=== add_sub_seq ===
Figure 1. The metal 1 layer (add_sub_seq).
Bar = 20 um. Supply wires on this layer in gray.
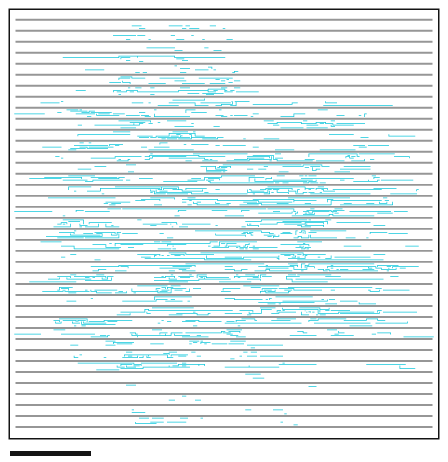

File: src/rtl/add_sub_seq.sv
`default_nettype none
// add_sub_seq: WIDTH-bit add/sub computed CHUNK bits per clock, NZCV flags (rev 1.0).
// Optional saturation on signed overflow: define ADD_SUB_SEQ_SAT_EN (adds sat_i).
module add_sub_seq #(
  parameter int WIDTH = 16,
  parameter int CHUNK = 4
) (
  input  logic             clk_i,
  input  logic             rst_n_i,
  input  logic             start_i,
`ifdef ADD_SUB_SEQ_SAT_EN
  input  logic             sat_i,
`endif
  input  logic [WIDTH-1:0] A_i,
  input  logic [WIDTH-1:0] B_i,
  input  logic             add_sub_i,
  output logic             busy_o,
  output logic             done_o,
  output logic [WIDTH-1:0] S_o,
  output logic             C_o,
  output logic             N_o,
  output logic             Z_o,
  output logic             V_o
);

  localparam int NCH = WIDTH / CHUNK;
  localparam int CW  = (NCH > 1) ? $clog2(NCH) : 1;

  localparam logic [0:0]    IDLE     = 1'b0;
  localparam logic [0:0]    BUSY     = 1'b1;
  localparam logic [CW-1:0] LAST_CNT = CW'(NCH - 1);

  logic [0:0]       state;
  logic [WIDTH-1:0] a_q;
  logic [WIDTH-1:0] b_q;
  logic [WIDTH-1:0] shadow;
  logic             carry;
  logic [CW-1:0]    cnt;
  logic             sat_q;

  logic [31:0]      base;
  logic [CHUNK-1:0] a_ch;
  logic [CHUNK-1:0] b_ch;
  logic [CHUNK-1:0] psum;
  logic             cout;
  logic [WIDTH-1:0] full;
  logic [WIDTH-1:0] result;
  logic             ovf;
  logic             last;

  assign base = 32'(cnt) * 32'(CHUNK);
  assign a_ch = CHUNK'(a_q >> base);
  assign b_ch = CHUNK'(b_q >> base);
  assign {cout, psum} = {1'b0, a_ch} + {1'b0, b_ch} + {{CHUNK{1'b0}}, carry};

  // Shadow is cleared at start, so each chunk lands in zeroed bits.
  assign full = shadow | (WIDTH'(psum) << base);
  assign last = (cnt == LAST_CNT);

  // b_q already holds ~B for subtract, so one rule covers both operations.
  assign ovf = (a_q[WIDTH-1] == b_q[WIDTH-1]) && (full[WIDTH-1] != a_q[WIDTH-1]);

  assign result = (sat_q && ovf) ? {a_q[WIDTH-1], {(WIDTH-1){~a_q[WIDTH-1]}}} : full;

  assign busy_o = (state == BUSY);

  always_ff @(posedge clk_i or negedge rst_n_i) begin
    if (!rst_n_i) begin
      state  <= IDLE;
      a_q    <= '0;
      b_q    <= '0;
      shadow <= '0;
      carry  <= 1'b0;
      cnt    <= '0;
      sat_q  <= 1'b0;
      done_o <= 1'b0;
      S_o    <= '0;
      C_o    <= 1'b0;
      N_o    <= 1'b0;
      Z_o    <= 1'b0;
      V_o    <= 1'b0;
    end else begin
      done_o <= 1'b0;
      case (state)
        IDLE: begin
          if (start_i) begin
            a_q    <= A_i;
            b_q    <= add_sub_i ? ~B_i : B_i;
            carry  <= add_sub_i;
            shadow <= '0;
            cnt    <= '0;
`ifdef ADD_SUB_SEQ_SAT_EN
            sat_q  <= sat_i;
`else
            sat_q  <= 1'b0;
`endif
            state  <= BUSY;
          end
        end
        BUSY: begin
          shadow <= full;
          carry  <= cout;
          cnt    <= cnt + 1'b1;
          if (last) begin
            S_o    <= result;
            C_o    <= cout;
            N_o    <= result[WIDTH-1];
            Z_o    <= (result == '0);
            V_o    <= ovf;
            done_o <= 1'b1;
            state  <= IDLE;
          end
        end
        default: state <= IDLE;
      endcase
    end
  end

endmodule
`default_nettype wire

File: config.mk
export PLATFORM = sky130hd
export DESIGN_NAME = add_sub_seq
export DESIGN_NICKNAME = d
export VERILOG_FILES = /design/src/rtl/add_sub_seq.sv
export SDC_FILE = /design/constraint.sdc
export NUM_CORES = 1
export LEC_CHECK = 0
export CORE_UTILIZATION = 31
export DETAILED_ROUTE_END_ITERATION = 8
export SLEW_MARGIN = 10
export SYNTH_ARGS = -nofsm -noshare
export SYNTH_HDL_FRONTEND = slang
export SYNTH_SLANG_ARGS = --single-unit
File: constraint.sdc
create_clock -name clk_i -period 6.25 [get_ports clk_i]
set_input_delay 1.5625 -clock clk_i [delete_from_list [all_inputs] [get_ports clk_i]]
set_output_delay 1.5625 -clock clk_i [all_outputs]
set_load 0.05 [all_outputs]
=== iomem_gpio ===
**src/rtl/iomem_gpio.sv**
```systemverilog
// iomem_gpio: memory-mapped GPIO peripheral on a valid/ready iomem bus.
// Holds output, output-enable and interrupt configuration registers.
// Synchronizes the pin inputs and raises a level interrupt on enabled
// rising or falling edges.
//
// Register index = iomem_addr[4:2]
//   0 OUT      rw
//   1 OE       rw
//   2 IN       ro  (synchronized pins)
//   3 IRQ_EN   rw
//   4 IRQ_POL  rw  (0 rising, 1 falling)
//   5 IRQ_STAT w1c
//   6 OUT_SET  wo  (reads 0)
//   7 OUT_CLR  wo  (reads 0)
module iomem_gpio #(
  parameter int          WIDTH       = 16,
  parameter logic [7:0]  BASE_ADDR   = 8'h03,
  parameter int          SYNC_STAGES = 2
) (
  input  logic              clk,
  input  logic              resetn,
  input  logic              iomem_valid,
  output logic              iomem_ready,
  input  logic [3:0]        iomem_wstrb,
  input  logic [31:0]       iomem_addr,
  input  logic [31:0]       iomem_wdata,
  output logic [31:0]       iomem_rdata,
  input  logic [WIDTH-1:0]  gpio_in,
  output logic [WIDTH-1:0]  gpio_out,
  output logic [WIDTH-1:0]  gpio_oe,
  output logic              irq
);

  localparam logic [2:0] IDX_OUT  = 3'd0;
  localparam logic [2:0] IDX_OE   = 3'd1;
  localparam logic [2:0] IDX_IN   = 3'd2;
  localparam logic [2:0] IDX_EN   = 3'd3;
  localparam logic [2:0] IDX_POL  = 3'd4;
  localparam logic [2:0] IDX_STAT = 3'd5;
  localparam logic [2:0] IDX_SET  = 3'd6;
  localparam logic [2:0] IDX_CLR  = 3'd7;

  logic [WIDTH-1:0]             r_out;
  logic [WIDTH-1:0]             r_oe;
  logic [WIDTH-1:0]             r_en;
  logic [WIDTH-1:0]             r_pol;
  logic [WIDTH-1:0]             r_stat;
  logic [SYNC_STAGES*WIDTH-1:0] r_sync;
  logic [WIDTH-1:0]             r_prev;

  logic                         w_sel;
  logic                         w_wr_en;
  logic [2:0]                   w_idx;
  logic [31:0]                  w_bmask32;
  logic [WIDTH-1:0]             w_m;
  logic [WIDTH-1:0]             w_wd_m;
  logic [WIDTH-1:0]             w_sync;
  logic [WIDTH-1:0]             w_evt;
  logic [WIDTH-1:0]             w_clr;
  logic [WIDTH-1:0]             w_rd;
  logic                         w_unused;

  // A request is only taken while ready is low, so transfers are spaced
  // at least two cycles apart and a held valid is never double-counted.
  assign w_sel     = iomem_valid & ~iomem_ready & (iomem_addr[31:24] == BASE_ADDR);
  assign w_wr_en   = w_sel & (|iomem_wstrb);
  assign w_idx     = iomem_addr[4:2];
  assign w_bmask32 = {{8{iomem_wstrb[3]}}, {8{iomem_wstrb[2]}},
                      {8{iomem_wstrb[1]}}, {8{iomem_wstrb[0]}}};
  // Lanes above WIDTH simply do not exist, so their data and strobes drop out here.
  assign w_m       = w_bmask32[WIDTH-1:0];
  assign w_wd_m    = iomem_wdata[WIDTH-1:0] & w_m;

  assign w_sync    = r_sync[SYNC_STAGES*WIDTH-1 -: WIDTH];
  // Edge in the selected direction: current differs from polarity, previous matched it.
  assign w_evt     = (w_sync ^ r_pol) & ~(r_prev ^ r_pol) & r_en;
  assign w_clr     = (w_wr_en && (w_idx == IDX_STAT)) ? w_wd_m : '0;

  assign gpio_out  = r_out;
  assign gpio_oe   = r_oe;
  // Purely from flops: enable masks immediately, status is untouched.
  assign irq       = |(r_stat & r_en);

  assign w_unused  = &{1'b0, iomem_addr[23:5], iomem_addr[1:0], iomem_wdata, w_bmask32};

  // Read mux over current register contents (pre-write values).
  always_comb begin
    w_rd = '0;
    case (w_idx)
      IDX_OUT:  w_rd = r_out;
      IDX_OE:   w_rd = r_oe;
      IDX_IN:   w_rd = w_sync;
      IDX_EN:   w_rd = r_en;
      IDX_POL:  w_rd = r_pol;
      IDX_STAT: w_rd = r_stat;
      default:  w_rd = '0;
    endcase
  end

  // Bus handshake: one-cycle ready pulse with read data captured alongside it.
  always_ff @(posedge clk or negedge resetn) begin
    if (!resetn) begin
      iomem_ready <= 1'b0;
      iomem_rdata <= '0;
    end else begin
      iomem_ready <= w_sel;
      iomem_rdata <= w_sel ? 32'(w_rd) : '0;
    end
  end

  // OUT register: byte-masked write plus atomic set/clear aliases.
  always_ff @(posedge clk or negedge resetn) begin
    if (!resetn) begin
      r_out <= '0;
    end else if (w_wr_en) begin
      case (w_idx)
        IDX_OUT: r_out <= (r_out & ~w_m) | w_wd_m;
        IDX_SET: r_out <= r_out | w_wd_m;
        IDX_CLR: r_out <= r_out & ~w_wd_m;
        default: r_out <= r_out;
      endcase
    end
  end

  // Plain byte-masked configuration registers.
  always_ff @(posedge clk or negedge resetn) begin
    if (!resetn) begin
      r_oe  <= '0;
      r_en  <= '0;
      r_pol <= '0;
    end else if (w_wr_en) begin
      if (w_idx == IDX_OE)  r_oe  <= (r_oe  & ~w_m) | w_wd_m;
      if (w_idx == IDX_EN)  r_en  <= (r_en  & ~w_m) | w_wd_m;
      if (w_idx == IDX_POL) r_pol <= (r_pol & ~w_m) | w_wd_m;
    end
  end

  // Pin synchronizer chain plus one-cycle-delayed copy for edge detection.
  always_ff @(posedge clk or negedge resetn) begin
    if (!resetn) begin
      r_sync <= '0;
      r_prev <= '0;
    end else begin
      r_sync <= {r_sync[(SYNC_STAGES-1)*WIDTH-1:0], gpio_in};
      r_prev <= w_sync;
    end
  end

  // Interrupt status: new events override a simultaneous write-1-to-clear.
  always_ff @(posedge clk or negedge resetn) begin
    if (!resetn) begin
      r_stat <= '0;
    end else begin
      r_stat <= (r_stat & ~w_clr) | w_evt;
    end
  end

endmodule
```
**config.mk**
```make
export PLATFORM = sky130hd
export DESIGN_NAME = iomem_gpio
export DESIGN_NICKNAME = d
export VERILOG_FILES = /design/src/rtl/iomem_gpio.sv
export SDC_FILE = /design/constraint.sdc
export NUM_CORES = 1
export LEC_CHECK = 0
export CORE_MARGIN = 3
export CORE_UTILIZATION = 50
export CTS_CLUSTER_SIZE = 14
export DETAILED_ROUTE_END_ITERATION = 10
export PLACE_DENSITY = 0.83
export SYNTH_ARGS = -nofsm -noshare
export SYNTH_HDL_FRONTEND = slang
export SYNTH_SLANG_ARGS = --single-unit
```
**constraint.sdc**
```tcl
create_clock -name clk -period 4.6 [get_ports clk]
set_input_delay 1.38 -clock clk [delete_from_list [all_inputs] [get_ports clk]]
set_output_delay 1.38 -clock clk [all_outputs]
set_load 0.01 [all_outputs]
```
=== press_arbiter ===
### config.mk
export PLATFORM = sky130hd
export DESIGN_NAME = press_arbiter
export DESIGN_NICKNAME = d
export VERILOG_FILES = /design/src/rtl/tow_pkg.sv /design/src/rtl/pb_debounce.sv /design/src/rtl/press_arbiter.sv
export SDC_FILE = /design/constraint.sdc
export NUM_CORES = 1
export LEC_CHECK = 0
export CELL_PAD_IN_SITES_DETAIL_PLACEMENT = 0
export CELL_PAD_IN_SITES_GLOBAL_PLACEMENT = 1
export CORE_MARGIN = 5
export CORE_UTILIZATION = 35
export CTS_BUF_LIST = sky130_fd_sc_hd__clkbuf_2 sky130_fd_sc_hd__clkbuf_4 sky130_fd_sc_hd__clkbuf_8
export DETAILED_ROUTE_END_ITERATION = 8
export MAX_ROUTING_LAYER = met4
export PLACE_DENSITY = 0.7
export SYNTH_ARGS = -nofsm -noshare
export SYNTH_HDL_FRONTEND = slang
export SYNTH_SLANG_ARGS = --single-unit
### constraint.sdc
create_clock -name clk -period 2.3 [get_ports clk]
set_input_delay 0.23 -clock clk [delete_from_list [all_inputs] [get_ports clk]]
set_output_delay 0.23 -clock clk [all_outputs]
set_load 0.05 [all_outputs]
### src/rtl/tow_pkg.sv
// tow_pkg: shared arbiter state encoding and width helpers
package tow_pkg;
  typedef enum logic [1:0] {IDLE, ARMED, LATCHED} state_t;
  function automatic int clog2(input int v);
    int r;
    r = 0;
    while ((1 << r) < v) r++;
    return r;
  endfunction
  function automatic logic [3:0] lsb16(input logic [15:0] v);
    lsb16 = '0;
    for (int i = 15; i >= 0; i--) if (v[i]) lsb16 = 4'(i);
  endfunction
endpackage

### src/rtl/pb_debounce.sv
// pb_debounce: 2-flop synchroniser, stable-count debouncer and rising-edge press pulse
module pb_debounce #(
  parameter int DEB_CYCLES = 4
) (
  input  logic clk,
  input  logic rst_n,
  input  logic pb,
  output logic press
);
  logic s1, s2, deb, deb_q;
  logic [7:0] cnt;
  always_ff @(posedge clk or negedge rst_n)
    if (!rst_n) {s1, s2, deb, deb_q, cnt} <= '0;
    else begin
      s1 <= pb;
      s2 <= s1;
      deb_q <= deb;
      if (s2 == deb) cnt <= '0;
      else if (cnt == 8'(DEB_CYCLES - 1)) begin
        deb <= s2;
        cnt <= '0;
      end else cnt <= cnt + 8'd1;
    end
  assign press = deb & ~deb_q;
endmodule

### src/rtl/press_arbiter.sv
// press_arbiter: debounced first-press arbiter with tie detection.
// Define PRESS_ARBITER_FALSE_START_EN to add sticky false-start (foul) tracking.
module press_arbiter import tow_pkg::*; #(
  parameter int N_PLAYERS = 2,
  parameter int DEB_CYCLES = 4,
  localparam int IDX_W = clog2(N_PLAYERS) > 1 ? clog2(N_PLAYERS) : 1
) (
  input  logic                 clk,
  input  logic                 rst_n,
  input  logic [N_PLAYERS-1:0] pb,
  input  logic                 arm,
  input  logic                 clear,
  output logic                 armed,
  output logic                 push,
  output logic [N_PLAYERS-1:0] hit,
  output logic                 tie,
  output logic [IDX_W-1:0]     winner
`ifdef PRESS_ARBITER_FALSE_START_EN
  ,
  output logic [N_PLAYERS-1:0] foul
`endif
);
  state_t state, nxt;
  logic [N_PLAYERS-1:0] press, elig;
  logic go;
  for (genvar g = 0; g < N_PLAYERS; g++) begin : g_deb
    pb_debounce #(.DEB_CYCLES(DEB_CYCLES)) u_deb (
      .clk(clk), .rst_n(rst_n), .pb(pb[g]), .press(press[g])
    );
  end
`ifdef PRESS_ARBITER_FALSE_START_EN
  assign elig = press & ~foul;
  // presses in IDLE are false starts; any clear out of a live round forgives them
  always_ff @(posedge clk or negedge rst_n)
    if (!rst_n) foul <= '0;
    else if (clear && state != IDLE) foul <= '0;
    else if (state == IDLE) foul <= foul | press;
`else
  assign elig = press;
`endif
  assign go = |elig;
  always_ff @(posedge clk or negedge rst_n)
    if (!rst_n) state <= IDLE;
    else state <= nxt;
  always_comb
    nxt = state == IDLE  ? (arm && !clear ? ARMED : IDLE) :
          state == ARMED ? (clear ? IDLE : go ? LATCHED : ARMED) :
                           (clear ? IDLE : LATCHED);
  always_comb begin
    armed = state == ARMED;
    push = state == LATCHED;
  end
  always_ff @(posedge clk or negedge rst_n)
    if (!rst_n) begin
      hit <= '0;
      tie <= 1'b0;
      winner <= '0;
    end else if (state == ARMED && nxt == LATCHED) begin
      hit <= elig;
      tie <= |(elig & (elig - N_PLAYERS'(1)));
      winner <= IDX_W'(lsb16(16'(elig)));
    end else if (state == LATCHED && nxt == IDLE) begin
      hit <= '0;
      tie <= 1'b0;
      winner <= '0;
    end
endmodule

Figure 2. Routing congestion map (add_sub_seq).
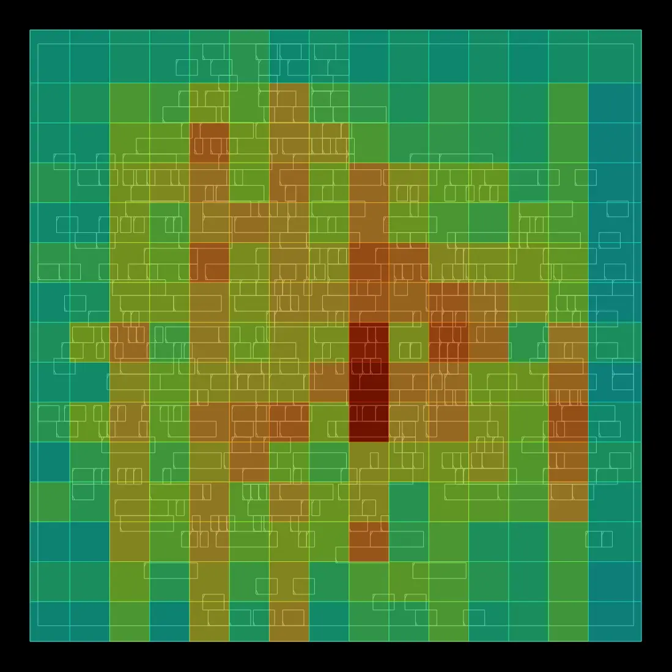
utilization of the core after routing: 0.403
GR Util met2: 0.219
M3 GR Usage: 0.0458
WL/cell: 13.8 um

## Picture notes: Figure 1
The layer carries 3480 um of wire. The layer holds 48% of the routed length. 373 nets have wire on it. The wires run mostly horizontal.
detailed-route via count: 2508
met1 Usage GRT: 0.187
DRT Wirelength: 7.26 mm

==> run notes, add_sub_seq <==
run metrics: Min-Delay Endpoint=S_o[1], min-delay worst type=reg -> reg, mux share=0.0663, fa+ha+maj area frac=0.0270, combinational gate count=235, reg2reg start=cnt[0], OpenROAD warning count=26, post-place setup slack=2720 ps, vias per cell=4.76, Power Sequential=0.854 mW, Cell Int Power=1.34 mW, placed inst area=0.00400 mm2, non-clock buffer count=60, DRC violations left=0, yosys cell count=336, Crit path max-delay family=buffers and inverters, DRT met1 WL=3.48 mm, WS Path Type=reg -> out, Clock power frac=0.130, placed insts=511, Filler Cell Count=1051, CP Launch Type=flip-flop, Init Core Util=0.322, max layer used=met4, clk_skew=7.94 ps, initial antenna violation count=0, end of the worst register-to-register path=Z_o, Latency at later pin=350 ps, register area=0.00180 mm2, status=completed
==> add_sub_seq: how the worst max path moves through the flow <==
stage             from  endpoint  slack, ps  depth (start not counted)
6_report        busy_o    busy_o       2550                          1
5_1_grt         busy_o    busy_o       2460                          1
4_1_cts         busy_o    busy_o       2550                          1
3_5_place_dp   start_i    a_q[7]       2720                          6
3_3_place_gp   start_i   a_q[11]       2760                          6
2_1_floorplan   cnt[1]       Z_o       3150                          9
==> add_sub_seq: cells in the mapped netlist (2+ instances only) <==
master / count / area, um2
inv_2: 3 / 11.3
clkbuf_1: 14 / 52.6
nor2b_1: 3 / 18.8
a21o_1: 2 / 15.0
nand2_1: 90 / 338
a31oi_1: 6 / 37.5
nand4b_1: 2 / 17.5
xnor2_1: 16 / 140
mux2i_1: 3 / 30.0
a21oi_1: 22 / 110
o21ai_1: 36 / 180
nor4_1: 2 / 12.5
inv_1: 5 / 18.8
mux4_2: 8 / 180
ha_1: 4 / 50.1
dfrtp_1: 72 / 1800
buf_2: 3 / 15.0
fa_1: 2 / 40.0
nor2_1: 16 / 60.1
or4_1: 3 / 22.5
a211oi_1: 3 / 22.5
o21ai_0: 5 / 25.0
buf_1: 2 / 7.51
Figure 3. The metal 1 layer (press_arbiter).
Bar = 20 um. Supply wires on this layer in gray.
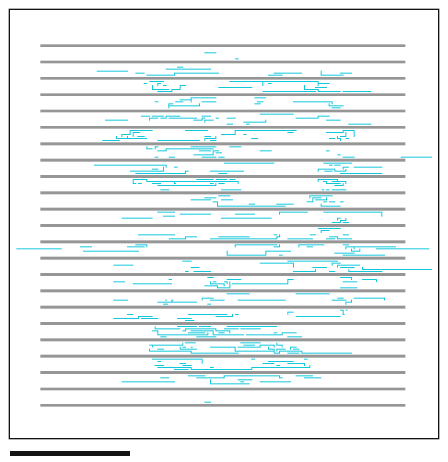
The layer holds 47% of the routed length. The longest straight run is 15.2 um. 136 nets have wire on it. The layer carries 1040 um of wire. The wires run mostly horizontal.
met1 Usage GRT: 0.112
DRT Wirelength: 2.19 mm
detailed-route via count: 949

==> run notes, press_arbiter <==
run metrics: status=completed, Final nets=149, RSZ-0062 raised after global routing=false, aoi share=0.129, area fraction in xor and xnor cells=0.0534, met2 routed WL=1.06 mm, Mean Syn Cell Area=10.7 um2, Fmax=506 MHz, Final Max Tran Viols=0, CP Launch Type=flip-flop, Initial DRT Pass Iterations=2, layout cells sized above 1=0.0986, CTS Hold Bufs=0, Latency at later pin=270 ps, Peak supply drop=278 uV, yosys warns=0, Die Area=0.00507 mm2
==> press_arbiter: area by class of cell <==
| class | instances | area (um2) | area share |
|---|---|---|---|
| Sequential cell | 30 | 751 | 0.471 |
| Clock buffer | 8 | 110 | 0.0690 |
| Inverter | 5 | 18.8 | 0.0118 |
| Tap cell | 48 | 60.1 | 0.0376 |
| Multi-Input combinational cell | 87 | 538 | 0.337 |
| Timing Repair Buffer | 12 | 118 | 0.0737 |
==> press_arbiter: per-stage QoR <==
stage | util | power (mW) | std cells
detailed placement | 0.409 | 1.22 | 182
CTS | 0.439 | 1.71 | 190
floorplan | - | 1.07 | 123
global placement | 0.409 | 1.20 | 182
finish | 0.439 | 1.68 | 190
global route | 0.439 | 1.79 | 190
==> press_arbiter: critical path, cell delays in order, from the launching register on <==
cell	delay [ps]
dfrtp_1	500
nor2b_1	170
clkdlybuf4s50_1	800
==> press_arbiter: synthesized netlist by cell type, types with 2 or more instances <==
library cell,count
nor2b_1,4
inv_1,5
a211oi_1,2
o21ai_0,8
nand4_1,2
xor2_1,5
a21oi_1,13
nor3_1,3
xnor2_1,3
and3_1,2
nand2_1,4
nor2_1,12
dfrtp_1,30
nand2b_1,2
ha_1,2
or3_1,6
nand3_1,8
Figure 4. The metal 4 layer (iomem_gpio).
Supply wires on this layer in gray.
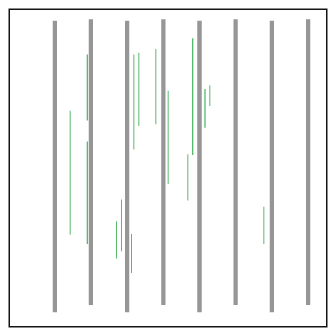
The wires run mostly vertical. The layer carries 377 um of wire. The longest straight run is 46.2 um. 11 nets have wire on it. The layer holds 2.3% of the routed length.
DRT Wirelength: 16.1 mm
detailed-route via count: 4709

==> run notes, iomem_gpio <==
run metrics: Pwr per Cell Area=364 mW/mm2, met2 routed WL=8.17 mm, Final nets=705, Cells after Synth=511, IO buf count=99, DRT met1 WL=6.37 mm, largest net degree at the start of global routing=109, yosys cell count=511, Comb pwr share=0.069, vias per cell=5.89, area share, top type=0.573, Latency at later pin=430 ps, Final WS setup=1020 ps, Comb area=0.00253 mm2, WS Path Type=in -> reg, placed insts=767, CP Launch Type=input pin, final hold viol count=0, Area Growth Syn to Fin=27.7%, Design Area, Final=0.00808 mm2, Filler Cell Count=890, status=completed, clk_skew=7.21 ps, Leakage=3.48 nW, top cells by count=dfrtp_1, mux2_2, nand2_1, Yosys top cell by instances=dfrtp_1, DRC violations left=0, Init Core Util=0.518
==> iomem_gpio: layout by cell type (no fill, tap or decap), drive strengths merged, types with 3 or more instances in the layout <==
cell / instances
conb: 16
clkbuf: 20
nand2: 48
o21ai: 48
buf: 13
a221oi: 4
dfrtp: 145
nor2: 36
inv: 4
nand4b: 4
a22o: 4
mux4: 7
o22a: 9
nand4: 5
mux2: 73
nor2b: 3
clkinvlp: 4
a22oi: 25
a21oi: 17
clkdlybuf4s50: 98
o31ai: 16
nor3b: 16
bufinv: 3
clkinv: 3
==> iomem_gpio: logic make-up (layout without fill, tap and decap cells) <==
| family | count (synthesis) | in the layout | share of synthesized area |
|---|---|---|---|
| flops | 145 | 145 | 0.573 |
| compound gates | 125 | 125 | 0.132 |
| simple gates | 120 | 120 | 0.103 |
| mux | 80 | 80 | 0.155 |
| buf+inv | 40 | 145 | 0.0364 |
| other cells | 1 | 16 | 0.000592 |
==> iomem_gpio: layer usage <==
layer	GRT usage	vias to the layer above
met5	0	-
met4	0.0985	0
met3	0.0622	35
met2	0.393	222
met1	0.308	2396
li1	-	2056

## Gallery

Signal wires on met2.
(a)
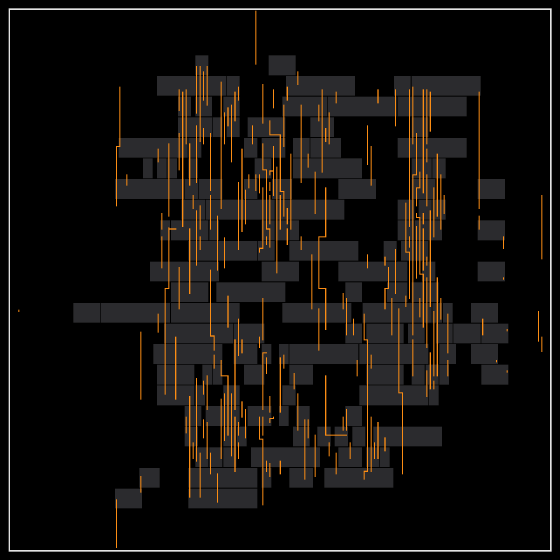
(b)
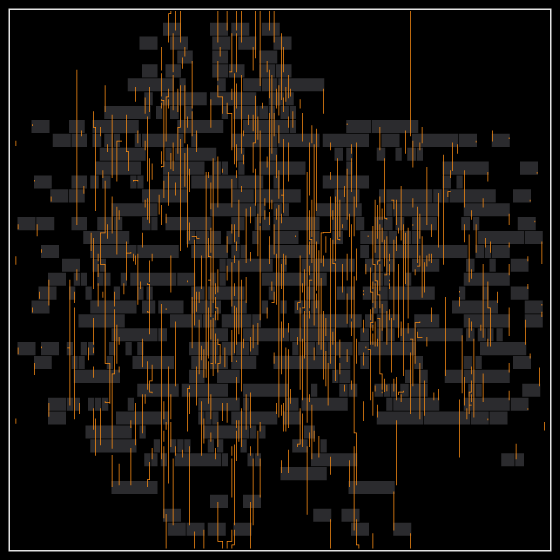
(c)
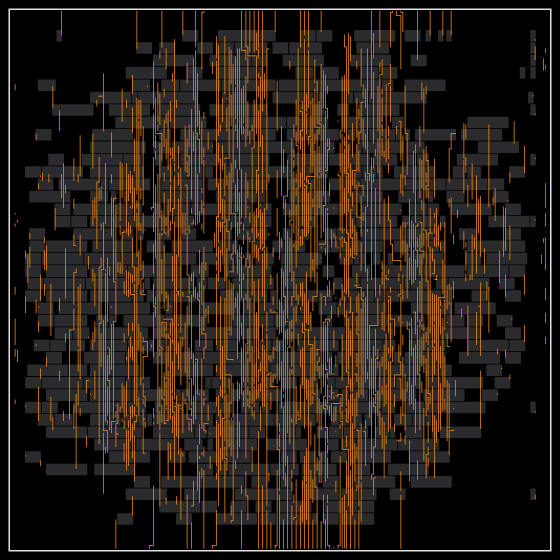
add_sub_seq: (b)
press_arbiter: (a)
iomem_gpio: (c)


=== seq_restoring_divider ===
Figure 5. Signal wires on met3 (seq_restoring_divider).
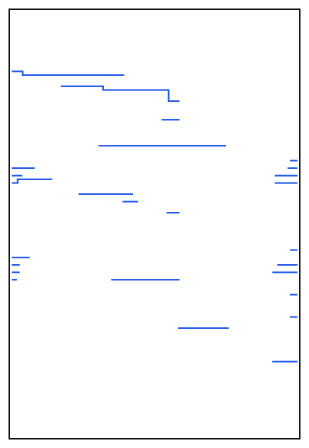

<file path="src/rtl/arith_pkg.sv">
// Shared arithmetic-library definitions: divider FSM state encoding and default width.
package arith_pkg;

  localparam int DEF_WIDTH = 4;

  typedef enum logic [1:0] {
    IDLE = 2'd0,
    CALC = 2'd1,
    DONE = 2'd2
  } state_t;

endpackage

</file>
<file path="src/rtl/struct_borrow_look_ahead_subtractor.sv">
// Borrow-look-ahead subtractor: D = X - Y - Bin, every borrow expanded
// directly from the per-bit generate/propagate terms, not rippled.
module struct_borrow_look_ahead_subtractor #(
  parameter int WIDTH = 5
) (
  input  logic [WIDTH-1:0] x,
  input  logic [WIDTH-1:0] y,
  input  logic             bin,
  output logic [WIDTH-1:0] d,
  output logic             bout
);

  logic [WIDTH-1:0] gb;
  logic [WIDTH-1:0] pb;
  logic [WIDTH:0]   b;

  // Per-bit borrow generate (0 - 1) and propagate (equal bits pass the borrow).
  for (genvar gi = 0; gi < WIDTH; gi++) begin : g_gp
    assign gb[gi] = ~x[gi] & y[gi];
    assign pb[gi] = ~(x[gi] ^ y[gi]);
  end

  // Look-ahead: borrow into bit i+1 is an OR of generates gated by all
  // propagates above them, plus Bin gated by the full propagate run.
  always_comb begin
    logic prop;
    logic acc;
    b    = '0;
    b[0] = bin;
    prop = 1'b1;
    acc  = 1'b0;
    for (int i = 0; i < WIDTH; i++) begin
      prop = 1'b1;
      acc  = 1'b0;
      for (int j = i; j >= 0; j--) begin
        acc  = acc | (prop & gb[j]);
        prop = prop & pb[j];
      end
      b[i+1] = acc | (prop & bin);
    end
  end

  assign d    = x ^ y ^ b[WIDTH-1:0];
  assign bout = b[WIDTH];

endmodule

</file>
<file path="src/rtl/seq_restoring_divider.sv">
// Sequential restoring divider: one quotient bit per clock, trial subtraction
// done by the borrow-look-ahead subtractor. Results are registered and held.
module seq_restoring_divider
  import arith_pkg::*;
#(
  parameter int WIDTH = DEF_WIDTH
) (
  input  logic             clk,
  input  logic             rst_n,
  input  logic             start,
  input  logic [WIDTH-1:0] Dividend,
  input  logic [WIDTH-1:0] Divisor,
  output logic [WIDTH-1:0] Quotient,
  output logic [WIDTH-1:0] Remainder,
  output logic             busy,
  output logic             done,
  output logic             div_by_zero
);

  localparam int CW = $clog2(WIDTH + 1);

  state_t           state, state_nxt;
  logic [WIDTH-1:0] q_sr;      // dividend bits shift out the top, quotient bits in the bottom
  logic [WIDTH-1:0] dvd;
  logic [WIDTH-1:0] dvs;
  logic [WIDTH:0]   rem;       // partial remainder R
  logic [WIDTH:0]   rem_sh;
  logic [WIDTH:0]   diff;
  logic             bout;
  logic [CW-1:0]    cnt;
  logic             accept;

  assign accept = (state == IDLE) && start;

  // R shifted left with the next dividend bit entering at the bottom.
  assign rem_sh = (rem << 1) | {{WIDTH{1'b0}}, q_sr[WIDTH-1]};

  struct_borrow_look_ahead_subtractor #(
    .WIDTH (WIDTH + 1)
  ) u_sub (
    .x    (rem_sh),
    .y    ({1'b0, dvs}),
    .bin  (1'b0),
    .d    (diff),
    .bout (bout)
  );

  // State register.
  always_ff @(posedge clk or negedge rst_n) begin
    if (!rst_n) state <= IDLE;
    else        state <= state_nxt;
  end

  // Next-state: zero divisor skips CALC entirely.
  always_comb begin
    state_nxt = state;
    case (state)
      IDLE:    if (start) state_nxt = (Divisor == '0) ? DONE : CALC;
      CALC:    if (cnt == CW'(1)) state_nxt = DONE;
      DONE:    state_nxt = IDLE;
      default: state_nxt = IDLE;
    endcase
  end

  // FSM outputs.
  always_comb begin
    busy = (state == CALC) || (state == DONE);
  end

  // Operand capture and one restoring step per CALC cycle.
  always_ff @(posedge clk or negedge rst_n) begin
    if (!rst_n) begin
      q_sr <= '0;
      dvd  <= '0;
      dvs  <= '0;
      rem  <= '0;
      cnt  <= '0;
    end else if (accept) begin
      q_sr <= Dividend;
      dvd  <= Dividend;
      dvs  <= Divisor;
      rem  <= '0;
      cnt  <= CW'(WIDTH);
    end else if (state == CALC) begin
      rem  <= bout ? rem_sh : diff;
      q_sr <= {q_sr[WIDTH-2:0], ~bout};
      cnt  <= cnt - CW'(1);
    end
  end

  // Result registers: loaded leaving DONE, held in IDLE until the next result.
  always_ff @(posedge clk or negedge rst_n) begin
    if (!rst_n) begin
      Quotient    <= '0;
      Remainder   <= '0;
      done        <= 1'b0;
      div_by_zero <= 1'b0;
    end else begin
      done <= (state == DONE);
      if (accept) div_by_zero <= 1'b0;
      if (state == DONE) begin
        if (dvs == '0) begin
          Quotient    <= '1;
          Remainder   <= dvd;
          div_by_zero <= 1'b1;
        end else begin
          Quotient    <= q_sr;
          Remainder   <= rem[WIDTH-1:0];
        end
      end
    end
  end

endmodule
</file>
<file path="config.mk">
export PLATFORM = sky130hd
export DESIGN_NAME = seq_restoring_divider
export DESIGN_NICKNAME = d
export VERILOG_FILES = /design/src/rtl/arith_pkg.sv /design/src/rtl/struct_borrow_look_ahead_subtractor.sv /design/src/rtl/seq_restoring_divider.sv
export SDC_FILE = /design/constraint.sdc
export NUM_CORES = 1
export LEC_CHECK = 0
export CORE_ASPECT_RATIO = 1.5
export CORE_UTILIZATION = 40
export CTS_BUF_LIST = sky130_fd_sc_hd__clkbuf_16
export DETAILED_ROUTE_END_ITERATION = 7
export SETUP_SLACK_MARGIN = 0.15
export SYNTH_ARGS = -nofsm -noshare
export SYNTH_HDL_FRONTEND = slang
export SYNTH_SLANG_ARGS = --single-unit
</file>
<file path="constraint.sdc">
create_clock -name clk -period 2.3 [get_ports clk]
set_input_delay 0.69 -clock clk [delete_from_list [all_inputs] [get_ports clk]]
set_output_delay 0.69 -clock clk [all_outputs]
set_load 0.03 [all_outputs]
</file>
=== fwd_scoreboard ===
$ cat src/rtl/fwd_pkg.sv
// Shared types and width helpers for the forwarding scoreboard.
// Slot record, register-file select code, derived-width functions.
package fwd_pkg;

  localparam int MAX_REG_W = 8;
  localparam int FWD_RF    = 0;

  typedef struct packed {
    logic                 valid;
    logic [MAX_REG_W-1:0] wsel;
    logic                 is_load;
  } slot_t;

  function automatic int reg_w(input int nregs);
    return (nregs > 2) ? $clog2(nregs) : 1;
  endfunction

  function automatic int sel_w(input int stages);
    return $clog2(stages + 1);
  endfunction

endpackage

$ cat src/rtl/fwd_match.sv
// Single-operand priority match against all in-flight slots.
// Youngest valid producer wins; reports not-ready as a stall.
module fwd_match
  import fwd_pkg::*;
#(
  parameter int STAGES     = 3,
  parameter int DATA_W     = 32,
  parameter int SEL_W      = 2,
  parameter int ALU_READY  = 0,
  parameter int LOAD_READY = 1
) (
  input  slot_t [STAGES-1:0]        i_slots,
  input  logic  [MAX_REG_W-1:0]     i_src,
  input  logic  [STAGES*DATA_W-1:0] i_data,
  output logic  [SEL_W-1:0]         o_sel,
  output logic  [DATA_W-1:0]        o_data,
  output logic                      o_stall
);

  // scan oldest to youngest so a younger hit overrides an older one
  always_comb begin
    o_sel   = SEL_W'(FWD_RF);
    o_data  = '0;
    o_stall = 1'b0;
    for (int k = STAGES - 1; k >= 0; k--) begin
      if (i_slots[k].valid && i_slots[k].wsel == i_src &&
          i_src != '0) begin
        o_sel   = SEL_W'(k + 1);
        o_data  = i_data[k*DATA_W +: DATA_W];
        o_stall = i_slots[k].is_load ? (k < LOAD_READY)
                                     : (k < ALU_READY);
      end
    end
  end

endmodule

$ cat src/rtl/fwd_scoreboard.sv
// Parametrised forwarding/hazard scoreboard over STAGES in-flight slots.
// Optional counters: define FWD_SCOREBOARD_PERF_EN.
module fwd_scoreboard
  import fwd_pkg::*;
#(
  parameter  int NREGS      = 32,
  parameter  int DATA_W     = 32,
  parameter  int STAGES     = 3,
  parameter  int NSRC       = 2,
  parameter  int ALU_READY  = 0,
  parameter  int LOAD_READY = 1,
  localparam int REG_W      = reg_w(NREGS),
  localparam int SEL_W      = sel_w(STAGES)
) (
  input  logic                     CLK,
  input  logic                     RST,
  input  logic                     advance,
  input  logic                     issue_valid,
  input  logic                     issue_regwrite,
  input  logic                     issue_load,
  input  logic [REG_W-1:0]         issue_wsel,
  input  logic [NSRC*REG_W-1:0]    src_sel,
  input  logic [STAGES*DATA_W-1:0] stage_data,
  input  logic [STAGES-1:0]        flush,
  output logic [NSRC*SEL_W-1:0]    fwd_sel,
  output logic [NSRC*DATA_W-1:0]   fwd_data,
  output logic                     stall,
  output logic [STAGES-1:0]        slot_valid
`ifdef FWD_SCOREBOARD_PERF_EN
  ,
  output logic [31:0]              perf_stalls,
  output logic [31:0]              perf_fwds
`endif
);

  generate
    if (LOAD_READY >= STAGES || LOAD_READY < ALU_READY ||
        REG_W > MAX_REG_W) begin : g_bad_cfg
      $error("fwd_scoreboard: illegal parameter set");
    end
  endgenerate

  slot_t [STAGES-1:0] r_slots;
  slot_t [STAGES-1:0] w_kept;
  slot_t              w_new;
  logic  [NSRC-1:0]   w_op_stall;
  logic               w_stall;

  for (genvar s = 0; s < NSRC; s++) begin : g_src
    fwd_match #(
      .STAGES     (STAGES),
      .DATA_W     (DATA_W),
      .SEL_W      (SEL_W),
      .ALU_READY  (ALU_READY),
      .LOAD_READY (LOAD_READY)
    ) u_match (
      .i_slots (r_slots),
      .i_src   (MAX_REG_W'(src_sel[s*REG_W +: REG_W])),
      .i_data  (stage_data),
      .o_sel   (fwd_sel[s*SEL_W +: SEL_W]),
      .o_data  (fwd_data[s*DATA_W +: DATA_W]),
      .o_stall (w_op_stall[s])
    );
  end

  assign w_stall = |w_op_stall;
  assign stall   = w_stall;

  // kill masked slots, build the entry for the decoding instruction
  always_comb begin
    for (int k = 0; k < STAGES; k++) begin
      w_kept[k] = r_slots[k];
      if (flush[k]) w_kept[k].valid = 1'b0;
    end
    w_new.valid   = issue_valid & issue_regwrite & ~w_stall;
    w_new.wsel    = MAX_REG_W'(issue_wsel);
    w_new.is_load = issue_load;
  end

  // shift on advance, otherwise only apply the flush in place
  always_ff @(posedge CLK or posedge RST) begin
    if (RST) begin
      r_slots <= '0;
    end else begin
      for (int k = 0; k < STAGES; k++) begin
        if (!advance)    r_slots[k] <= w_kept[k];
        else if (k == 0) r_slots[k] <= w_new;
        else             r_slots[k] <= w_kept[(k == 0) ? 0 : k - 1];
      end
    end
  end

  // debug occupancy view
  always_comb begin
    for (int k = 0; k < STAGES; k++) slot_valid[k] = r_slots[k].valid;
  end

`ifdef FWD_SCOREBOARD_PERF_EN
  localparam int NFW = $clog2(NSRC + 1);

  logic [31:0]    r_perf_stalls;
  logic [31:0]    r_perf_fwds;
  logic [NFW-1:0] w_nfwd;
  logic [32:0]    w_fwd_sum;

  // operands actually served by a bypass this cycle
  always_comb begin
    w_nfwd = '0;
    for (int s = 0; s < NSRC; s++) begin
      if (fwd_sel[s*SEL_W +: SEL_W] != '0 && !w_op_stall[s])
        w_nfwd = w_nfwd + NFW'(1);
    end
    w_fwd_sum = {1'b0, r_perf_fwds} + 33'(w_nfwd);
  end

  // saturating event counters
  always_ff @(posedge CLK or posedge RST) begin
    if (RST) begin
      r_perf_stalls <= '0;
      r_perf_fwds   <= '0;
    end else begin
      if (advance && w_stall && r_perf_stalls != '1)
        r_perf_stalls <= r_perf_stalls + 32'd1;
      r_perf_fwds <= w_fwd_sum[32] ? '1 : w_fwd_sum[31:0];
    end
  end

  assign perf_stalls = r_perf_stalls;
  assign perf_fwds   = r_perf_fwds;
`endif

endmodule

$ cat config.mk
export PLATFORM = sky130hd
export DESIGN_NAME = fwd_scoreboard
export DESIGN_NICKNAME = d
export VERILOG_FILES = /design/src/rtl/fwd_pkg.sv /design/src/rtl/fwd_match.sv /design/src/rtl/fwd_scoreboard.sv
export SDC_FILE = /design/constraint.sdc
export NUM_CORES = 1
export LEC_CHECK = 0
export CAP_MARGIN = 20
export CORE_ASPECT_RATIO = 1.25
export CORE_MARGIN = 1
export CORE_UTILIZATION = 42
export DETAILED_ROUTE_END_ITERATION = 12
export PLACE_DENSITY = 0.84
export SLEW_MARGIN = 30
export SYNTH_ARGS = -nofsm -noshare
export SYNTH_HDL_FRONTEND = slang
export SYNTH_HIERARCHICAL = 1
export SYNTH_SLANG_ARGS = --single-unit
export TNS_END_PERCENT = 20
$ cat constraint.sdc
create_clock -name CLK -period 3.7 [get_ports CLK]
set_input_delay 1.11 -clock CLK [delete_from_list [all_inputs] [get_ports CLK]]
set_output_delay 1.11 -clock CLK [all_outputs]
set_load 0.02 [all_outputs]
=== door_input_cond ===
### src/rtl/door_input_cond.sv
// rtl/door_input_cond.sv - door pushbutton and end-stop input conditioning
// Synchronizes, debounces and decodes two keys and two end-stop switches.
module door_input_cond #(
  parameter int DEBOUNCE_CYCLES = 20000
) (
  input  logic clk2m,
  input  logic rst_n,
  input  logic key_up_raw,
  input  logic key_down_raw,
  input  logic sense_up_raw,
  input  logic sense_down_raw,
  output logic key_up,
  output logic key_down,
  output logic sense_up,
  output logic sense_down,
  output logic sensor_fault
);

  localparam int NCH = 4;
  localparam int CW  = $clog2(DEBOUNCE_CYCLES + 1);
  localparam logic [CW-1:0] CNT_LAST = CW'(DEBOUNCE_CYCLES - 1);

  // Channel order: 0 key_up, 1 key_down, 2 sense_up, 3 sense_down
  logic [NCH-1:0]         raw;
  logic [NCH-1:0]         sync1_q, sync1_d;
  logic [NCH-1:0]         sync2_q, sync2_d;
  logic [NCH-1:0]         stable_q, stable_d;
  logic [NCH-1:0][CW-1:0] cnt_q, cnt_d;
  logic [1:0]             key_prev_q, key_prev_d;
  logic                   key_up_q, key_up_d;
  logic                   key_down_q, key_down_d;
  logic                   sense_up_q, sense_up_d;
  logic                   sense_down_q, sense_down_d;
  logic                   sensor_fault_q, sensor_fault_d;

  assign raw = {sense_down_raw, sense_up_raw, key_down_raw, key_up_raw};

  always_comb begin
    sync1_d  = raw;
    sync2_d  = sync1_q;
    stable_d = stable_q;
    cnt_d    = cnt_q;
    for (int i = 0; i < NCH; i++) begin
      if (sync2_q[i] == stable_q[i]) begin
        cnt_d[i] = '0;
      end else if (cnt_q[i] == CNT_LAST) begin
        stable_d[i] = sync2_q[i];
        cnt_d[i]    = '0;
      end else begin
        cnt_d[i] = cnt_q[i] + 1'b1;
      end
    end

    // A key press only counts while the opposite key is released; this also
    // rejects simultaneous rises and keeps the two pulses mutually exclusive.
    key_prev_d     = stable_q[1:0];
    key_up_d       = stable_q[0] & ~key_prev_q[0] & ~stable_q[1];
    key_down_d     = stable_q[1] & ~key_prev_q[1] & ~stable_q[0];
    sense_up_d     = stable_q[2] & ~stable_q[3];
    sense_down_d   = stable_q[3] & ~stable_q[2];
    sensor_fault_d = stable_q[2] & stable_q[3];
  end

  always_ff @(posedge clk2m or negedge rst_n) begin
    if (!rst_n) begin
      sync1_q        <= '0;
      sync2_q        <= '0;
      stable_q       <= '0;
      cnt_q          <= '0;
      key_prev_q     <= '0;
      key_up_q       <= 1'b0;
      key_down_q     <= 1'b0;
      sense_up_q     <= 1'b0;
      sense_down_q   <= 1'b0;
      sensor_fault_q <= 1'b0;
    end else begin
      sync1_q        <= sync1_d;
      sync2_q        <= sync2_d;
      stable_q       <= stable_d;
      cnt_q          <= cnt_d;
      key_prev_q     <= key_prev_d;
      key_up_q       <= key_up_d;
      key_down_q     <= key_down_d;
      sense_up_q     <= sense_up_d;
      sense_down_q   <= sense_down_d;
      sensor_fault_q <= sensor_fault_d;
    end
  end

  assign key_up       = key_up_q;
  assign key_down     = key_down_q;
  assign sense_up     = sense_up_q;
  assign sense_down   = sense_down_q;
  assign sensor_fault = sensor_fault_q;

endmodule

### config.mk
export PLATFORM = sky130hd
export DESIGN_NAME = door_input_cond
export DESIGN_NICKNAME = d
export VERILOG_FILES = /design/src/rtl/door_input_cond.sv
export SDC_FILE = /design/constraint.sdc
export NUM_CORES = 1
export LEC_CHECK = 0
export CAP_MARGIN = 20
export CORE_MARGIN = 1
export CORE_UTILIZATION = 35
export DETAILED_ROUTE_END_ITERATION = 8
export GPL_TIMING_DRIVEN = 0
export SLEW_MARGIN = 20
export SYNTH_ARGS = -nofsm -noshare
export SYNTH_HDL_FRONTEND = slang
export SYNTH_SLANG_ARGS = --single-unit
### constraint.sdc
create_clock -name clk2m -period 1.7 [get_ports clk2m]
set_clock_uncertainty 0.2 [all_clocks]
set_input_delay 0.34 -clock clk2m [delete_from_list [all_inputs] [get_ports clk2m]]
set_output_delay 0.34 -clock clk2m [all_outputs]
set_load 0.1 [all_outputs]
=== alarm_controller_flat ===
$ cat config.mk
export PLATFORM = sky130hd
export DESIGN_NAME = alarm_controller_flat
export DESIGN_NICKNAME = d
export VERILOG_FILES = /design/src/rtl/alarm_pkg.sv /design/src/rtl/alarm_controller_if.sv /design/src/rtl/alarm_controller_tick_timer.sv /design/src/rtl/alarm_controller.sv /design/src/flat_wrapper.sv
export SDC_FILE = /design/constraint.sdc
export NUM_CORES = 1
export LEC_CHECK = 0
export CAP_MARGIN = 20
export CORE_MARGIN = 8
export CORE_UTILIZATION = 50
export DETAILED_ROUTE_END_ITERATION = 10
export GPL_ROUTABILITY_DRIVEN = 0
export HOLD_SLACK_MARGIN = 0.1
export PLACE_DENSITY = 0.86
export RECOVER_POWER = 100
export SETUP_SLACK_MARGIN = 0.4
export SYNTH_ARGS = -nofsm -noshare
export SYNTH_HDL_FRONTEND = slang
export SYNTH_SLANG_ARGS = --single-unit
export TNS_END_PERCENT = 100
$ cat constraint.sdc
create_clock -name clk -period 4.85 [get_ports clk]
set_clock_uncertainty 0.05 [all_clocks]
set_input_delay 0.7275 -clock clk [delete_from_list [all_inputs] [get_ports clk]]
set_output_delay 0.7275 -clock clk [all_outputs]
set_load 0.02 [all_outputs]
$ cat src/rtl/alarm_pkg.sv
// Shared definitions for the security-system alarm controller: state codes and
// the width rule for the delay counter.
package alarm_pkg;

    localparam int STATE_W = 3;

    typedef enum logic [STATE_W-1:0] {
        DISARMED    = 3'd0,
        EXIT_DELAY  = 3'd1,
        ARMED       = 3'd2,
        ENTRY_DELAY = 3'd3,
        ALARM       = 3'd4
    } state_t;

    // Counter must hold the longest delay plus one spare bit.
    function automatic int count_width(input int exit_ticks, input int entry_ticks,
                                       input int alarm_ticks);
        int longest;
        longest = exit_ticks;
        if (entry_ticks > longest) longest = entry_ticks;
        if (alarm_ticks > longest) longest = alarm_ticks;
        return $clog2(longest) + 1;
    endfunction

endpackage

$ cat src/rtl/alarm_controller_if.sv
// Keypad/sensor inputs and siren/LED/status outputs of the alarm controller.
interface alarm_controller_if
    import alarm_pkg::*;
#(
    parameter int NUM_ZONES = 4,
    parameter int CW        = count_width(10, 8, 60)
);
    logic                 tick;
    logic                 arm;
    logic                 code_ok;
    logic [NUM_ZONES-1:0] sensor;
    logic                 siren;
    logic                 armed_led;
    logic                 arm_fault;
    logic [STATE_W-1:0]   state;
    logic [NUM_ZONES-1:0] zone_latched;
    logic [CW-1:0]        count;

    modport master (
        output tick, arm, code_ok, sensor,
        input  siren, armed_led, arm_fault, state, zone_latched, count
    );

    modport slave (
        input  tick, arm, code_ok, sensor,
        output siren, armed_led, arm_fault, state, zone_latched, count
    );
endinterface

$ cat src/rtl/alarm_controller_tick_timer.sv
// Loadable tick-driven down-counter; done flags the tick that consumes the
// last remaining count.
module tick_timer
    import alarm_pkg::*;
#(
    parameter int CW = 7
) (
    input  logic          clk,
    input  logic          clear,
    input  logic          load,
    input  logic [CW-1:0] load_value,
    input  logic          tick,
    output logic [CW-1:0] count,
    output logic          done
);
    assign done = tick && (count == CW'(1));

    // A load wins over a coincident tick, so the new delay starts in full.
    always_ff @(posedge clk) begin
        if (clear) begin
            count <= '0;
        end else if (load) begin
            count <= load_value;
        end else if (tick && (count != '0)) begin
            count <= count - CW'(1);
        end
    end
endmodule

$ cat src/rtl/alarm_controller.sv
// Arm/disarm sequencer with exit/entry delays, siren timeout and sticky
// record of the zones that tripped while armed.
module alarm_controller
    import alarm_pkg::*;
#(
    parameter int                   NUM_ZONES   = 4,
    parameter int                   EXIT_TICKS  = 10,
    parameter int                   ENTRY_TICKS = 8,
    parameter int                   ALARM_TICKS = 60,
    parameter logic [NUM_ZONES-1:0] ENTRY_MASK  = NUM_ZONES'(1)
) (
    input  logic             clk,
    input  logic             clear,
    alarm_controller_if.slave bus
);
    localparam int CW = count_width(EXIT_TICKS, ENTRY_TICKS, ALARM_TICKS);

    state_t               state_q;
    state_t               state_d;
    logic [NUM_ZONES-1:0] latched_q;
    logic [NUM_ZONES-1:0] latched_d;
    logic                 siren_q;
    logic                 siren_d;
    logic                 led_q;
    logic                 led_d;
    logic                 fault_q;
    logic                 fault_d;
    logic                 timer_load;
    logic [CW-1:0]        timer_value;
    logic [CW-1:0]        count;
    logic                 timeout;
    logic                 trip;
    logic                 etrip;

    assign trip  = |(bus.sensor & ~ENTRY_MASK);
    assign etrip = |(bus.sensor & ENTRY_MASK);

    tick_timer #(.CW(CW)) u_timer (
        .clk        (clk),
        .clear      (clear),
        .load       (timer_load),
        .load_value (timer_value),
        .tick       (bus.tick),
        .count      (count),
        .done       (timeout)
    );

    always_ff @(posedge clk) begin
        if (clear) begin
            state_q   <= DISARMED;
            latched_q <= '0;
            siren_q   <= 1'b0;
            led_q     <= 1'b0;
            fault_q   <= 1'b0;
        end else begin
            state_q   <= state_d;
            latched_q <= latched_d;
            siren_q   <= siren_d;
            led_q     <= led_d;
            fault_q   <= fault_d;
        end
    end

    // code_ok is tested first in every armed state so a disarm beats any trip.
    always_comb begin
        state_d = state_q;
        case (state_q)
            DISARMED: begin
                if (bus.arm && (bus.sensor == '0)) state_d = EXIT_DELAY;
            end
            EXIT_DELAY: begin
                if (bus.code_ok)   state_d = DISARMED;
                else if (timeout)  state_d = ARMED;
            end
            ARMED: begin
                if (bus.code_ok)   state_d = DISARMED;
                else if (trip)     state_d = ALARM;
                else if (etrip)    state_d = ENTRY_DELAY;
            end
            ENTRY_DELAY: begin
                if (bus.code_ok)           state_d = DISARMED;
                else if (trip || timeout)  state_d = ALARM;
            end
            ALARM: begin
                if (bus.code_ok)   state_d = DISARMED;
                else if (timeout)  state_d = ARMED;
            end
            default: state_d = DISARMED;
        endcase
    end

    always_comb begin
        latched_d   = latched_q;
        siren_d     = (state_d == ALARM);
        led_d       = (state_d != DISARMED);
        fault_d     = (state_q == DISARMED) && bus.arm && (bus.sensor != '0);
        timer_load  = (state_d != state_q);
        timer_value = '0;
        case (state_d)
            EXIT_DELAY:  timer_value = CW'(EXIT_TICKS);
            ENTRY_DELAY: timer_value = CW'(ENTRY_TICKS);
            ALARM:       timer_value = CW'(ALARM_TICKS);
            default:     timer_value = '0;
        endcase
        if ((state_q == DISARMED) && (state_d == EXIT_DELAY)) begin
            latched_d = '0;
        end else if (((state_q == ARMED) || (state_q == ENTRY_DELAY)) && !bus.code_ok) begin
            latched_d = latched_q | bus.sensor;
        end
    end

    assign bus.state        = state_q;
    assign bus.zone_latched = latched_q;
    assign bus.siren        = siren_q;
    assign bus.armed_led    = led_q;
    assign bus.arm_fault    = fault_q;
    assign bus.count        = count;
endmodule

$ cat src/flat_wrapper.sv
// flat-port wrapper written by rule: the top's interface ports become plain ports
module alarm_controller_flat import alarm_pkg::*;
#(
    parameter int                   NUM_ZONES   = 4,
    parameter int                   EXIT_TICKS  = 10,
    parameter int                   ENTRY_TICKS = 8,
    parameter int                   ALARM_TICKS = 60,
    parameter logic [NUM_ZONES-1:0] ENTRY_MASK  = NUM_ZONES'(1)
)
  (clk, clear, bus_tick, bus_arm, bus_code_ok, bus_sensor, bus_siren, bus_armed_led, bus_arm_fault, bus_state, bus_zone_latched, bus_count);
  alarm_controller_if #(.NUM_ZONES(NUM_ZONES)) bus_i ();
  input  logic clk;
  input  logic clear;
  input wire logic [$bits(bus_i.tick)-1:0] bus_tick;
  input wire logic [$bits(bus_i.arm)-1:0] bus_arm;
  input wire logic [$bits(bus_i.code_ok)-1:0] bus_code_ok;
  input wire logic [$bits(bus_i.sensor)-1:0] bus_sensor;
  output wire logic [$bits(bus_i.siren)-1:0] bus_siren;
  output wire logic [$bits(bus_i.armed_led)-1:0] bus_armed_led;
  output wire logic [$bits(bus_i.arm_fault)-1:0] bus_arm_fault;
  output wire logic [$bits(bus_i.state)-1:0] bus_state;
  output wire logic [$bits(bus_i.zone_latched)-1:0] bus_zone_latched;
  output wire logic [$bits(bus_i.count)-1:0] bus_count;
  assign bus_i.tick = bus_tick;
  assign bus_i.arm = bus_arm;
  assign bus_i.code_ok = bus_code_ok;
  assign bus_i.sensor = bus_sensor;
  assign bus_siren = bus_i.siren;
  assign bus_armed_led = bus_i.armed_led;
  assign bus_arm_fault = bus_i.arm_fault;
  assign bus_state = bus_i.state;
  assign bus_zone_latched = bus_i.zone_latched;
  assign bus_count = bus_i.count;
  alarm_controller #(.NUM_ZONES(NUM_ZONES), .EXIT_TICKS(EXIT_TICKS), .ENTRY_TICKS(ENTRY_TICKS), .ALARM_TICKS(ALARM_TICKS), .ENTRY_MASK(ENTRY_MASK)) u_core (.clk(clk), .clear(clear), .bus(bus_i));
endmodule
Figure 6. Routing congestion map (fwd_scoreboard).
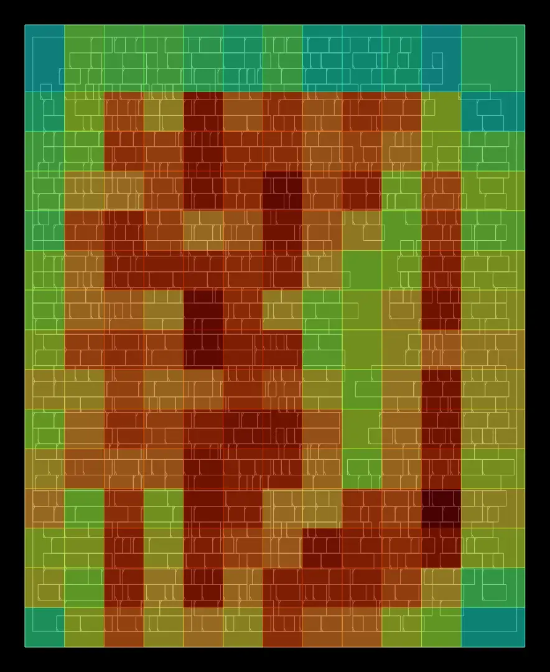
WL/cell: 19.8 um
GR Util met2: 0.602
M3 GR Usage: 0.0382
busiest grt layer: met2

==> run notes, fwd_scoreboard <==
run metrics: detailed-route via count=4637, Tap Count=120, final setup fails=69, maximum clock path buffer count=2, CTS root buffer=clkbuf_8, DRT Wirelength=16.4 mm, cycle use final=1.07, placed insts=788, Worst-Margin Slew=947 ps, inverters=68, Max-Cap Viols=0, # H-tree levels=1, initial antenna violation count=0, # rows=38, core area=0.00870 mm2, Final Max Tran Viols=0, Comb area=0.00326 mm2, failing checks=negative setup slack, vias per cell=5.59, Slew HR=0.367, status=finished, violations left, final hold viol count=0, WS Path Type=in -> out, Final nets=831, Initial DRT Pass Iterations=6, Final WS setup=-261 ps, Non-Filler Instances=830, diode count=0, Period minus WS final=3960 ps
## fwd_scoreboard: final timing paths
kind                       cells after the start  slack [ps]       endpoint
max                                           10        -260    fwd_data[0]
min                                            1         580     r_slots[0]
max reg2reg                                   10        1440  slot_valid[0]
min reg2reg                                    1         580     r_slots[0]
max in group asynchronous                      2        1960    r_slots[23]
min in group asynchronous                      2        1290     r_slots[1]
## fwd_scoreboard: worst max-delay path, stage by stage
cell and delay [ps]:
buf_8 110, buf_6 110, xnor2_2 160, nand4_1 190
nor3_4 330, buf_6 160, buf_8 140, buf_6 100
mux2_4 290, buf_6 130
## fwd_scoreboard: sequential cells by signal, indices dropped and copies added (netlist names)
name,cells
r_slots,16
slot_valid,3
## fwd_scoreboard: where the power goes
group | switching [mW] | total [mW] | internal [mW]
Combinational | 0.251 | 0.528 | 0.277
Sequential | 0.0510 | 0.285 | 0.234
Clock | 0.0695 | 0.144 | 0.0749
## fwd_scoreboard: what timing repair did
item / CTS / global route
gates cloned: 6 / 3
gates resized: 410 / 58
pin swaps: 16 / 17
setup endpoints to repair: 69 / 69
setup buffers: 19 / 11
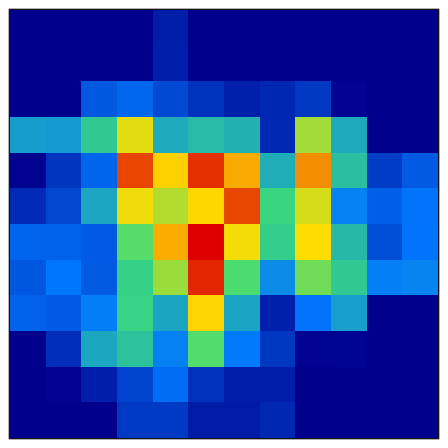
Figure 7: alarm_controller_flat, routed metal per tile.
12 x 12 tiles, from dark blue (low) to red (high), scaled to the fullest tile. Values are wire area over tile area, all layers added.
The fullest tile reaches 0.45. The mean over all tiles is 0.11. 35% of the tiles are nearly empty. The emptiest ninth of the die: bottom right. 16% of the tiles are over half the peak.
GRT Overall Usage: 0.138
detailed-route via count: 883
WL/cell: 15.2 um

==> run notes, alarm_controller_flat <==
run metrics: Initial DRT Pass Iterations=4, inverters=3, setup repair bufs after CTS=0, Clk. pwr=0.0727 mW, EDFF count, synth=0, Sw Pwr=0.172 mW, initial DRC count=17, IO buf count=25, busiest grt layer=met2, status=completed, Init Core Util=0.538, Latency at later pin=280 ps, # rows=15, Non-Filler Instances=154, max reg flops=7, Leakage=0.481 nW, Die Wd=59.6 um, Comb/total area=0.456, initial antenna violation count=0, Area Growth Syn to Fin=27.7%, Peak supply drop=192 uV, Max-Cap Viols=0, top cells by count=dfxtp_1, a21oi_1, nor3_1, Critical Path Sink Type=flip-flop, combinational gate count=80, data required time of the worst path=5010 ps
## alarm_controller_flat: metrics by stage
stage               setup slack, ps  total power, mW  hold slack [ps]
detailed placement             2120            0.396              447
CTS                            2430            0.473              469
floorplan                      2740            0.323              526
global route                   2010            0.491              511
finish                         2100            0.457              467
global placement               2180            0.389              445
## alarm_controller_flat: per-layer routing
layer | routed length [um] | vias to the layer above
met3 | 137 | 4
li1 | - | 440
met1 | 1010 | 408
met5 | 0 | -
met2 | 1170 | 31
met4 | 23 | 0
## alarm_controller_flat: path summary, 6_finish.rpt
| path | start | endpoint | slack [ps] | cells past startpoint |
|---|---|---|---|---|
| max | bus_tick | u_core.u_timer.count[3] | 2100 | 6 |
| min | u_core.bus.zone_latched[3] | u_core.bus.zone_latched[3] | 470 | 2 |
| max reg2reg | u_core.u_timer.count[1] | u_core.u_timer.count[3] | 2560 | 7 |
| min reg2reg | u_core.bus.zone_latched[3] | u_core.bus.zone_latched[3] | 470 | 2 |
## alarm_controller_flat: cell families after synthesis
group           after synthesis  synth area share
mux                           1            0.0106
simple gates                 47             0.301
fa+ha+maj                     3            0.0396
flops                        17             0.359
compound gates               24             0.198
buf+inv                       6            0.0462
xor+xnor                      5            0.0462
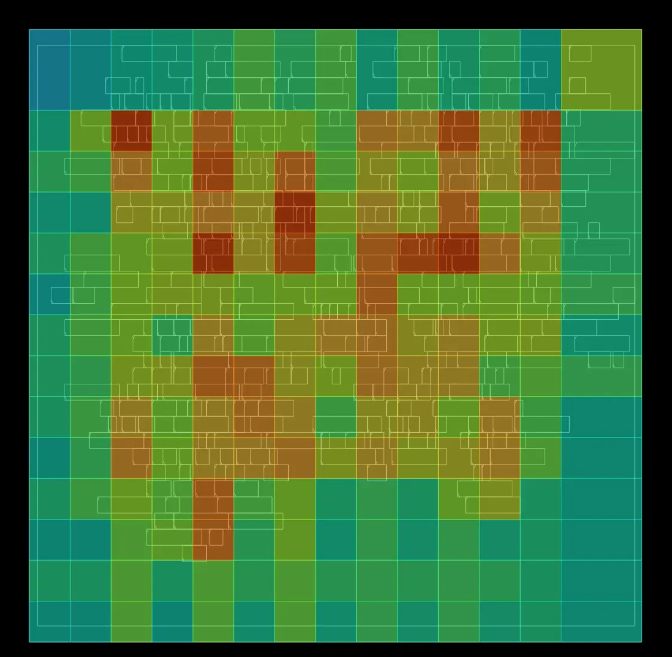
Figure 8: door_input_cond, routing congestion map.
GR Util met2: 0.208
WL/cell: 12.9 um
utilization of the core after routing: 0.457
M3 GR Usage: 0.0370
busiest grt layer: met2

Figure 9. The metal 4 layer (door_input_cond).
Supply wires on this layer in gray.
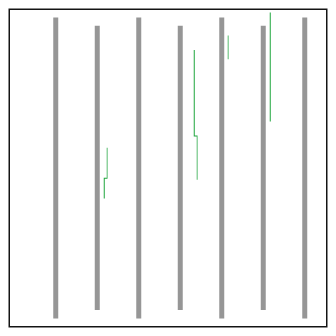
The layer holds 1.6% of the routed length. The wires run mostly vertical. 3 nets have wire on it. The longest straight run is 35.4 um.
DRT Wirelength: 6.31 mm
detailed-route via count: 2328

==> run notes, door_input_cond <==
run metrics: RSZ-0062 raised after global routing=true, registers=79, Pwr top=registers, WP buf/inv=2, Final WS setup=-21.6 ps, clock-cell share of area=0.0411, Fmax=581 MHz, status=finished, violations left, Worst Setup SP=cnt_q[46], vias per cell=4.74, post-place setup slack=-283 ps, Worst-Margin Slew=490 ps, Filler Cell Count=894, failing checks=negative setup slack, Init Core Util=0.364, maximum clock path buffer count=2, final setup fails=3, Min-Delay Endpoint=sync2_q[1], CTS Sinks=79, Period minus WS final=1720 ps, GRT Overall Usage=0.128, yosys warns=0, CTS Hold Bufs=1, CTS root buffer=clkbuf_8, Sw Pwr=0.799 mW
-- door_input_cond: through the flow --
| step | instances | power (mW) |
|---|---|---|
| finish | 491 | 3.52 |
| global placement | 455 | 2.11 |
| detailed placement | 456 | 2.12 |
| global route | 491 | 3.68 |
| CTS | 478 | 3.51 |
| floorplan | 312 | 2.04 |
-- door_input_cond: logic make-up after synthesis --
kind of cell | Yosys count
and+or+nand+nor | 153
adders and majority gates | 4
DFF | 79
muxes | 4
buffers and inverters | 16
xor gates and xnor gates | 56
-- door_input_cond: synth_stat cells, types with 5 or more instances --
cell type,count,area (um2)
xor2_1,48,420
nand3_1,20,100
and2_1,5,31.3
nand4_1,20,125
xnor2_1,8,70.1
nand2_1,8,30.0
dfrtp_1,79,1980
and4_1,16,140
nor2_1,60,225
-- door_input_cond: state kept, by name, summed over array words and instances, names as in the netlist --
name	cells
key_prev_q	2
stable_q	4
sense_up	1
sense_down	1
key_down	1
sync2_q	4
sync1_q	4
key_up	1
sensor_fault	1
cnt_q	60
-- door_input_cond: layer usage --
metal,up-vias,share of wire,GRT usage
met4,0,0.016,0.0455
met5,-,0,0
met1,1151,0.46,0.163
li1,1143,-,-
met3,11,0.026,0.0370
met2,23,0.50,0.208
Figure 10. Routed metal per tile (seq_restoring_divider).
11 x 16 tiles, from dark blue (low) to red (high), scaled to the fullest tile. Values are wire area over tile area, all layers added.
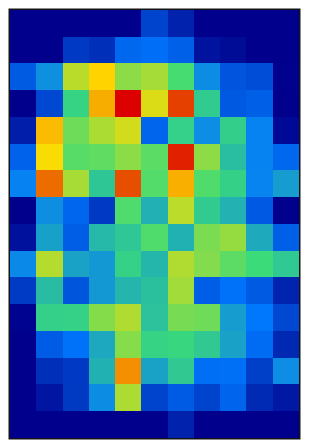
24% of the tiles are over half the peak. The fullest tile reaches 0.39. The emptiest ninth of the die: top right. 19% of the tiles are nearly empty. The mean over all tiles is 0.12. The densest ninth of the die: middle.
GRT Overall Usage: 0.188
DRT Wirelength: 3.19 mm
WL/cell: 13.9 um
detailed-route via count: 1193

About Figure 5:
The wires run mostly horizontal. The longest straight run is 23.0 um. 21 nets have wire on it. The layer holds 4.8% of the routed length.
M3 GR Usage: 0.0543

==> run notes, seq_restoring_divider <==
run metrics: Clock buffer cells=5, min-delay worst type=reg -> reg, # H-tree levels=2, DRT met1 WL=1.30 mm, syn nets=181, die height=78.2 um, hold path depth=2, number of global-route vias before repair=1243, top cells by count=dfrtp_1, nand2_1, nor2_1, CP max-delay cell=dlygate4sd2_1, setup repair bufs after CTS=0, placed insts=221, layout cells sized above 1=0.0699, Post-synth seq share=0.501, status=completed, Latency at later pin=280 ps, Netlist Area Pre-Place=0.00155 mm2, met1 Usage GRT=0.209, Die Area=0.00413 mm2
## seq_restoring_divider: cells by family (layout without fill, tap and decap cells)
group | after synthesis | after routing | synth area share
compound gates | 36 | 36 | 0.134
xor+xnor | 2 | 2 | 0.0113
fa+ha+maj | 10 | 10 | 0.0857
buf+inv | 21 | 47 | 0.0525
flops | 31 | 31 | 0.501
mux | 11 | 11 | 0.0728
simple gates | 49 | 49 | 0.142
## seq_restoring_divider: registers in the layout, summed over array words and instances, names as in the netlist
| signal | count |
|---|---|
| cnt | 3 |
| rem | 4 |
| div_by_zero | 1 |
| state | 2 |
| Remainder | 4 |
| Quotient | 4 |
| dvs | 4 |
| dvd | 4 |
| q_sr | 4 |
| done | 1 |
## seq_restoring_divider: per-stage QoR
stage | power [mW] | instance area [um2] | util | worst slack (ps)
2_1_floorplan | 2.06 | 1550 | - | 697
4_1_cts | 3.15 | 1950 | 0.529 | 213
6_report | 3.12 | 1950 | 0.529 | 220
5_1_grt | 3.39 | 1950 | 0.529 | 152
3_3_place_gp | 2.48 | 1810 | 0.492 | 233
3_5_place_dp | 2.54 | 1810 | 0.492 | 210

=== pipelined_adder_sub_flat ===
--- src/rtl/pipelined_adder_sub_if.sv ---
// Operand/result handshake bundle for pipelined_adder_sub.
// The slave side is the adder; the master side is the producer/consumer pair.
interface pipelined_adder_sub_if #(
    parameter int WIDTH = 32
) ();
    logic             in_valid;
    logic             in_ready;
    logic [WIDTH-1:0] a;
    logic [WIDTH-1:0] b;
    logic             c_in;
    logic             sub;
    logic             out_valid;
    logic             out_ready;
    logic [WIDTH-1:0] sum;
    logic             c_out;
    logic             overflow;

    modport master (
        output in_valid, a, b, c_in, sub, out_ready,
        input  in_ready, out_valid, sum, c_out, overflow
    );

    modport slave (
        input  in_valid, a, b, c_in, sub, out_ready,
        output in_ready, out_valid, sum, c_out, overflow
    );
endinterface

--- src/rtl/pipelined_adder_sub.sv ---
// Pipelined adder/subtractor: ripple carry resolved CHUNK bits per stage,
// valid/ready handshake with a global stall enable across all stages.
module pipelined_adder_sub #(
    parameter int WIDTH = 32,
    parameter int CHUNK = 8
) (
    input  logic                  clk_i,
    input  logic                  rst_ni,
    pipelined_adder_sub_if.slave  bus
);
    localparam int CHUNK_SAFE = (CHUNK < 1) ? 1 : CHUNK;
    localparam int NSTG       = WIDTH / CHUNK_SAFE;

    if (WIDTH < 1 || CHUNK < 1 || (WIDTH % CHUNK_SAFE) != 0) begin : g_param_err
        $error("pipelined_adder_sub: WIDTH must be >= 1 and a multiple of CHUNK");
    end

    logic stall;
    logic adv;
    logic accept;
    logic ovf_q;

    assign stall        = bus.out_valid && !bus.out_ready;
    assign adv          = !stall;
    assign accept       = bus.in_valid && adv;
    assign bus.in_ready = adv;

    // Stage gi holds the result with its low gi*CHUNK bits resolved and the
    // remaining high bits still equal to operand A; B' shrinks as slices retire.
    genvar gi;
    for (gi = 0; gi <= NSTG; gi++) begin : g_stg
        logic             valid_q;
        logic [WIDTH-1:0] a_q;
        logic             c_q;

        if (gi == 0) begin : g_cap
            always_ff @(posedge clk_i or negedge rst_ni) begin
                if (!rst_ni) begin
                    valid_q <= 1'b0;
                    a_q     <= '0;
                    c_q     <= 1'b0;
                end else if (adv) begin
                    valid_q <= accept;
                    if (accept) begin
                        a_q <= bus.a;
                        c_q <= bus.c_in ^ bus.sub;
                    end
                end
            end
        end else begin : g_add
            logic [CHUNK-1:0] sa;
            logic [CHUNK-1:0] sb;
            logic [CHUNK:0]   ss;
            logic [WIDTH-1:0] a_d;

            assign sa = g_stg[gi-1].a_q[(gi-1)*CHUNK +: CHUNK];
            assign sb = g_stg[gi-1].g_b.b_q[CHUNK-1:0];
            assign ss = {1'b0, sa} + {1'b0, sb} + {{CHUNK{1'b0}}, g_stg[gi-1].c_q};

            always_comb begin
                a_d = g_stg[gi-1].a_q;
                a_d[(gi-1)*CHUNK +: CHUNK] = ss[CHUNK-1:0];
            end

            always_ff @(posedge clk_i or negedge rst_ni) begin
                if (!rst_ni) begin
                    valid_q <= 1'b0;
                    a_q     <= '0;
                    c_q     <= 1'b0;
                end else if (adv) begin
                    valid_q <= g_stg[gi-1].valid_q;
                    if (g_stg[gi-1].valid_q) begin
                        a_q <= a_d;
                        c_q <= ss[CHUNK];
                    end
                end
            end

            if (gi == NSTG) begin : g_ovf
                logic ovf_d;
                // Carry into the MSB is recovered from the MSB sum bit itself.
                assign ovf_d = ss[CHUNK-1] ^ sa[CHUNK-1] ^ sb[CHUNK-1] ^ ss[CHUNK];

                always_ff @(posedge clk_i or negedge rst_ni) begin
                    if (!rst_ni) begin
                        ovf_q <= 1'b0;
                    end else if (adv && g_stg[gi-1].valid_q) begin
                        ovf_q <= ovf_d;
                    end
                end
            end
        end

        if (gi < NSTG) begin : g_b
            logic [WIDTH-gi*CHUNK-1:0] b_q;

            if (gi == 0) begin : g_b_cap
                always_ff @(posedge clk_i or negedge rst_ni) begin
                    if (!rst_ni) begin
                        b_q <= '0;
                    end else if (accept) begin
                        b_q <= bus.sub ? ~bus.b : bus.b;
                    end
                end
            end else begin : g_b_fwd
                always_ff @(posedge clk_i or negedge rst_ni) begin
                    if (!rst_ni) begin
                        b_q <= '0;
                    end else if (adv && g_stg[gi-1].valid_q) begin
                        b_q <= g_stg[gi-1].g_b.b_q[WIDTH-(gi-1)*CHUNK-1:CHUNK];
                    end
                end
            end
        end
    end

    assign bus.out_valid = g_stg[NSTG].valid_q;
    assign bus.sum       = g_stg[NSTG].a_q;
    assign bus.c_out     = g_stg[NSTG].c_q;
    assign bus.overflow  = ovf_q;
endmodule

--- src/flat_wrapper.sv ---
// flat-port wrapper written by rule: the top's interface ports become plain ports
module pipelined_adder_sub_flat 
#(
    parameter int WIDTH = 32,
    parameter int CHUNK = 8
)
  (clk_i, rst_ni, bus_in_valid, bus_a, bus_b, bus_c_in, bus_sub, bus_out_ready, bus_in_ready, bus_out_valid, bus_sum, bus_c_out, bus_overflow);
  pipelined_adder_sub_if #(.WIDTH(WIDTH)) bus_i ();
  input  logic clk_i;
  input  logic rst_ni;
  input wire logic [$bits(bus_i.in_valid)-1:0] bus_in_valid;
  input wire logic [$bits(bus_i.a)-1:0] bus_a;
  input wire logic [$bits(bus_i.b)-1:0] bus_b;
  input wire logic [$bits(bus_i.c_in)-1:0] bus_c_in;
  input wire logic [$bits(bus_i.sub)-1:0] bus_sub;
  input wire logic [$bits(bus_i.out_ready)-1:0] bus_out_ready;
  output wire logic [$bits(bus_i.in_ready)-1:0] bus_in_ready;
  output wire logic [$bits(bus_i.out_valid)-1:0] bus_out_valid;
  output wire logic [$bits(bus_i.sum)-1:0] bus_sum;
  output wire logic [$bits(bus_i.c_out)-1:0] bus_c_out;
  output wire logic [$bits(bus_i.overflow)-1:0] bus_overflow;
  assign bus_i.in_valid = bus_in_valid;
  assign bus_i.a = bus_a;
  assign bus_i.b = bus_b;
  assign bus_i.c_in = bus_c_in;
  assign bus_i.sub = bus_sub;
  assign bus_i.out_ready = bus_out_ready;
  assign bus_in_ready = bus_i.in_ready;
  assign bus_out_valid = bus_i.out_valid;
  assign bus_sum = bus_i.sum;
  assign bus_c_out = bus_i.c_out;
  assign bus_overflow = bus_i.overflow;
  pipelined_adder_sub #(.WIDTH(WIDTH), .CHUNK(CHUNK)) u_core (.clk_i(clk_i), .rst_ni(rst_ni), .bus(bus_i));
endmodule
--- config.mk ---
export PLATFORM = sky130hd
export DESIGN_NAME = pipelined_adder_sub_flat
export DESIGN_NICKNAME = d
export VERILOG_FILES = /design/src/rtl/pipelined_adder_sub_if.sv /design/src/rtl/pipelined_adder_sub.sv /design/src/flat_wrapper.sv
export SDC_FILE = /design/constraint.sdc
export NUM_CORES = 1
export LEC_CHECK = 0
export CAP_MARGIN = 20
export CORE_UTILIZATION = 47
export DETAILED_ROUTE_END_ITERATION = 7
export PLACE_DENSITY = 0.74
export RECOVER_POWER = 50
export SETUP_SLACK_MARGIN = 0.3
export SLEW_MARGIN = 40
export SYNTH_ARGS = -nofsm -noshare
export SYNTH_HDL_FRONTEND = slang
export SYNTH_SLANG_ARGS = --single-unit
--- constraint.sdc ---
create_clock -name clk_i -period 2.9 [get_ports clk_i]
set_input_delay 0.435 -clock clk_i [delete_from_list [all_inputs] [get_ports clk_i]]
set_output_delay 0.435 -clock clk_i [all_outputs]
set_load 0.03 [all_outputs]
=== polar_fm_discriminator ===
### src/rtl/polar_pkg.sv
// Shared types and helpers for the polar FM discriminator.
package polar_pkg;

  // Squelch gate states
  typedef enum logic [1:0] {
    SQ_MUTED = 2'd0,
    SQ_OPEN  = 2'd1,
    SQ_HANG  = 2'd2
  } sq_state_t;

  // Full phase word width: two quadrant bits on top of the in-quadrant angle
  function automatic int phase_w(input int aw);
    return aw + 2;
  endfunction

endpackage

### src/rtl/boxcar_avg.sv
// Running boxcar average over 2**LOG2 samples: shift register of past inputs
// plus an accumulator that adds the newest sample and drops the oldest.
module boxcar_avg
  import polar_pkg::*;
#(
  parameter int W    = 18,
  parameter int LOG2 = 2
) (
  input  logic                clk_i,
  input  logic                rstn_i,
  input  logic                valid_i,
  input  logic                clr_i,
  input  logic signed [W-1:0] d_i,
  output logic signed [W-1:0] q_o
);

  localparam int DEPTH = 1 << LOG2;
  localparam int ACW   = W + LOG2;

  logic signed [W-1:0]   hist [DEPTH];
  logic signed [ACW-1:0] acc;
  logic signed [ACW-1:0] d_ext;
  logic signed [ACW-1:0] old_ext;

  assign d_ext   = ACW'(d_i);
  assign old_ext = ACW'(hist[DEPTH-1]);

  // Push new sample, retire oldest; a clear wipes history and sum together
  always_ff @(posedge clk_i or negedge rstn_i) begin
    if (!rstn_i) begin
      acc <= '0;
      for (int i = 0; i < DEPTH; i++) hist[i] <= '0;
    end else if (valid_i) begin
      if (clr_i) begin
        acc <= '0;
        for (int i = 0; i < DEPTH; i++) hist[i] <= '0;
      end else begin
        acc     <= acc + d_ext - old_ext;
        hist[0] <= d_i;
        for (int i = 1; i < DEPTH; i++) hist[i] <= hist[i-1];
      end
    end
  end

  // Floor division by the window length via arithmetic shift
  assign q_o = W'(acc >>> LOG2);

endmodule

### src/rtl/polar_fm_discriminator.sv
// Polar FM discriminator: wrapped phase difference per sample, gated by a
// magnitude squelch with hysteresis and hang time, then boxcar smoothed.
// Fixed 2-clock latency from valid_i to valid_o.
module polar_fm_discriminator #(
  parameter int DW       = 16,
  parameter int AW       = 16,
  parameter int AVG_LOG2 = 2,
  parameter int SQ_OPEN  = 512,
  parameter int SQ_CLOSE = 256,
  parameter int HANG_LEN = 4
) (
  input  logic                 clk_i,
  input  logic                 rstn_i,
  input  logic                 valid_i,
  input  logic [DW-1:0]        r_i,
  input  logic [AW-1:0]        angle_i,
  input  logic [1:0]           quadrant_i,
  output logic signed [AW+1:0] freq_o,
  output logic                 open_o,
  output logic                 valid_o
);

  import polar_pkg::sq_state_t;
  import polar_pkg::SQ_MUTED;
  import polar_pkg::SQ_HANG;
  import polar_pkg::phase_w;

  localparam int PW  = phase_w(AW);
  localparam int HCW = (HANG_LEN < 1) ? 1 : $clog2(HANG_LEN + 1);

  sq_state_t        state, nxt_state;
  logic [HCW-1:0]   hang_cnt, nxt_cnt;
  logic [PW-1:0]    phase, prev_phase, raw_diff;
  logic             prev_valid;
  logic signed [PW-1:0] delta;

  logic                 s1_valid, s1_open, s1_clr;
  logic signed [PW-1:0] s1_delta;
  logic                 s2_valid, s2_open;
  logic signed [PW-1:0] avg_q;

  assign phase    = {quadrant_i, angle_i};
  assign raw_diff = phase - prev_phase;
  assign delta    = prev_valid ? $signed(raw_diff) : '0;

  // Squelch next-state from the current sample's magnitude
  always_comb begin
    nxt_state = state;
    nxt_cnt   = hang_cnt;
    case (state)
      SQ_MUTED: begin
        if (r_i >= DW'(SQ_OPEN)) nxt_state = polar_pkg::SQ_OPEN;
      end
      polar_pkg::SQ_OPEN: begin
        if (r_i < DW'(SQ_CLOSE)) begin
          nxt_state = SQ_HANG;
          nxt_cnt   = HCW'(1);
        end
      end
      SQ_HANG: begin
        if (r_i >= DW'(SQ_CLOSE)) nxt_state = polar_pkg::SQ_OPEN;
        else if (hang_cnt == HCW'(HANG_LEN)) nxt_state = SQ_MUTED;
        else nxt_cnt = hang_cnt + HCW'(1);
      end
      default: nxt_state = SQ_MUTED;
    endcase
  end

  // Stage 1: phase history, squelch state, and the gated difference
  always_ff @(posedge clk_i or negedge rstn_i) begin
    if (!rstn_i) begin
      state      <= SQ_MUTED;
      hang_cnt   <= '0;
      prev_phase <= '0;
      prev_valid <= 1'b0;
      s1_valid   <= 1'b0;
      s1_open    <= 1'b0;
      s1_clr     <= 1'b0;
      s1_delta   <= '0;
    end else begin
      s1_valid <= valid_i;
      if (valid_i) begin
        state      <= nxt_state;
        hang_cnt   <= nxt_cnt;
        prev_phase <= phase;
        prev_valid <= 1'b1;
        s1_open    <= (nxt_state != SQ_MUTED);
        s1_clr     <= (nxt_state == SQ_MUTED) && (state != SQ_MUTED);
        s1_delta   <= (nxt_state != SQ_MUTED) ? delta : '0;
      end
    end
  end

  boxcar_avg #(
    .W    (PW),
    .LOG2 (AVG_LOG2)
  ) u_avg (
    .clk_i   (clk_i),
    .rstn_i  (rstn_i),
    .valid_i (s1_valid),
    .clr_i   (s1_clr),
    .d_i     (s1_delta),
    .q_o     (avg_q)
  );

  // Stage 2: carry the open flag alongside the averager update
  always_ff @(posedge clk_i or negedge rstn_i) begin
    if (!rstn_i) begin
      s2_valid <= 1'b0;
      s2_open  <= 1'b0;
    end else begin
      s2_valid <= s1_valid;
      if (s1_valid) s2_open <= s1_open;
    end
  end

  // Output registers hold their value between samples
  always_ff @(posedge clk_i or negedge rstn_i) begin
    if (!rstn_i) begin
      valid_o <= 1'b0;
      open_o  <= 1'b0;
      freq_o  <= '0;
    end else begin
      valid_o <= s2_valid;
      if (s2_valid) begin
        open_o <= s2_open;
        freq_o <= avg_q;
      end
    end
  end

endmodule

### config.mk
export PLATFORM = sky130hd
export DESIGN_NAME = polar_fm_discriminator
export DESIGN_NICKNAME = d
export VERILOG_FILES = /design/src/rtl/polar_pkg.sv /design/src/rtl/boxcar_avg.sv /design/src/rtl/polar_fm_discriminator.sv
export SDC_FILE = /design/constraint.sdc
export NUM_CORES = 1
export LEC_CHECK = 0
export ABC_CLOCK_PERIOD_IN_PS = 8900
export CAP_MARGIN = 20
export CORE_MARGIN = 2
export CORE_UTILIZATION = 64
export DETAILED_ROUTE_END_ITERATION = 10
export HOLD_SLACK_MARGIN = 0.1
export PLACE_DENSITY = 0.85
export SLEW_MARGIN = 20
export SYNTH_ARGS = -nofsm -noshare
export SYNTH_HDL_FRONTEND = slang
export SYNTH_SLANG_ARGS = --single-unit
### constraint.sdc
create_clock -name clk_i -period 8.9 [get_ports clk_i]
set_clock_uncertainty 0.15 [all_clocks]
set_input_delay 1.335 -clock clk_i [delete_from_list [all_inputs] [get_ports clk_i]]
set_output_delay 1.335 -clock clk_i [all_outputs]
set_load 0.02 [all_outputs]
=== prog_loader ===
==> src/rtl/micro_pkg.sv <==
// Shared types and sizing for the microprocessor front end.
// The program loader's state encoding lives here so the core and the loader agree on it.
package micro_pkg;

  localparam int DW = 8;
  localparam int AW = 8;
  localparam logic [7:0] FILL_VALUE = 8'h00;

  typedef enum logic [2:0] {
    IDLE,
    HDR,
    LOAD,
    FILL,
    RUN
  } loader_state_t;

endpackage

==> src/rtl/prog_mem.sv <==
// Program memory, 2**AW x DW.
// Synchronous write port, asynchronous read port; contents are never reset.
module prog_mem #(
  parameter int DW = 8,
  parameter int AW = 8
) (
  input  logic          clk,
  input  logic          we,
  input  logic [AW-1:0] waddr,
  input  logic [DW-1:0] wdata,
  input  logic [AW-1:0] raddr,
  output logic [DW-1:0] rdata
);

  logic [DW-1:0] mem [2**AW];

  always_ff @(posedge clk) begin
    if (we) mem[waddr] <= wdata;
  end

  assign rdata = mem[raddr];

endmodule

==> src/rtl/prog_loader.sv <==
// Length-prefixed program image loader feeding the core's INST port.
// It writes the image, pads the rest of memory, then releases the core from clear.
module prog_loader
  import micro_pkg::*;
#(
  parameter int          DW         = micro_pkg::DW,
  parameter int          AW         = micro_pkg::AW,
  parameter logic [DW-1:0] FILL_VALUE = DW'(micro_pkg::FILL_VALUE)
) (
  input  logic          clk,
  input  logic          CLB,
  input  logic          load_start,
  input  logic [DW-1:0] load_data,
  input  logic          load_valid,
  output logic          load_ready,
  output logic          load_done,
  output logic          busy,
  input  logic [AW-1:0] PC,
  output logic [DW-1:0] INST,
  output logic          cpu_CLB
);

  loader_state_t state, state_n;
  logic [AW-1:0] wp, wp_n;
  logic [AW:0]   remain, remain_n;
  logic          done_n;
  logic          xfer, we;
  logic [DW-1:0] wdata, rdata;

  assign load_ready = (state == HDR) || (state == LOAD);
  assign busy       = load_ready || (state == FILL);
  assign cpu_CLB    = (state == RUN);
  assign INST       = (state == RUN) ? rdata : '0;
  assign xfer       = load_valid && load_ready;

  always_comb begin
    state_n  = state;
    wp_n     = wp;
    remain_n = remain;
    done_n   = 1'b0;
    we       = 1'b0;
    wdata    = load_data;
    case (state)
      IDLE, RUN: if (load_start) state_n = HDR;
      HDR: if (xfer) begin
        // a zero header encodes a full-depth image
        wp_n     = '0;
        remain_n = (load_data == '0) ? (AW+1)'(2**AW) : (AW+1)'(load_data);
        state_n  = LOAD;
      end
      LOAD: if (xfer) begin
        we       = 1'b1;
        wp_n     = wp + AW'(1);
        remain_n = remain - (AW+1)'(1);
        if (remain == (AW+1)'(1)) begin
          if (wp_n == '0) begin
            state_n = RUN;
            done_n  = 1'b1;
          end else begin
            state_n = FILL;
          end
        end
      end
      FILL: begin
        we    = 1'b1;
        wdata = FILL_VALUE;
        wp_n  = wp + AW'(1);
        if (wp == {AW{1'b1}}) begin
          state_n = RUN;
          done_n  = 1'b1;
        end
      end
      default: state_n = IDLE;
    endcase
  end

  always_ff @(posedge clk or negedge CLB) begin
    if (!CLB) begin
      state     <= IDLE;
      wp        <= '0;
      remain    <= '0;
      load_done <= 1'b0;
    end else begin
      state     <= state_n;
      wp        <= wp_n;
      remain    <= remain_n;
      load_done <= done_n;
    end
  end

  prog_mem #(.DW(DW), .AW(AW)) u_mem (
    .clk   (clk),
    .we    (we),
    .waddr (wp),
    .wdata (wdata),
    .raddr (PC),
    .rdata (rdata)
  );

endmodule

==> config.mk <==
export PLATFORM = sky130hd
export DESIGN_NAME = prog_loader
export DESIGN_NICKNAME = d
export VERILOG_FILES = /design/src/rtl/micro_pkg.sv /design/src/rtl/prog_mem.sv /design/src/rtl/prog_loader.sv
export SDC_FILE = /design/constraint.sdc
export NUM_CORES = 2
export LEC_CHECK = 0
export CAP_MARGIN = 30
export CORE_UTILIZATION = 57
export CTS_CLUSTER_SIZE = 20
export DETAILED_ROUTE_END_ITERATION = 7
export PLACE_DENSITY = 0.82
export SLEW_MARGIN = 20
export SYNTH_ARGS = -nofsm -noshare
export SYNTH_HDL_FRONTEND = slang
export SYNTH_SLANG_ARGS = --single-unit
==> constraint.sdc <==
create_clock -name clk -period 4.8 [get_ports clk]
set_input_delay 0.96 -clock clk [delete_from_list [all_inputs] [get_ports clk]]
set_output_delay 0.96 -clock clk [all_outputs]
set_load 0.05 [all_outputs]
=== irq_source_unit ===
===== src/rtl/irq_source_unit.sv =====
// Peripheral-side interrupt source: turns raw event lines into held requests,
// drops each one on its matching finish pulse and flags events lost while pending.
module irq_source_unit #(
    parameter int unsigned N_IRQ     = 32,
    parameter logic [31:0] EDGE_MASK = 32'hFFFF_FFFF
) (
    input  logic             clk_i,
    input  logic             rst_i,
    input  logic [N_IRQ-1:0] event_i,
    input  logic [N_IRQ-1:0] int_fin_i,
    input  logic [N_IRQ-1:0] clr_lost_i,
    output logic [N_IRQ-1:0] int_req_o,
    output logic [N_IRQ-1:0] lost_o,
    output logic [5:0]       pending_cnt_o
);

    typedef enum logic {StIdle, StPending} req_state_e;

    req_state_e       state_q [N_IRQ];
    req_state_e       state_d [N_IRQ];
    logic [N_IRQ-1:0] event_q;
    logic [N_IRQ-1:0] lost_q, lost_d;
    logic [N_IRQ-1:0] det;

    // event_q also loads during reset so a line high at release is not an edge
    always_ff @(posedge clk_i) begin
        event_q <= event_i;
        if (rst_i) begin
            lost_q <= '0;
            for (int unsigned i = 0; i < N_IRQ; i++) begin
                state_q[i] <= StIdle;
            end
        end else begin
            lost_q <= lost_d;
            for (int unsigned i = 0; i < N_IRQ; i++) begin
                state_q[i] <= state_d[i];
            end
        end
    end

    always_comb begin
        det    = '0;
        lost_d = lost_q;
        for (int unsigned i = 0; i < N_IRQ; i++) begin
            det[i]     = EDGE_MASK[i] ? (event_i[i] & ~event_q[i]) : event_i[i];
            state_d[i] = state_q[i];
            unique case (state_q[i])
                StIdle: begin
                    if (det[i]) begin
                        state_d[i] = StPending;
                    end
                end
                StPending: begin
                    if (int_fin_i[i]) begin
                        state_d[i] = det[i] ? StPending : StIdle;
                    end
                end
                default: state_d[i] = StIdle;
            endcase
            // Set wins over a same-cycle clear
            if (state_q[i] == StPending && !int_fin_i[i] && det[i] && EDGE_MASK[i]) begin
                lost_d[i] = 1'b1;
            end else if (clr_lost_i[i]) begin
                lost_d[i] = 1'b0;
            end
        end
    end

    always_comb begin
        int_req_o     = '0;
        pending_cnt_o = '0;
        for (int unsigned i = 0; i < N_IRQ; i++) begin
            int_req_o[i]  = (state_q[i] == StPending);
            pending_cnt_o = pending_cnt_o + {5'd0, int_req_o[i]};
        end
        lost_o = lost_q;
    end

endmodule

===== config.mk =====
export PLATFORM = sky130hd
export DESIGN_NAME = irq_source_unit
export DESIGN_NICKNAME = d
export VERILOG_FILES = /design/src/rtl/irq_source_unit.sv
export SDC_FILE = /design/constraint.sdc
export NUM_CORES = 1
export LEC_CHECK = 0
export CAP_MARGIN = 5
export CORE_MARGIN = 2
export CORE_UTILIZATION = 38
export DETAILED_ROUTE_END_ITERATION = 8
export GPL_TIMING_DRIVEN = 0
export PLACE_DENSITY = 0.76
export SYNTH_ARGS = -nofsm -noshare
export SYNTH_HDL_FRONTEND = slang
export SYNTH_SLANG_ARGS = --single-unit

===== constraint.sdc =====
create_clock -name clk_i -period 4.5 [get_ports clk_i]
set_input_delay 0.45 -clock clk_i [delete_from_list [all_inputs] [get_ports clk_i]]
set_output_delay 0.45 -clock clk_i [all_outputs]
set_load 0.03 [all_outputs]

Figure 11. The metal 1 layer (pipelined_adder_sub_flat).
Bar = 50 um. Supply wires on this layer in gray.
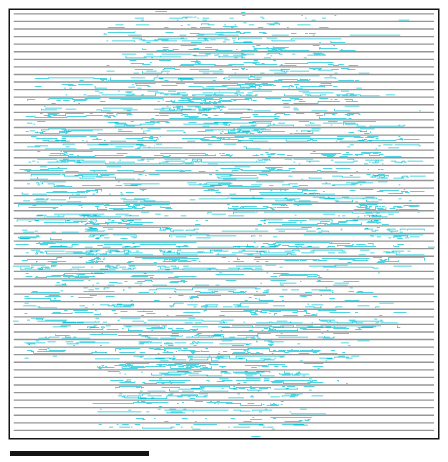
The layer holds 45% of the routed length. The layer carries 8400 um of wire. 928 nets have wire on it. The wires run mostly horizontal.
met1 Usage GRT: 0.221
DRT Wirelength: 18.8 mm
detailed-route via count: 6254

==> run notes, pipelined_adder_sub_flat <==
run metrics: status=finished, violations left, failing checks=max-capacitance violations, max-slew violations, CP max-delay cell=clkdlybuf4s50_1, crit path max fanout=9, area fraction in xor and xnor cells=0.0453, yosys warns=0, initial DRC count=153, Top cells by area=dfrtp_1, mux2_2, mux2_1, xnor2_1, ha_1, Max-Cap Viols=1, Unique cell types=39, Final Max Tran Viols=68, placed insts=1177, die height=154 um, DRC violations left=0, CTS root buffer=clkbuf_16, Congestion Overflow GR=0, aoi share=0.0700, Die Area=0.0236 mm2, Sum Neg Setup Slack=0 ps, Critical Path Sink Type=output pin, RSZ-0062 raised after global routing=false, OpenROAD warning count=26
[pipelined_adder_sub_flat: routing by layer]
layer / global-route usage / vias up / share of wire
met5: 0 / - / 0
met4: 0.0486 / 0 / 0.019
met3: 0.0259 / 26 / 0.034
met2: 0.288 / 90 / 0.50
met1: 0.221 / 3121 / 0.45
li1: - / 3017 / -
[pipelined_adder_sub_flat: report_power, final]
group | switching, mW | internal (mW)
Sequential | 0.873 | 5.10
Clock | 1.32 | 2.13
Combinational | 3.07 | 3.21
[pipelined_adder_sub_flat: how the worst max path moves through the flow]
stage | end | slack, ps | cells after the start
6_report | bus_in_ready | 440 | 3
5_1_grt | u_core.g_stg[0].a_q[7] | 300 | 3
4_1_cts | bus_in_ready | 500 | 3
3_5_place_dp | u_core.g_stg[3].a_q[5] | 560 | 6
3_3_place_gp | bus_in_ready | 570 | 4
2_1_floorplan | u_core.bus.overflow | 870 | 10
[pipelined_adder_sub_flat: registers in the layout (all words and copies together), names as in the netlist]
signal                count
u_core.g_stg.valid_q      4
u_core.g_stg.c_q          4
u_core.bus.overflow       1
u_core.g_stg.a_q        128
u_core.g_stg.g_b.b_q     80
u_core.bus.sum           32
u_core.bus.out_valid      1
u_core.bus.c_out          1
Figure 12. Routing congestion map (irq_source_unit).
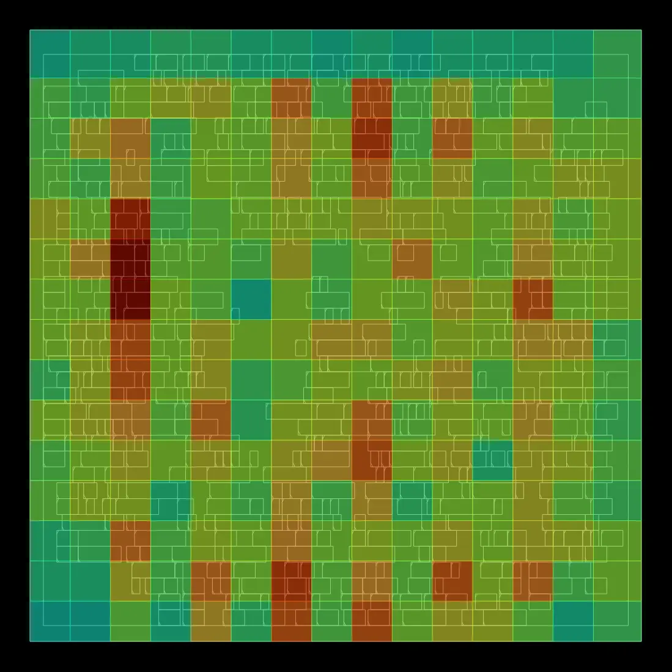
M3 GR Usage: 0.0618
WL/cell: 13.1 um
GRT Overall Usage: 0.171

Figure 13. The metal 1 layer (irq_source_unit).
Bar = 20 um. Supply wires on this layer in gray.
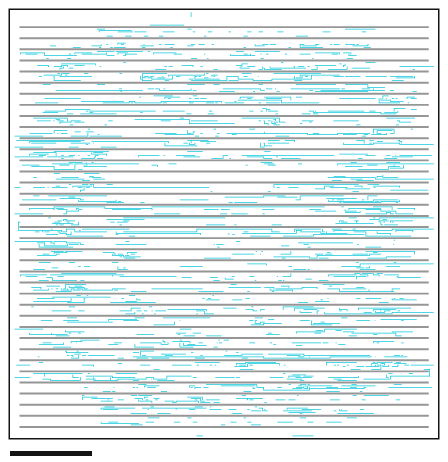
618 nets have wire on it. The layer carries 3960 um of wire. The layer holds 43% of the routed length.
met1 Usage GRT: 0.197
DRT Wirelength: 9.26 mm

==> run notes, irq_source_unit <==
run metrics: status=finished, violations left, failing checks=negative setup slack, Initial DRT Pass Iterations=4, Worst-Margin Slew=354 ps, syn nets=515, Congestion Overflow GR=0, Num CTS Buffers=9, Cell Int Power=1.64 mW, WP buf/inv=4, yosys cell count=386, Top cell excl fill/tap=clkdlybuf4s50_1, Pwr top=combinational logic, Crit path max-delay family=adder cells, RSZ-0062 raised after global routing=true, power consumption=2.57 mW, yosys warns=0, number of global-route vias before repair=3265, # IOs=168, Hold Startpoint=rst_i, Design Area, Final=0.00604 mm2, Worst path depth=15, CTS root buffer=clkbuf_8, final setup fails=6, Routed Antenna Nets=0, Fmax=185 MHz, GP Congestion=0.782, Top cells by area=dfxtp_1, fa_1, nand2b_1, inv_1, a2bb2oi_1, global-route wire length before repair=15.0 mm, setup repair bufs after CTS=6, slowest stage delay, CP=570 ps, Unique cell types=15, max layer used=met4, WS Path Type=reg -> out, reg-to-reg setup timing slack=3590 ps, initial antenna violation count=0, Switching Fraction=0.363, post-place setup slack=-1120 ps, Final WS setup=-914 ps, R2R depth=4
[irq_source_unit: metrics by stage]
step,cells,utilization
detailed placement,685,0.589
floorplan,386,-
global route,707,0.615
finish,707,0.615
global placement,685,0.589
CTS,707,0.615
[irq_source_unit: final cells by class]
class	count	area (um2)
clock buffer	11	141
multi-input combinational	203	1680
fill	875	3780
inverter	80	303
tap	133	166
clock inverter	5	40.0
sequential	96	1960
buffer	7	35.0
timing repair buffer	172	1710
[irq_source_unit: logic make-up (layout without fill, tap and decap cells)]
kind of cell | Yosys count | after routing | share of synthesized area
xor+xnor | 3 | 3 | 0.00680
buf+inv | 87 | 275 | 0.0868
fa+ha+maj | 31 | 31 | 0.147
compound gates | 68 | 68 | 0.122
flops | 96 | 96 | 0.497
simple gates | 101 | 101 | 0.140
[irq_source_unit: cell usage after synthesis (all sizes together)]
master / instances
inv: 80
ha: 7
buf: 7
dfxtp: 96
xor2: 1
a2bb2oi: 32
xnor2: 2
a21oi: 34
o21ai: 1
fa: 24
nand2: 2
nor2: 34
a21o: 1
nand2b: 65
[irq_source_unit: state kept, by name (all words and copies together) (netlist names)]
signal	cells
event_q	32
lost_o	32
state_q	32
Figure 14. The metal 4 layer (polar_fm_discriminator).
Supply wires on this layer in gray.
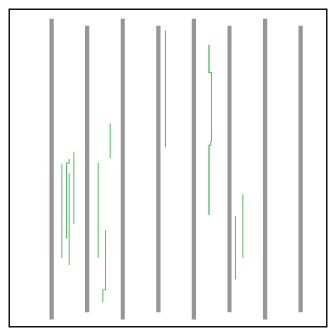
The layer carries 363 um of wire. The longest straight run is 44.2 um. The layer holds 2.1% of the routed length. The wires run mostly vertical. 8 nets have wire on it.
detailed-route via count: 6429
DRT Wirelength: 17.4 mm

Figure 15. Routing congestion map (polar_fm_discriminator).
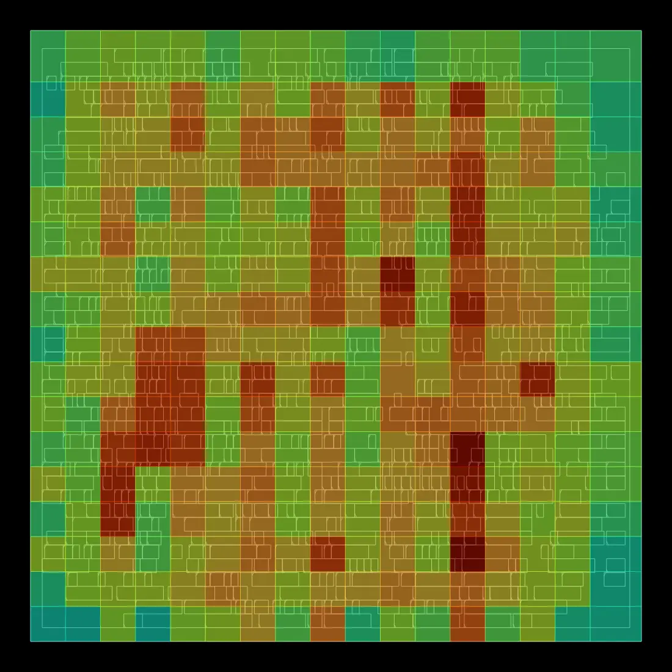
GR Util met2: 0.410
M3 GR Usage: 0.0458
met1 Usage GRT: 0.362
GRT Overall Usage: 0.261

==> run notes, polar_fm_discriminator <==
run metrics: Die Wd=121 um, status=completed, Power Sequential=0.953 mW, Cells after Synth=899, WHS=326 ps, area fraction in xor and xnor cells=0.0222, cycle use final=0.403, final setup fails=0, GP Congestion=0.963, EDFF count, synth=0, Sw Pwr=1.23 mW, number of global-route vias before repair=6162, syn nets=996, CTS root buffer=clkbuf_16, Slew HR=0.396, # IOs=57, Mean Syn Cell Area=9.67 um2, Yosys Chip Area=0.00869 mm2, yosys warns=0
polar_fm_discriminator: area by class of cell:
| class | count | area [um2] | share of cell area |
|---|---|---|---|
| Clock buffer | 20 | 447 | 0.0454 |
| Clock inverter | 11 | 119 | 0.0121 |
| Inverter | 150 | 563 | 0.0573 |
| Multi-Input combinational cell | 548 | 3980 | 0.405 |
| Sequential cell | 159 | 3980 | 0.405 |
| Tap cell | 176 | 220 | 0.0224 |
| Timing Repair Buffer | 53 | 514 | 0.0523 |
polar_fm_discriminator: final timing paths:
kind,startpoint,to
min,u_avg.hist[65],u_avg.hist[65]
max in group asynchronous,rstn_i,s1_delta[7]
min reg2reg,u_avg.hist[65],u_avg.hist[65]
max reg2reg,s1_delta[1],u_avg.acc[17]
max,angle_i[0],s1_delta[14]
min in group asynchronous,rstn_i,freq_o[9]
polar_fm_discriminator: worst max-delay path: stages:
cell             delay (ps)
clkdlybuf4s50_1         470
inv_1                    50
ha_1                    200
inv_1                    70
fa_1                    240
a211oi_1                100
o21ai_0                 310
nand3_1                 190
a21oi_1                 280
a211oi_1                110
or3_1                   390
Figure 16. Routing congestion map (prog_loader).
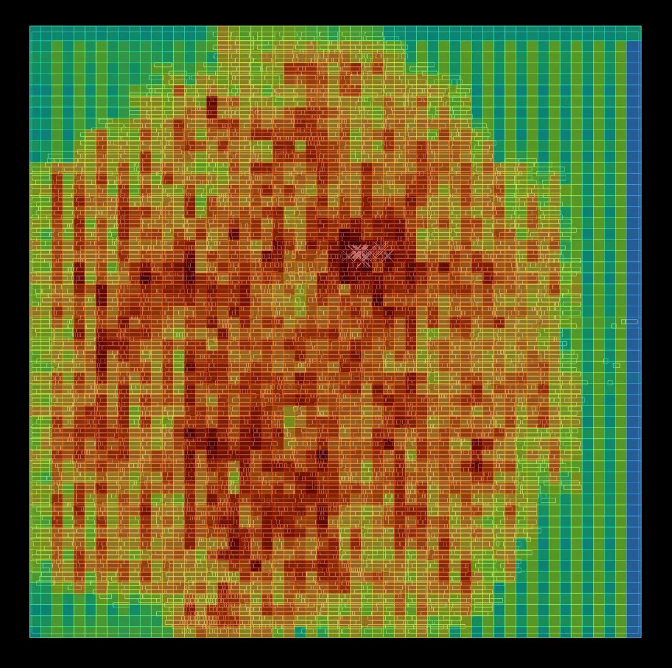
GR Util met2: 0.469
met1 Usage GRT: 0.411
busiest grt layer: met2
utilization of the core after routing: 0.655
WL/cell: 35.1 um

==> run notes, prog_loader <==
run metrics: final setup fails=6, Pwr top=registers, Final WS setup=-88.1 ps, Slew HR=0.276, global-route wire length before repair=321 mm, mux share=0.143, failing checks=design-rule violations, negative setup slack, Worst Setup SP=PC[0], Worst-Margin Slew=1090 ps, DRC violations left=59, Worst-path clk slew=60 ps, aoi share=0.0429, Netlist Area Pre-Place=0.0822 mm2, Cells after Synth=4173, vias per cell=7.09, Area Growth Syn to Fin=13.3%, Critical Path Sink Type=output pin, CTS tree=yes, Largest area class, layout=flip-flops and latches, Congestion Overflow GR=0, Filler Cell Count=8624, CTS Hold Bufs=0, Latency at later pin=850 ps, clock-cell share of area=0.0676, power consumption=42.0 mW, Final non-clock buffer share=0.0418, GP Congestion=1.03, WS Path Type=in -> out, Yosys Chip Area=0.0822 mm2, data required time of the worst path=3840 ps, area fraction in xor and xnor cells=0.000107, hpwl dp=142 mm, number of global-route vias before repair=44700, Unique cell types=75, main flop type after synthesis=edfxtp_1, Non-Filler Instances=6531, sequential share of cell area=0.666, Init Core Util=0.578, Max-Cap Viols=0, status=finished, violations left, reg2reg start=wp[0], Final Max Tran Viols=0, Clock power frac=0.365
[prog_loader: timing repair]
| action | in CTS | in global routing |
|---|---|---|
| pin swaps | 7 | 13 |
| gates cloned | 0 | 3 |
| gates resized | 34 | 35 |
| endpoints found under the hold margin | 0 | 0 |
| setup endpoints to repair | 8 | 7 |
[prog_loader: layout by cell type, fill, tap and decap left out, types with 9 or more instances in the layout]
cell type	instances
a31oi_1	13
mux2i_1	257
mux4_2	311
mux4_1	62
clkbuf_16	202
mux2_2	50
nand3_1	47
buf_6	9
o221ai_1	71
clkinv_1	43
o21ai_0	85
buf_12	68
nand2_1	105
or3_1	13
a211oi_1	20
nand4_1	23
clkdlybuf4s50_1	19
inv_1	10
nor2b_1	9
and2_1	16
and2_4	9
a22oi_1	40
a221oi_1	40
a21oi_1	76
bufinv_16	17
dfrtp_1	21
nor2_1	319
clkbuf_1	34
nor3_1	47
clkinv_2	36
buf_4	259
edfxtp_1	2048
o22ai_1	75
[prog_loader: flip-flops by register name, indices dropped and copies added (netlist names)]
register,flops
u_mem.mem,2048
remain,9
wp,8
state,3
load_done,1

==> notes/layouts.md <==
Pictures saved along the way, in no particular order.

Signal wires on met2.
picture 1
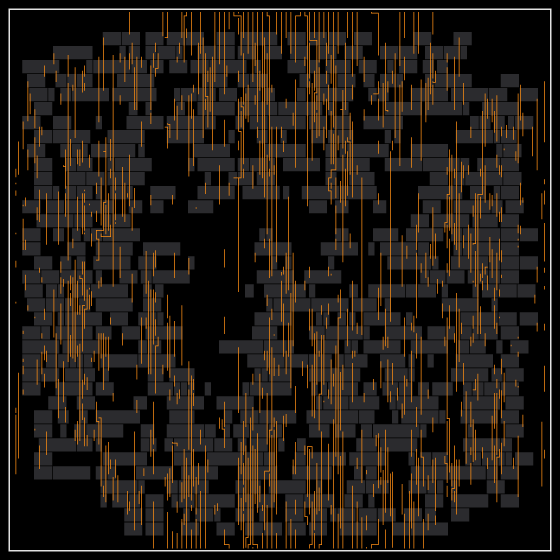
picture 2
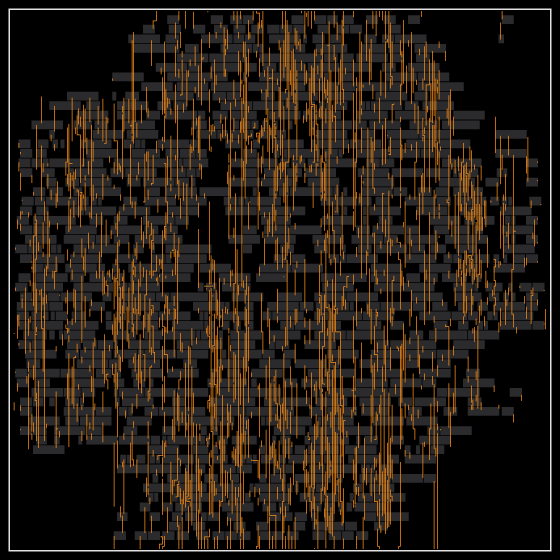
picture 3
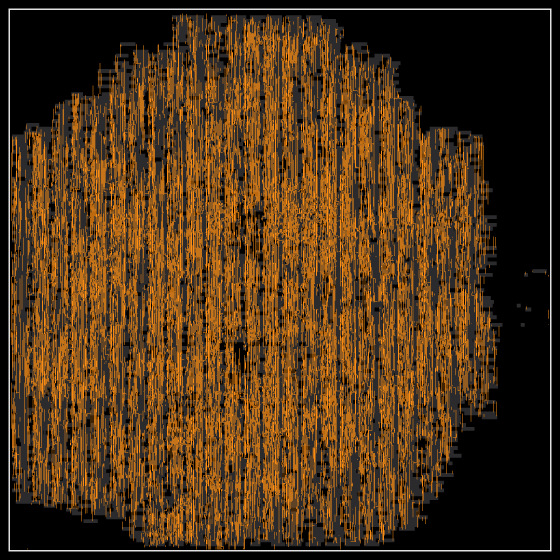
picture 4
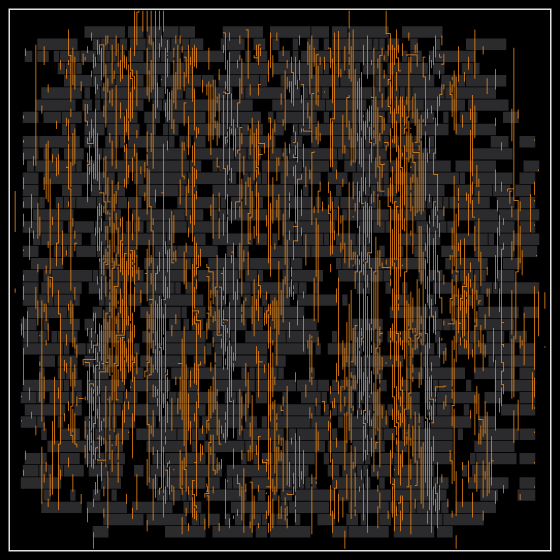
Picture 1 is irq_source_unit.
Picture 2 is pipelined_adder_sub_flat.
Picture 4 is polar_fm_discriminator.
Picture 3 is prog_loader.

Key to picture 4:
846 nets have wire on it. The layer holds 48% of the routed length. The layer carries 8300 um of wire.



==> layout pictures side by side <==
The metal 4 layer.
Supply wires on this layer in gray.
image #1
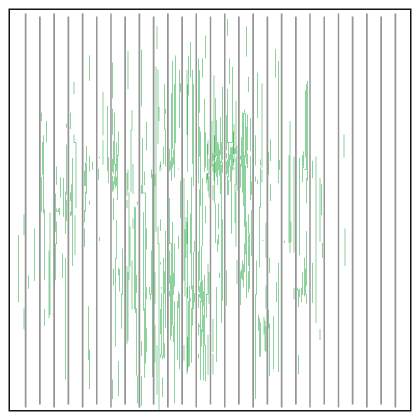
image #2
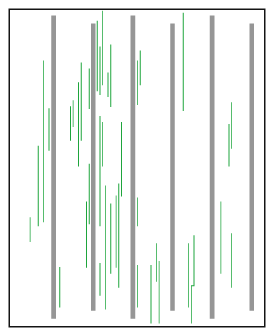
image #3
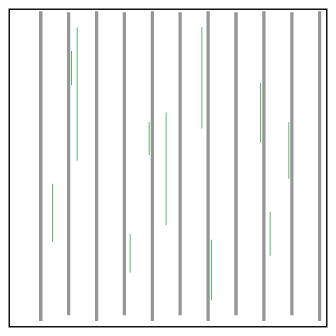
For prog_loader, see image #1.
For pipelined_adder_sub_flat, see image #3.
For fwd_scoreboard, see image #2.


==> notes/layouts.md <==
Pictures saved along the way, in no particular order.

The metal 1 layer.
panel A
Bar = 20 um. Supply wires on this layer in gray.
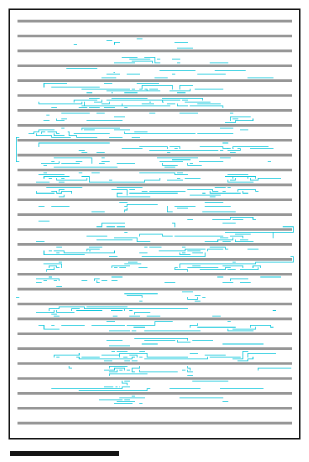
panel B
Bar = 100 um. Supply wires on this layer in gray.
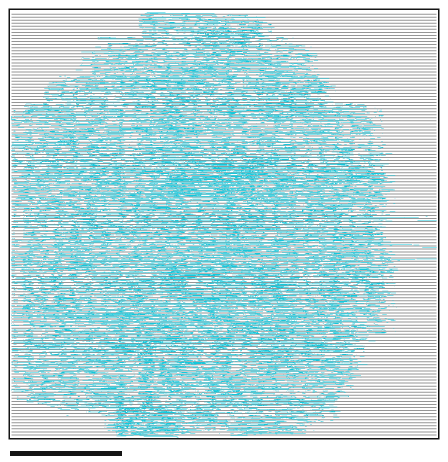
panel C
Bar = 20 um. Supply wires on this layer in gray.
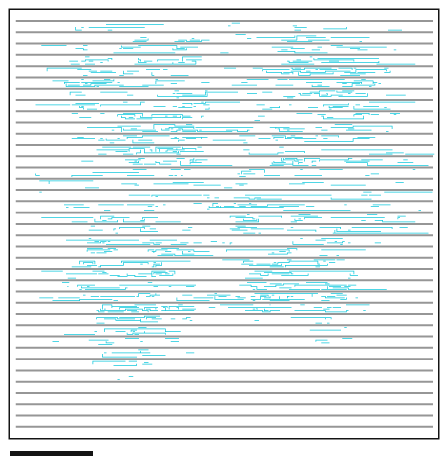
panel D
Bar = 20 um. Supply wires on this layer in gray.
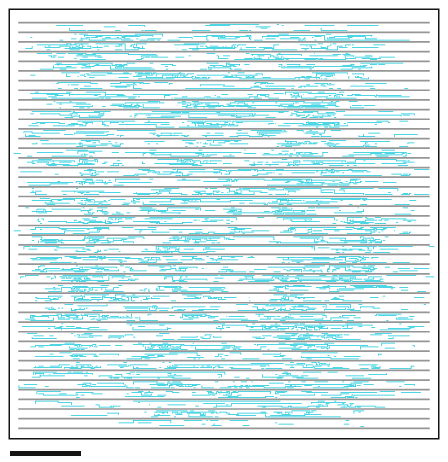
panel E
Bar = 20 um. Supply wires on this layer in gray.
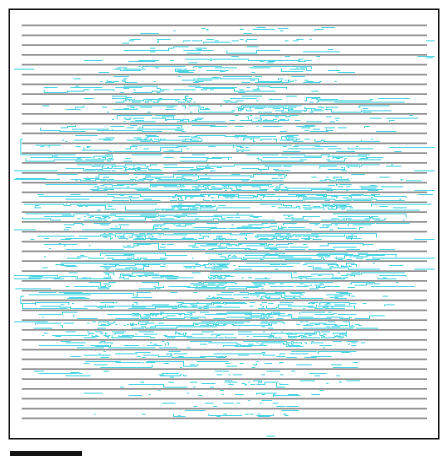
panel F
Bar = 20 um. Supply wires on this layer in gray.
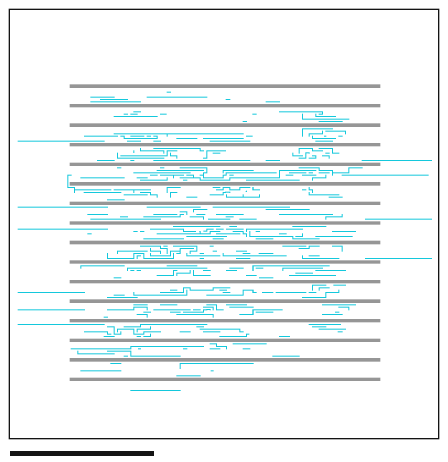
| from | picture |
|---|---|
| alarm_controller_flat | panel F |
| prog_loader | panel B |
| polar_fm_discriminator | panel D |
| iomem_gpio | panel E |
| seq_restoring_divider | panel A |
| door_input_cond | panel C |
- largest die: panel B
- smallest die: panel F

Key to panel D:
The wires run mostly horizontal. The longest straight run is 65.8 um. 940 nets have wire on it. The layer holds 47% of the routed length.

Power figures rest on the tool's default switching activity, not on a simulated workload.
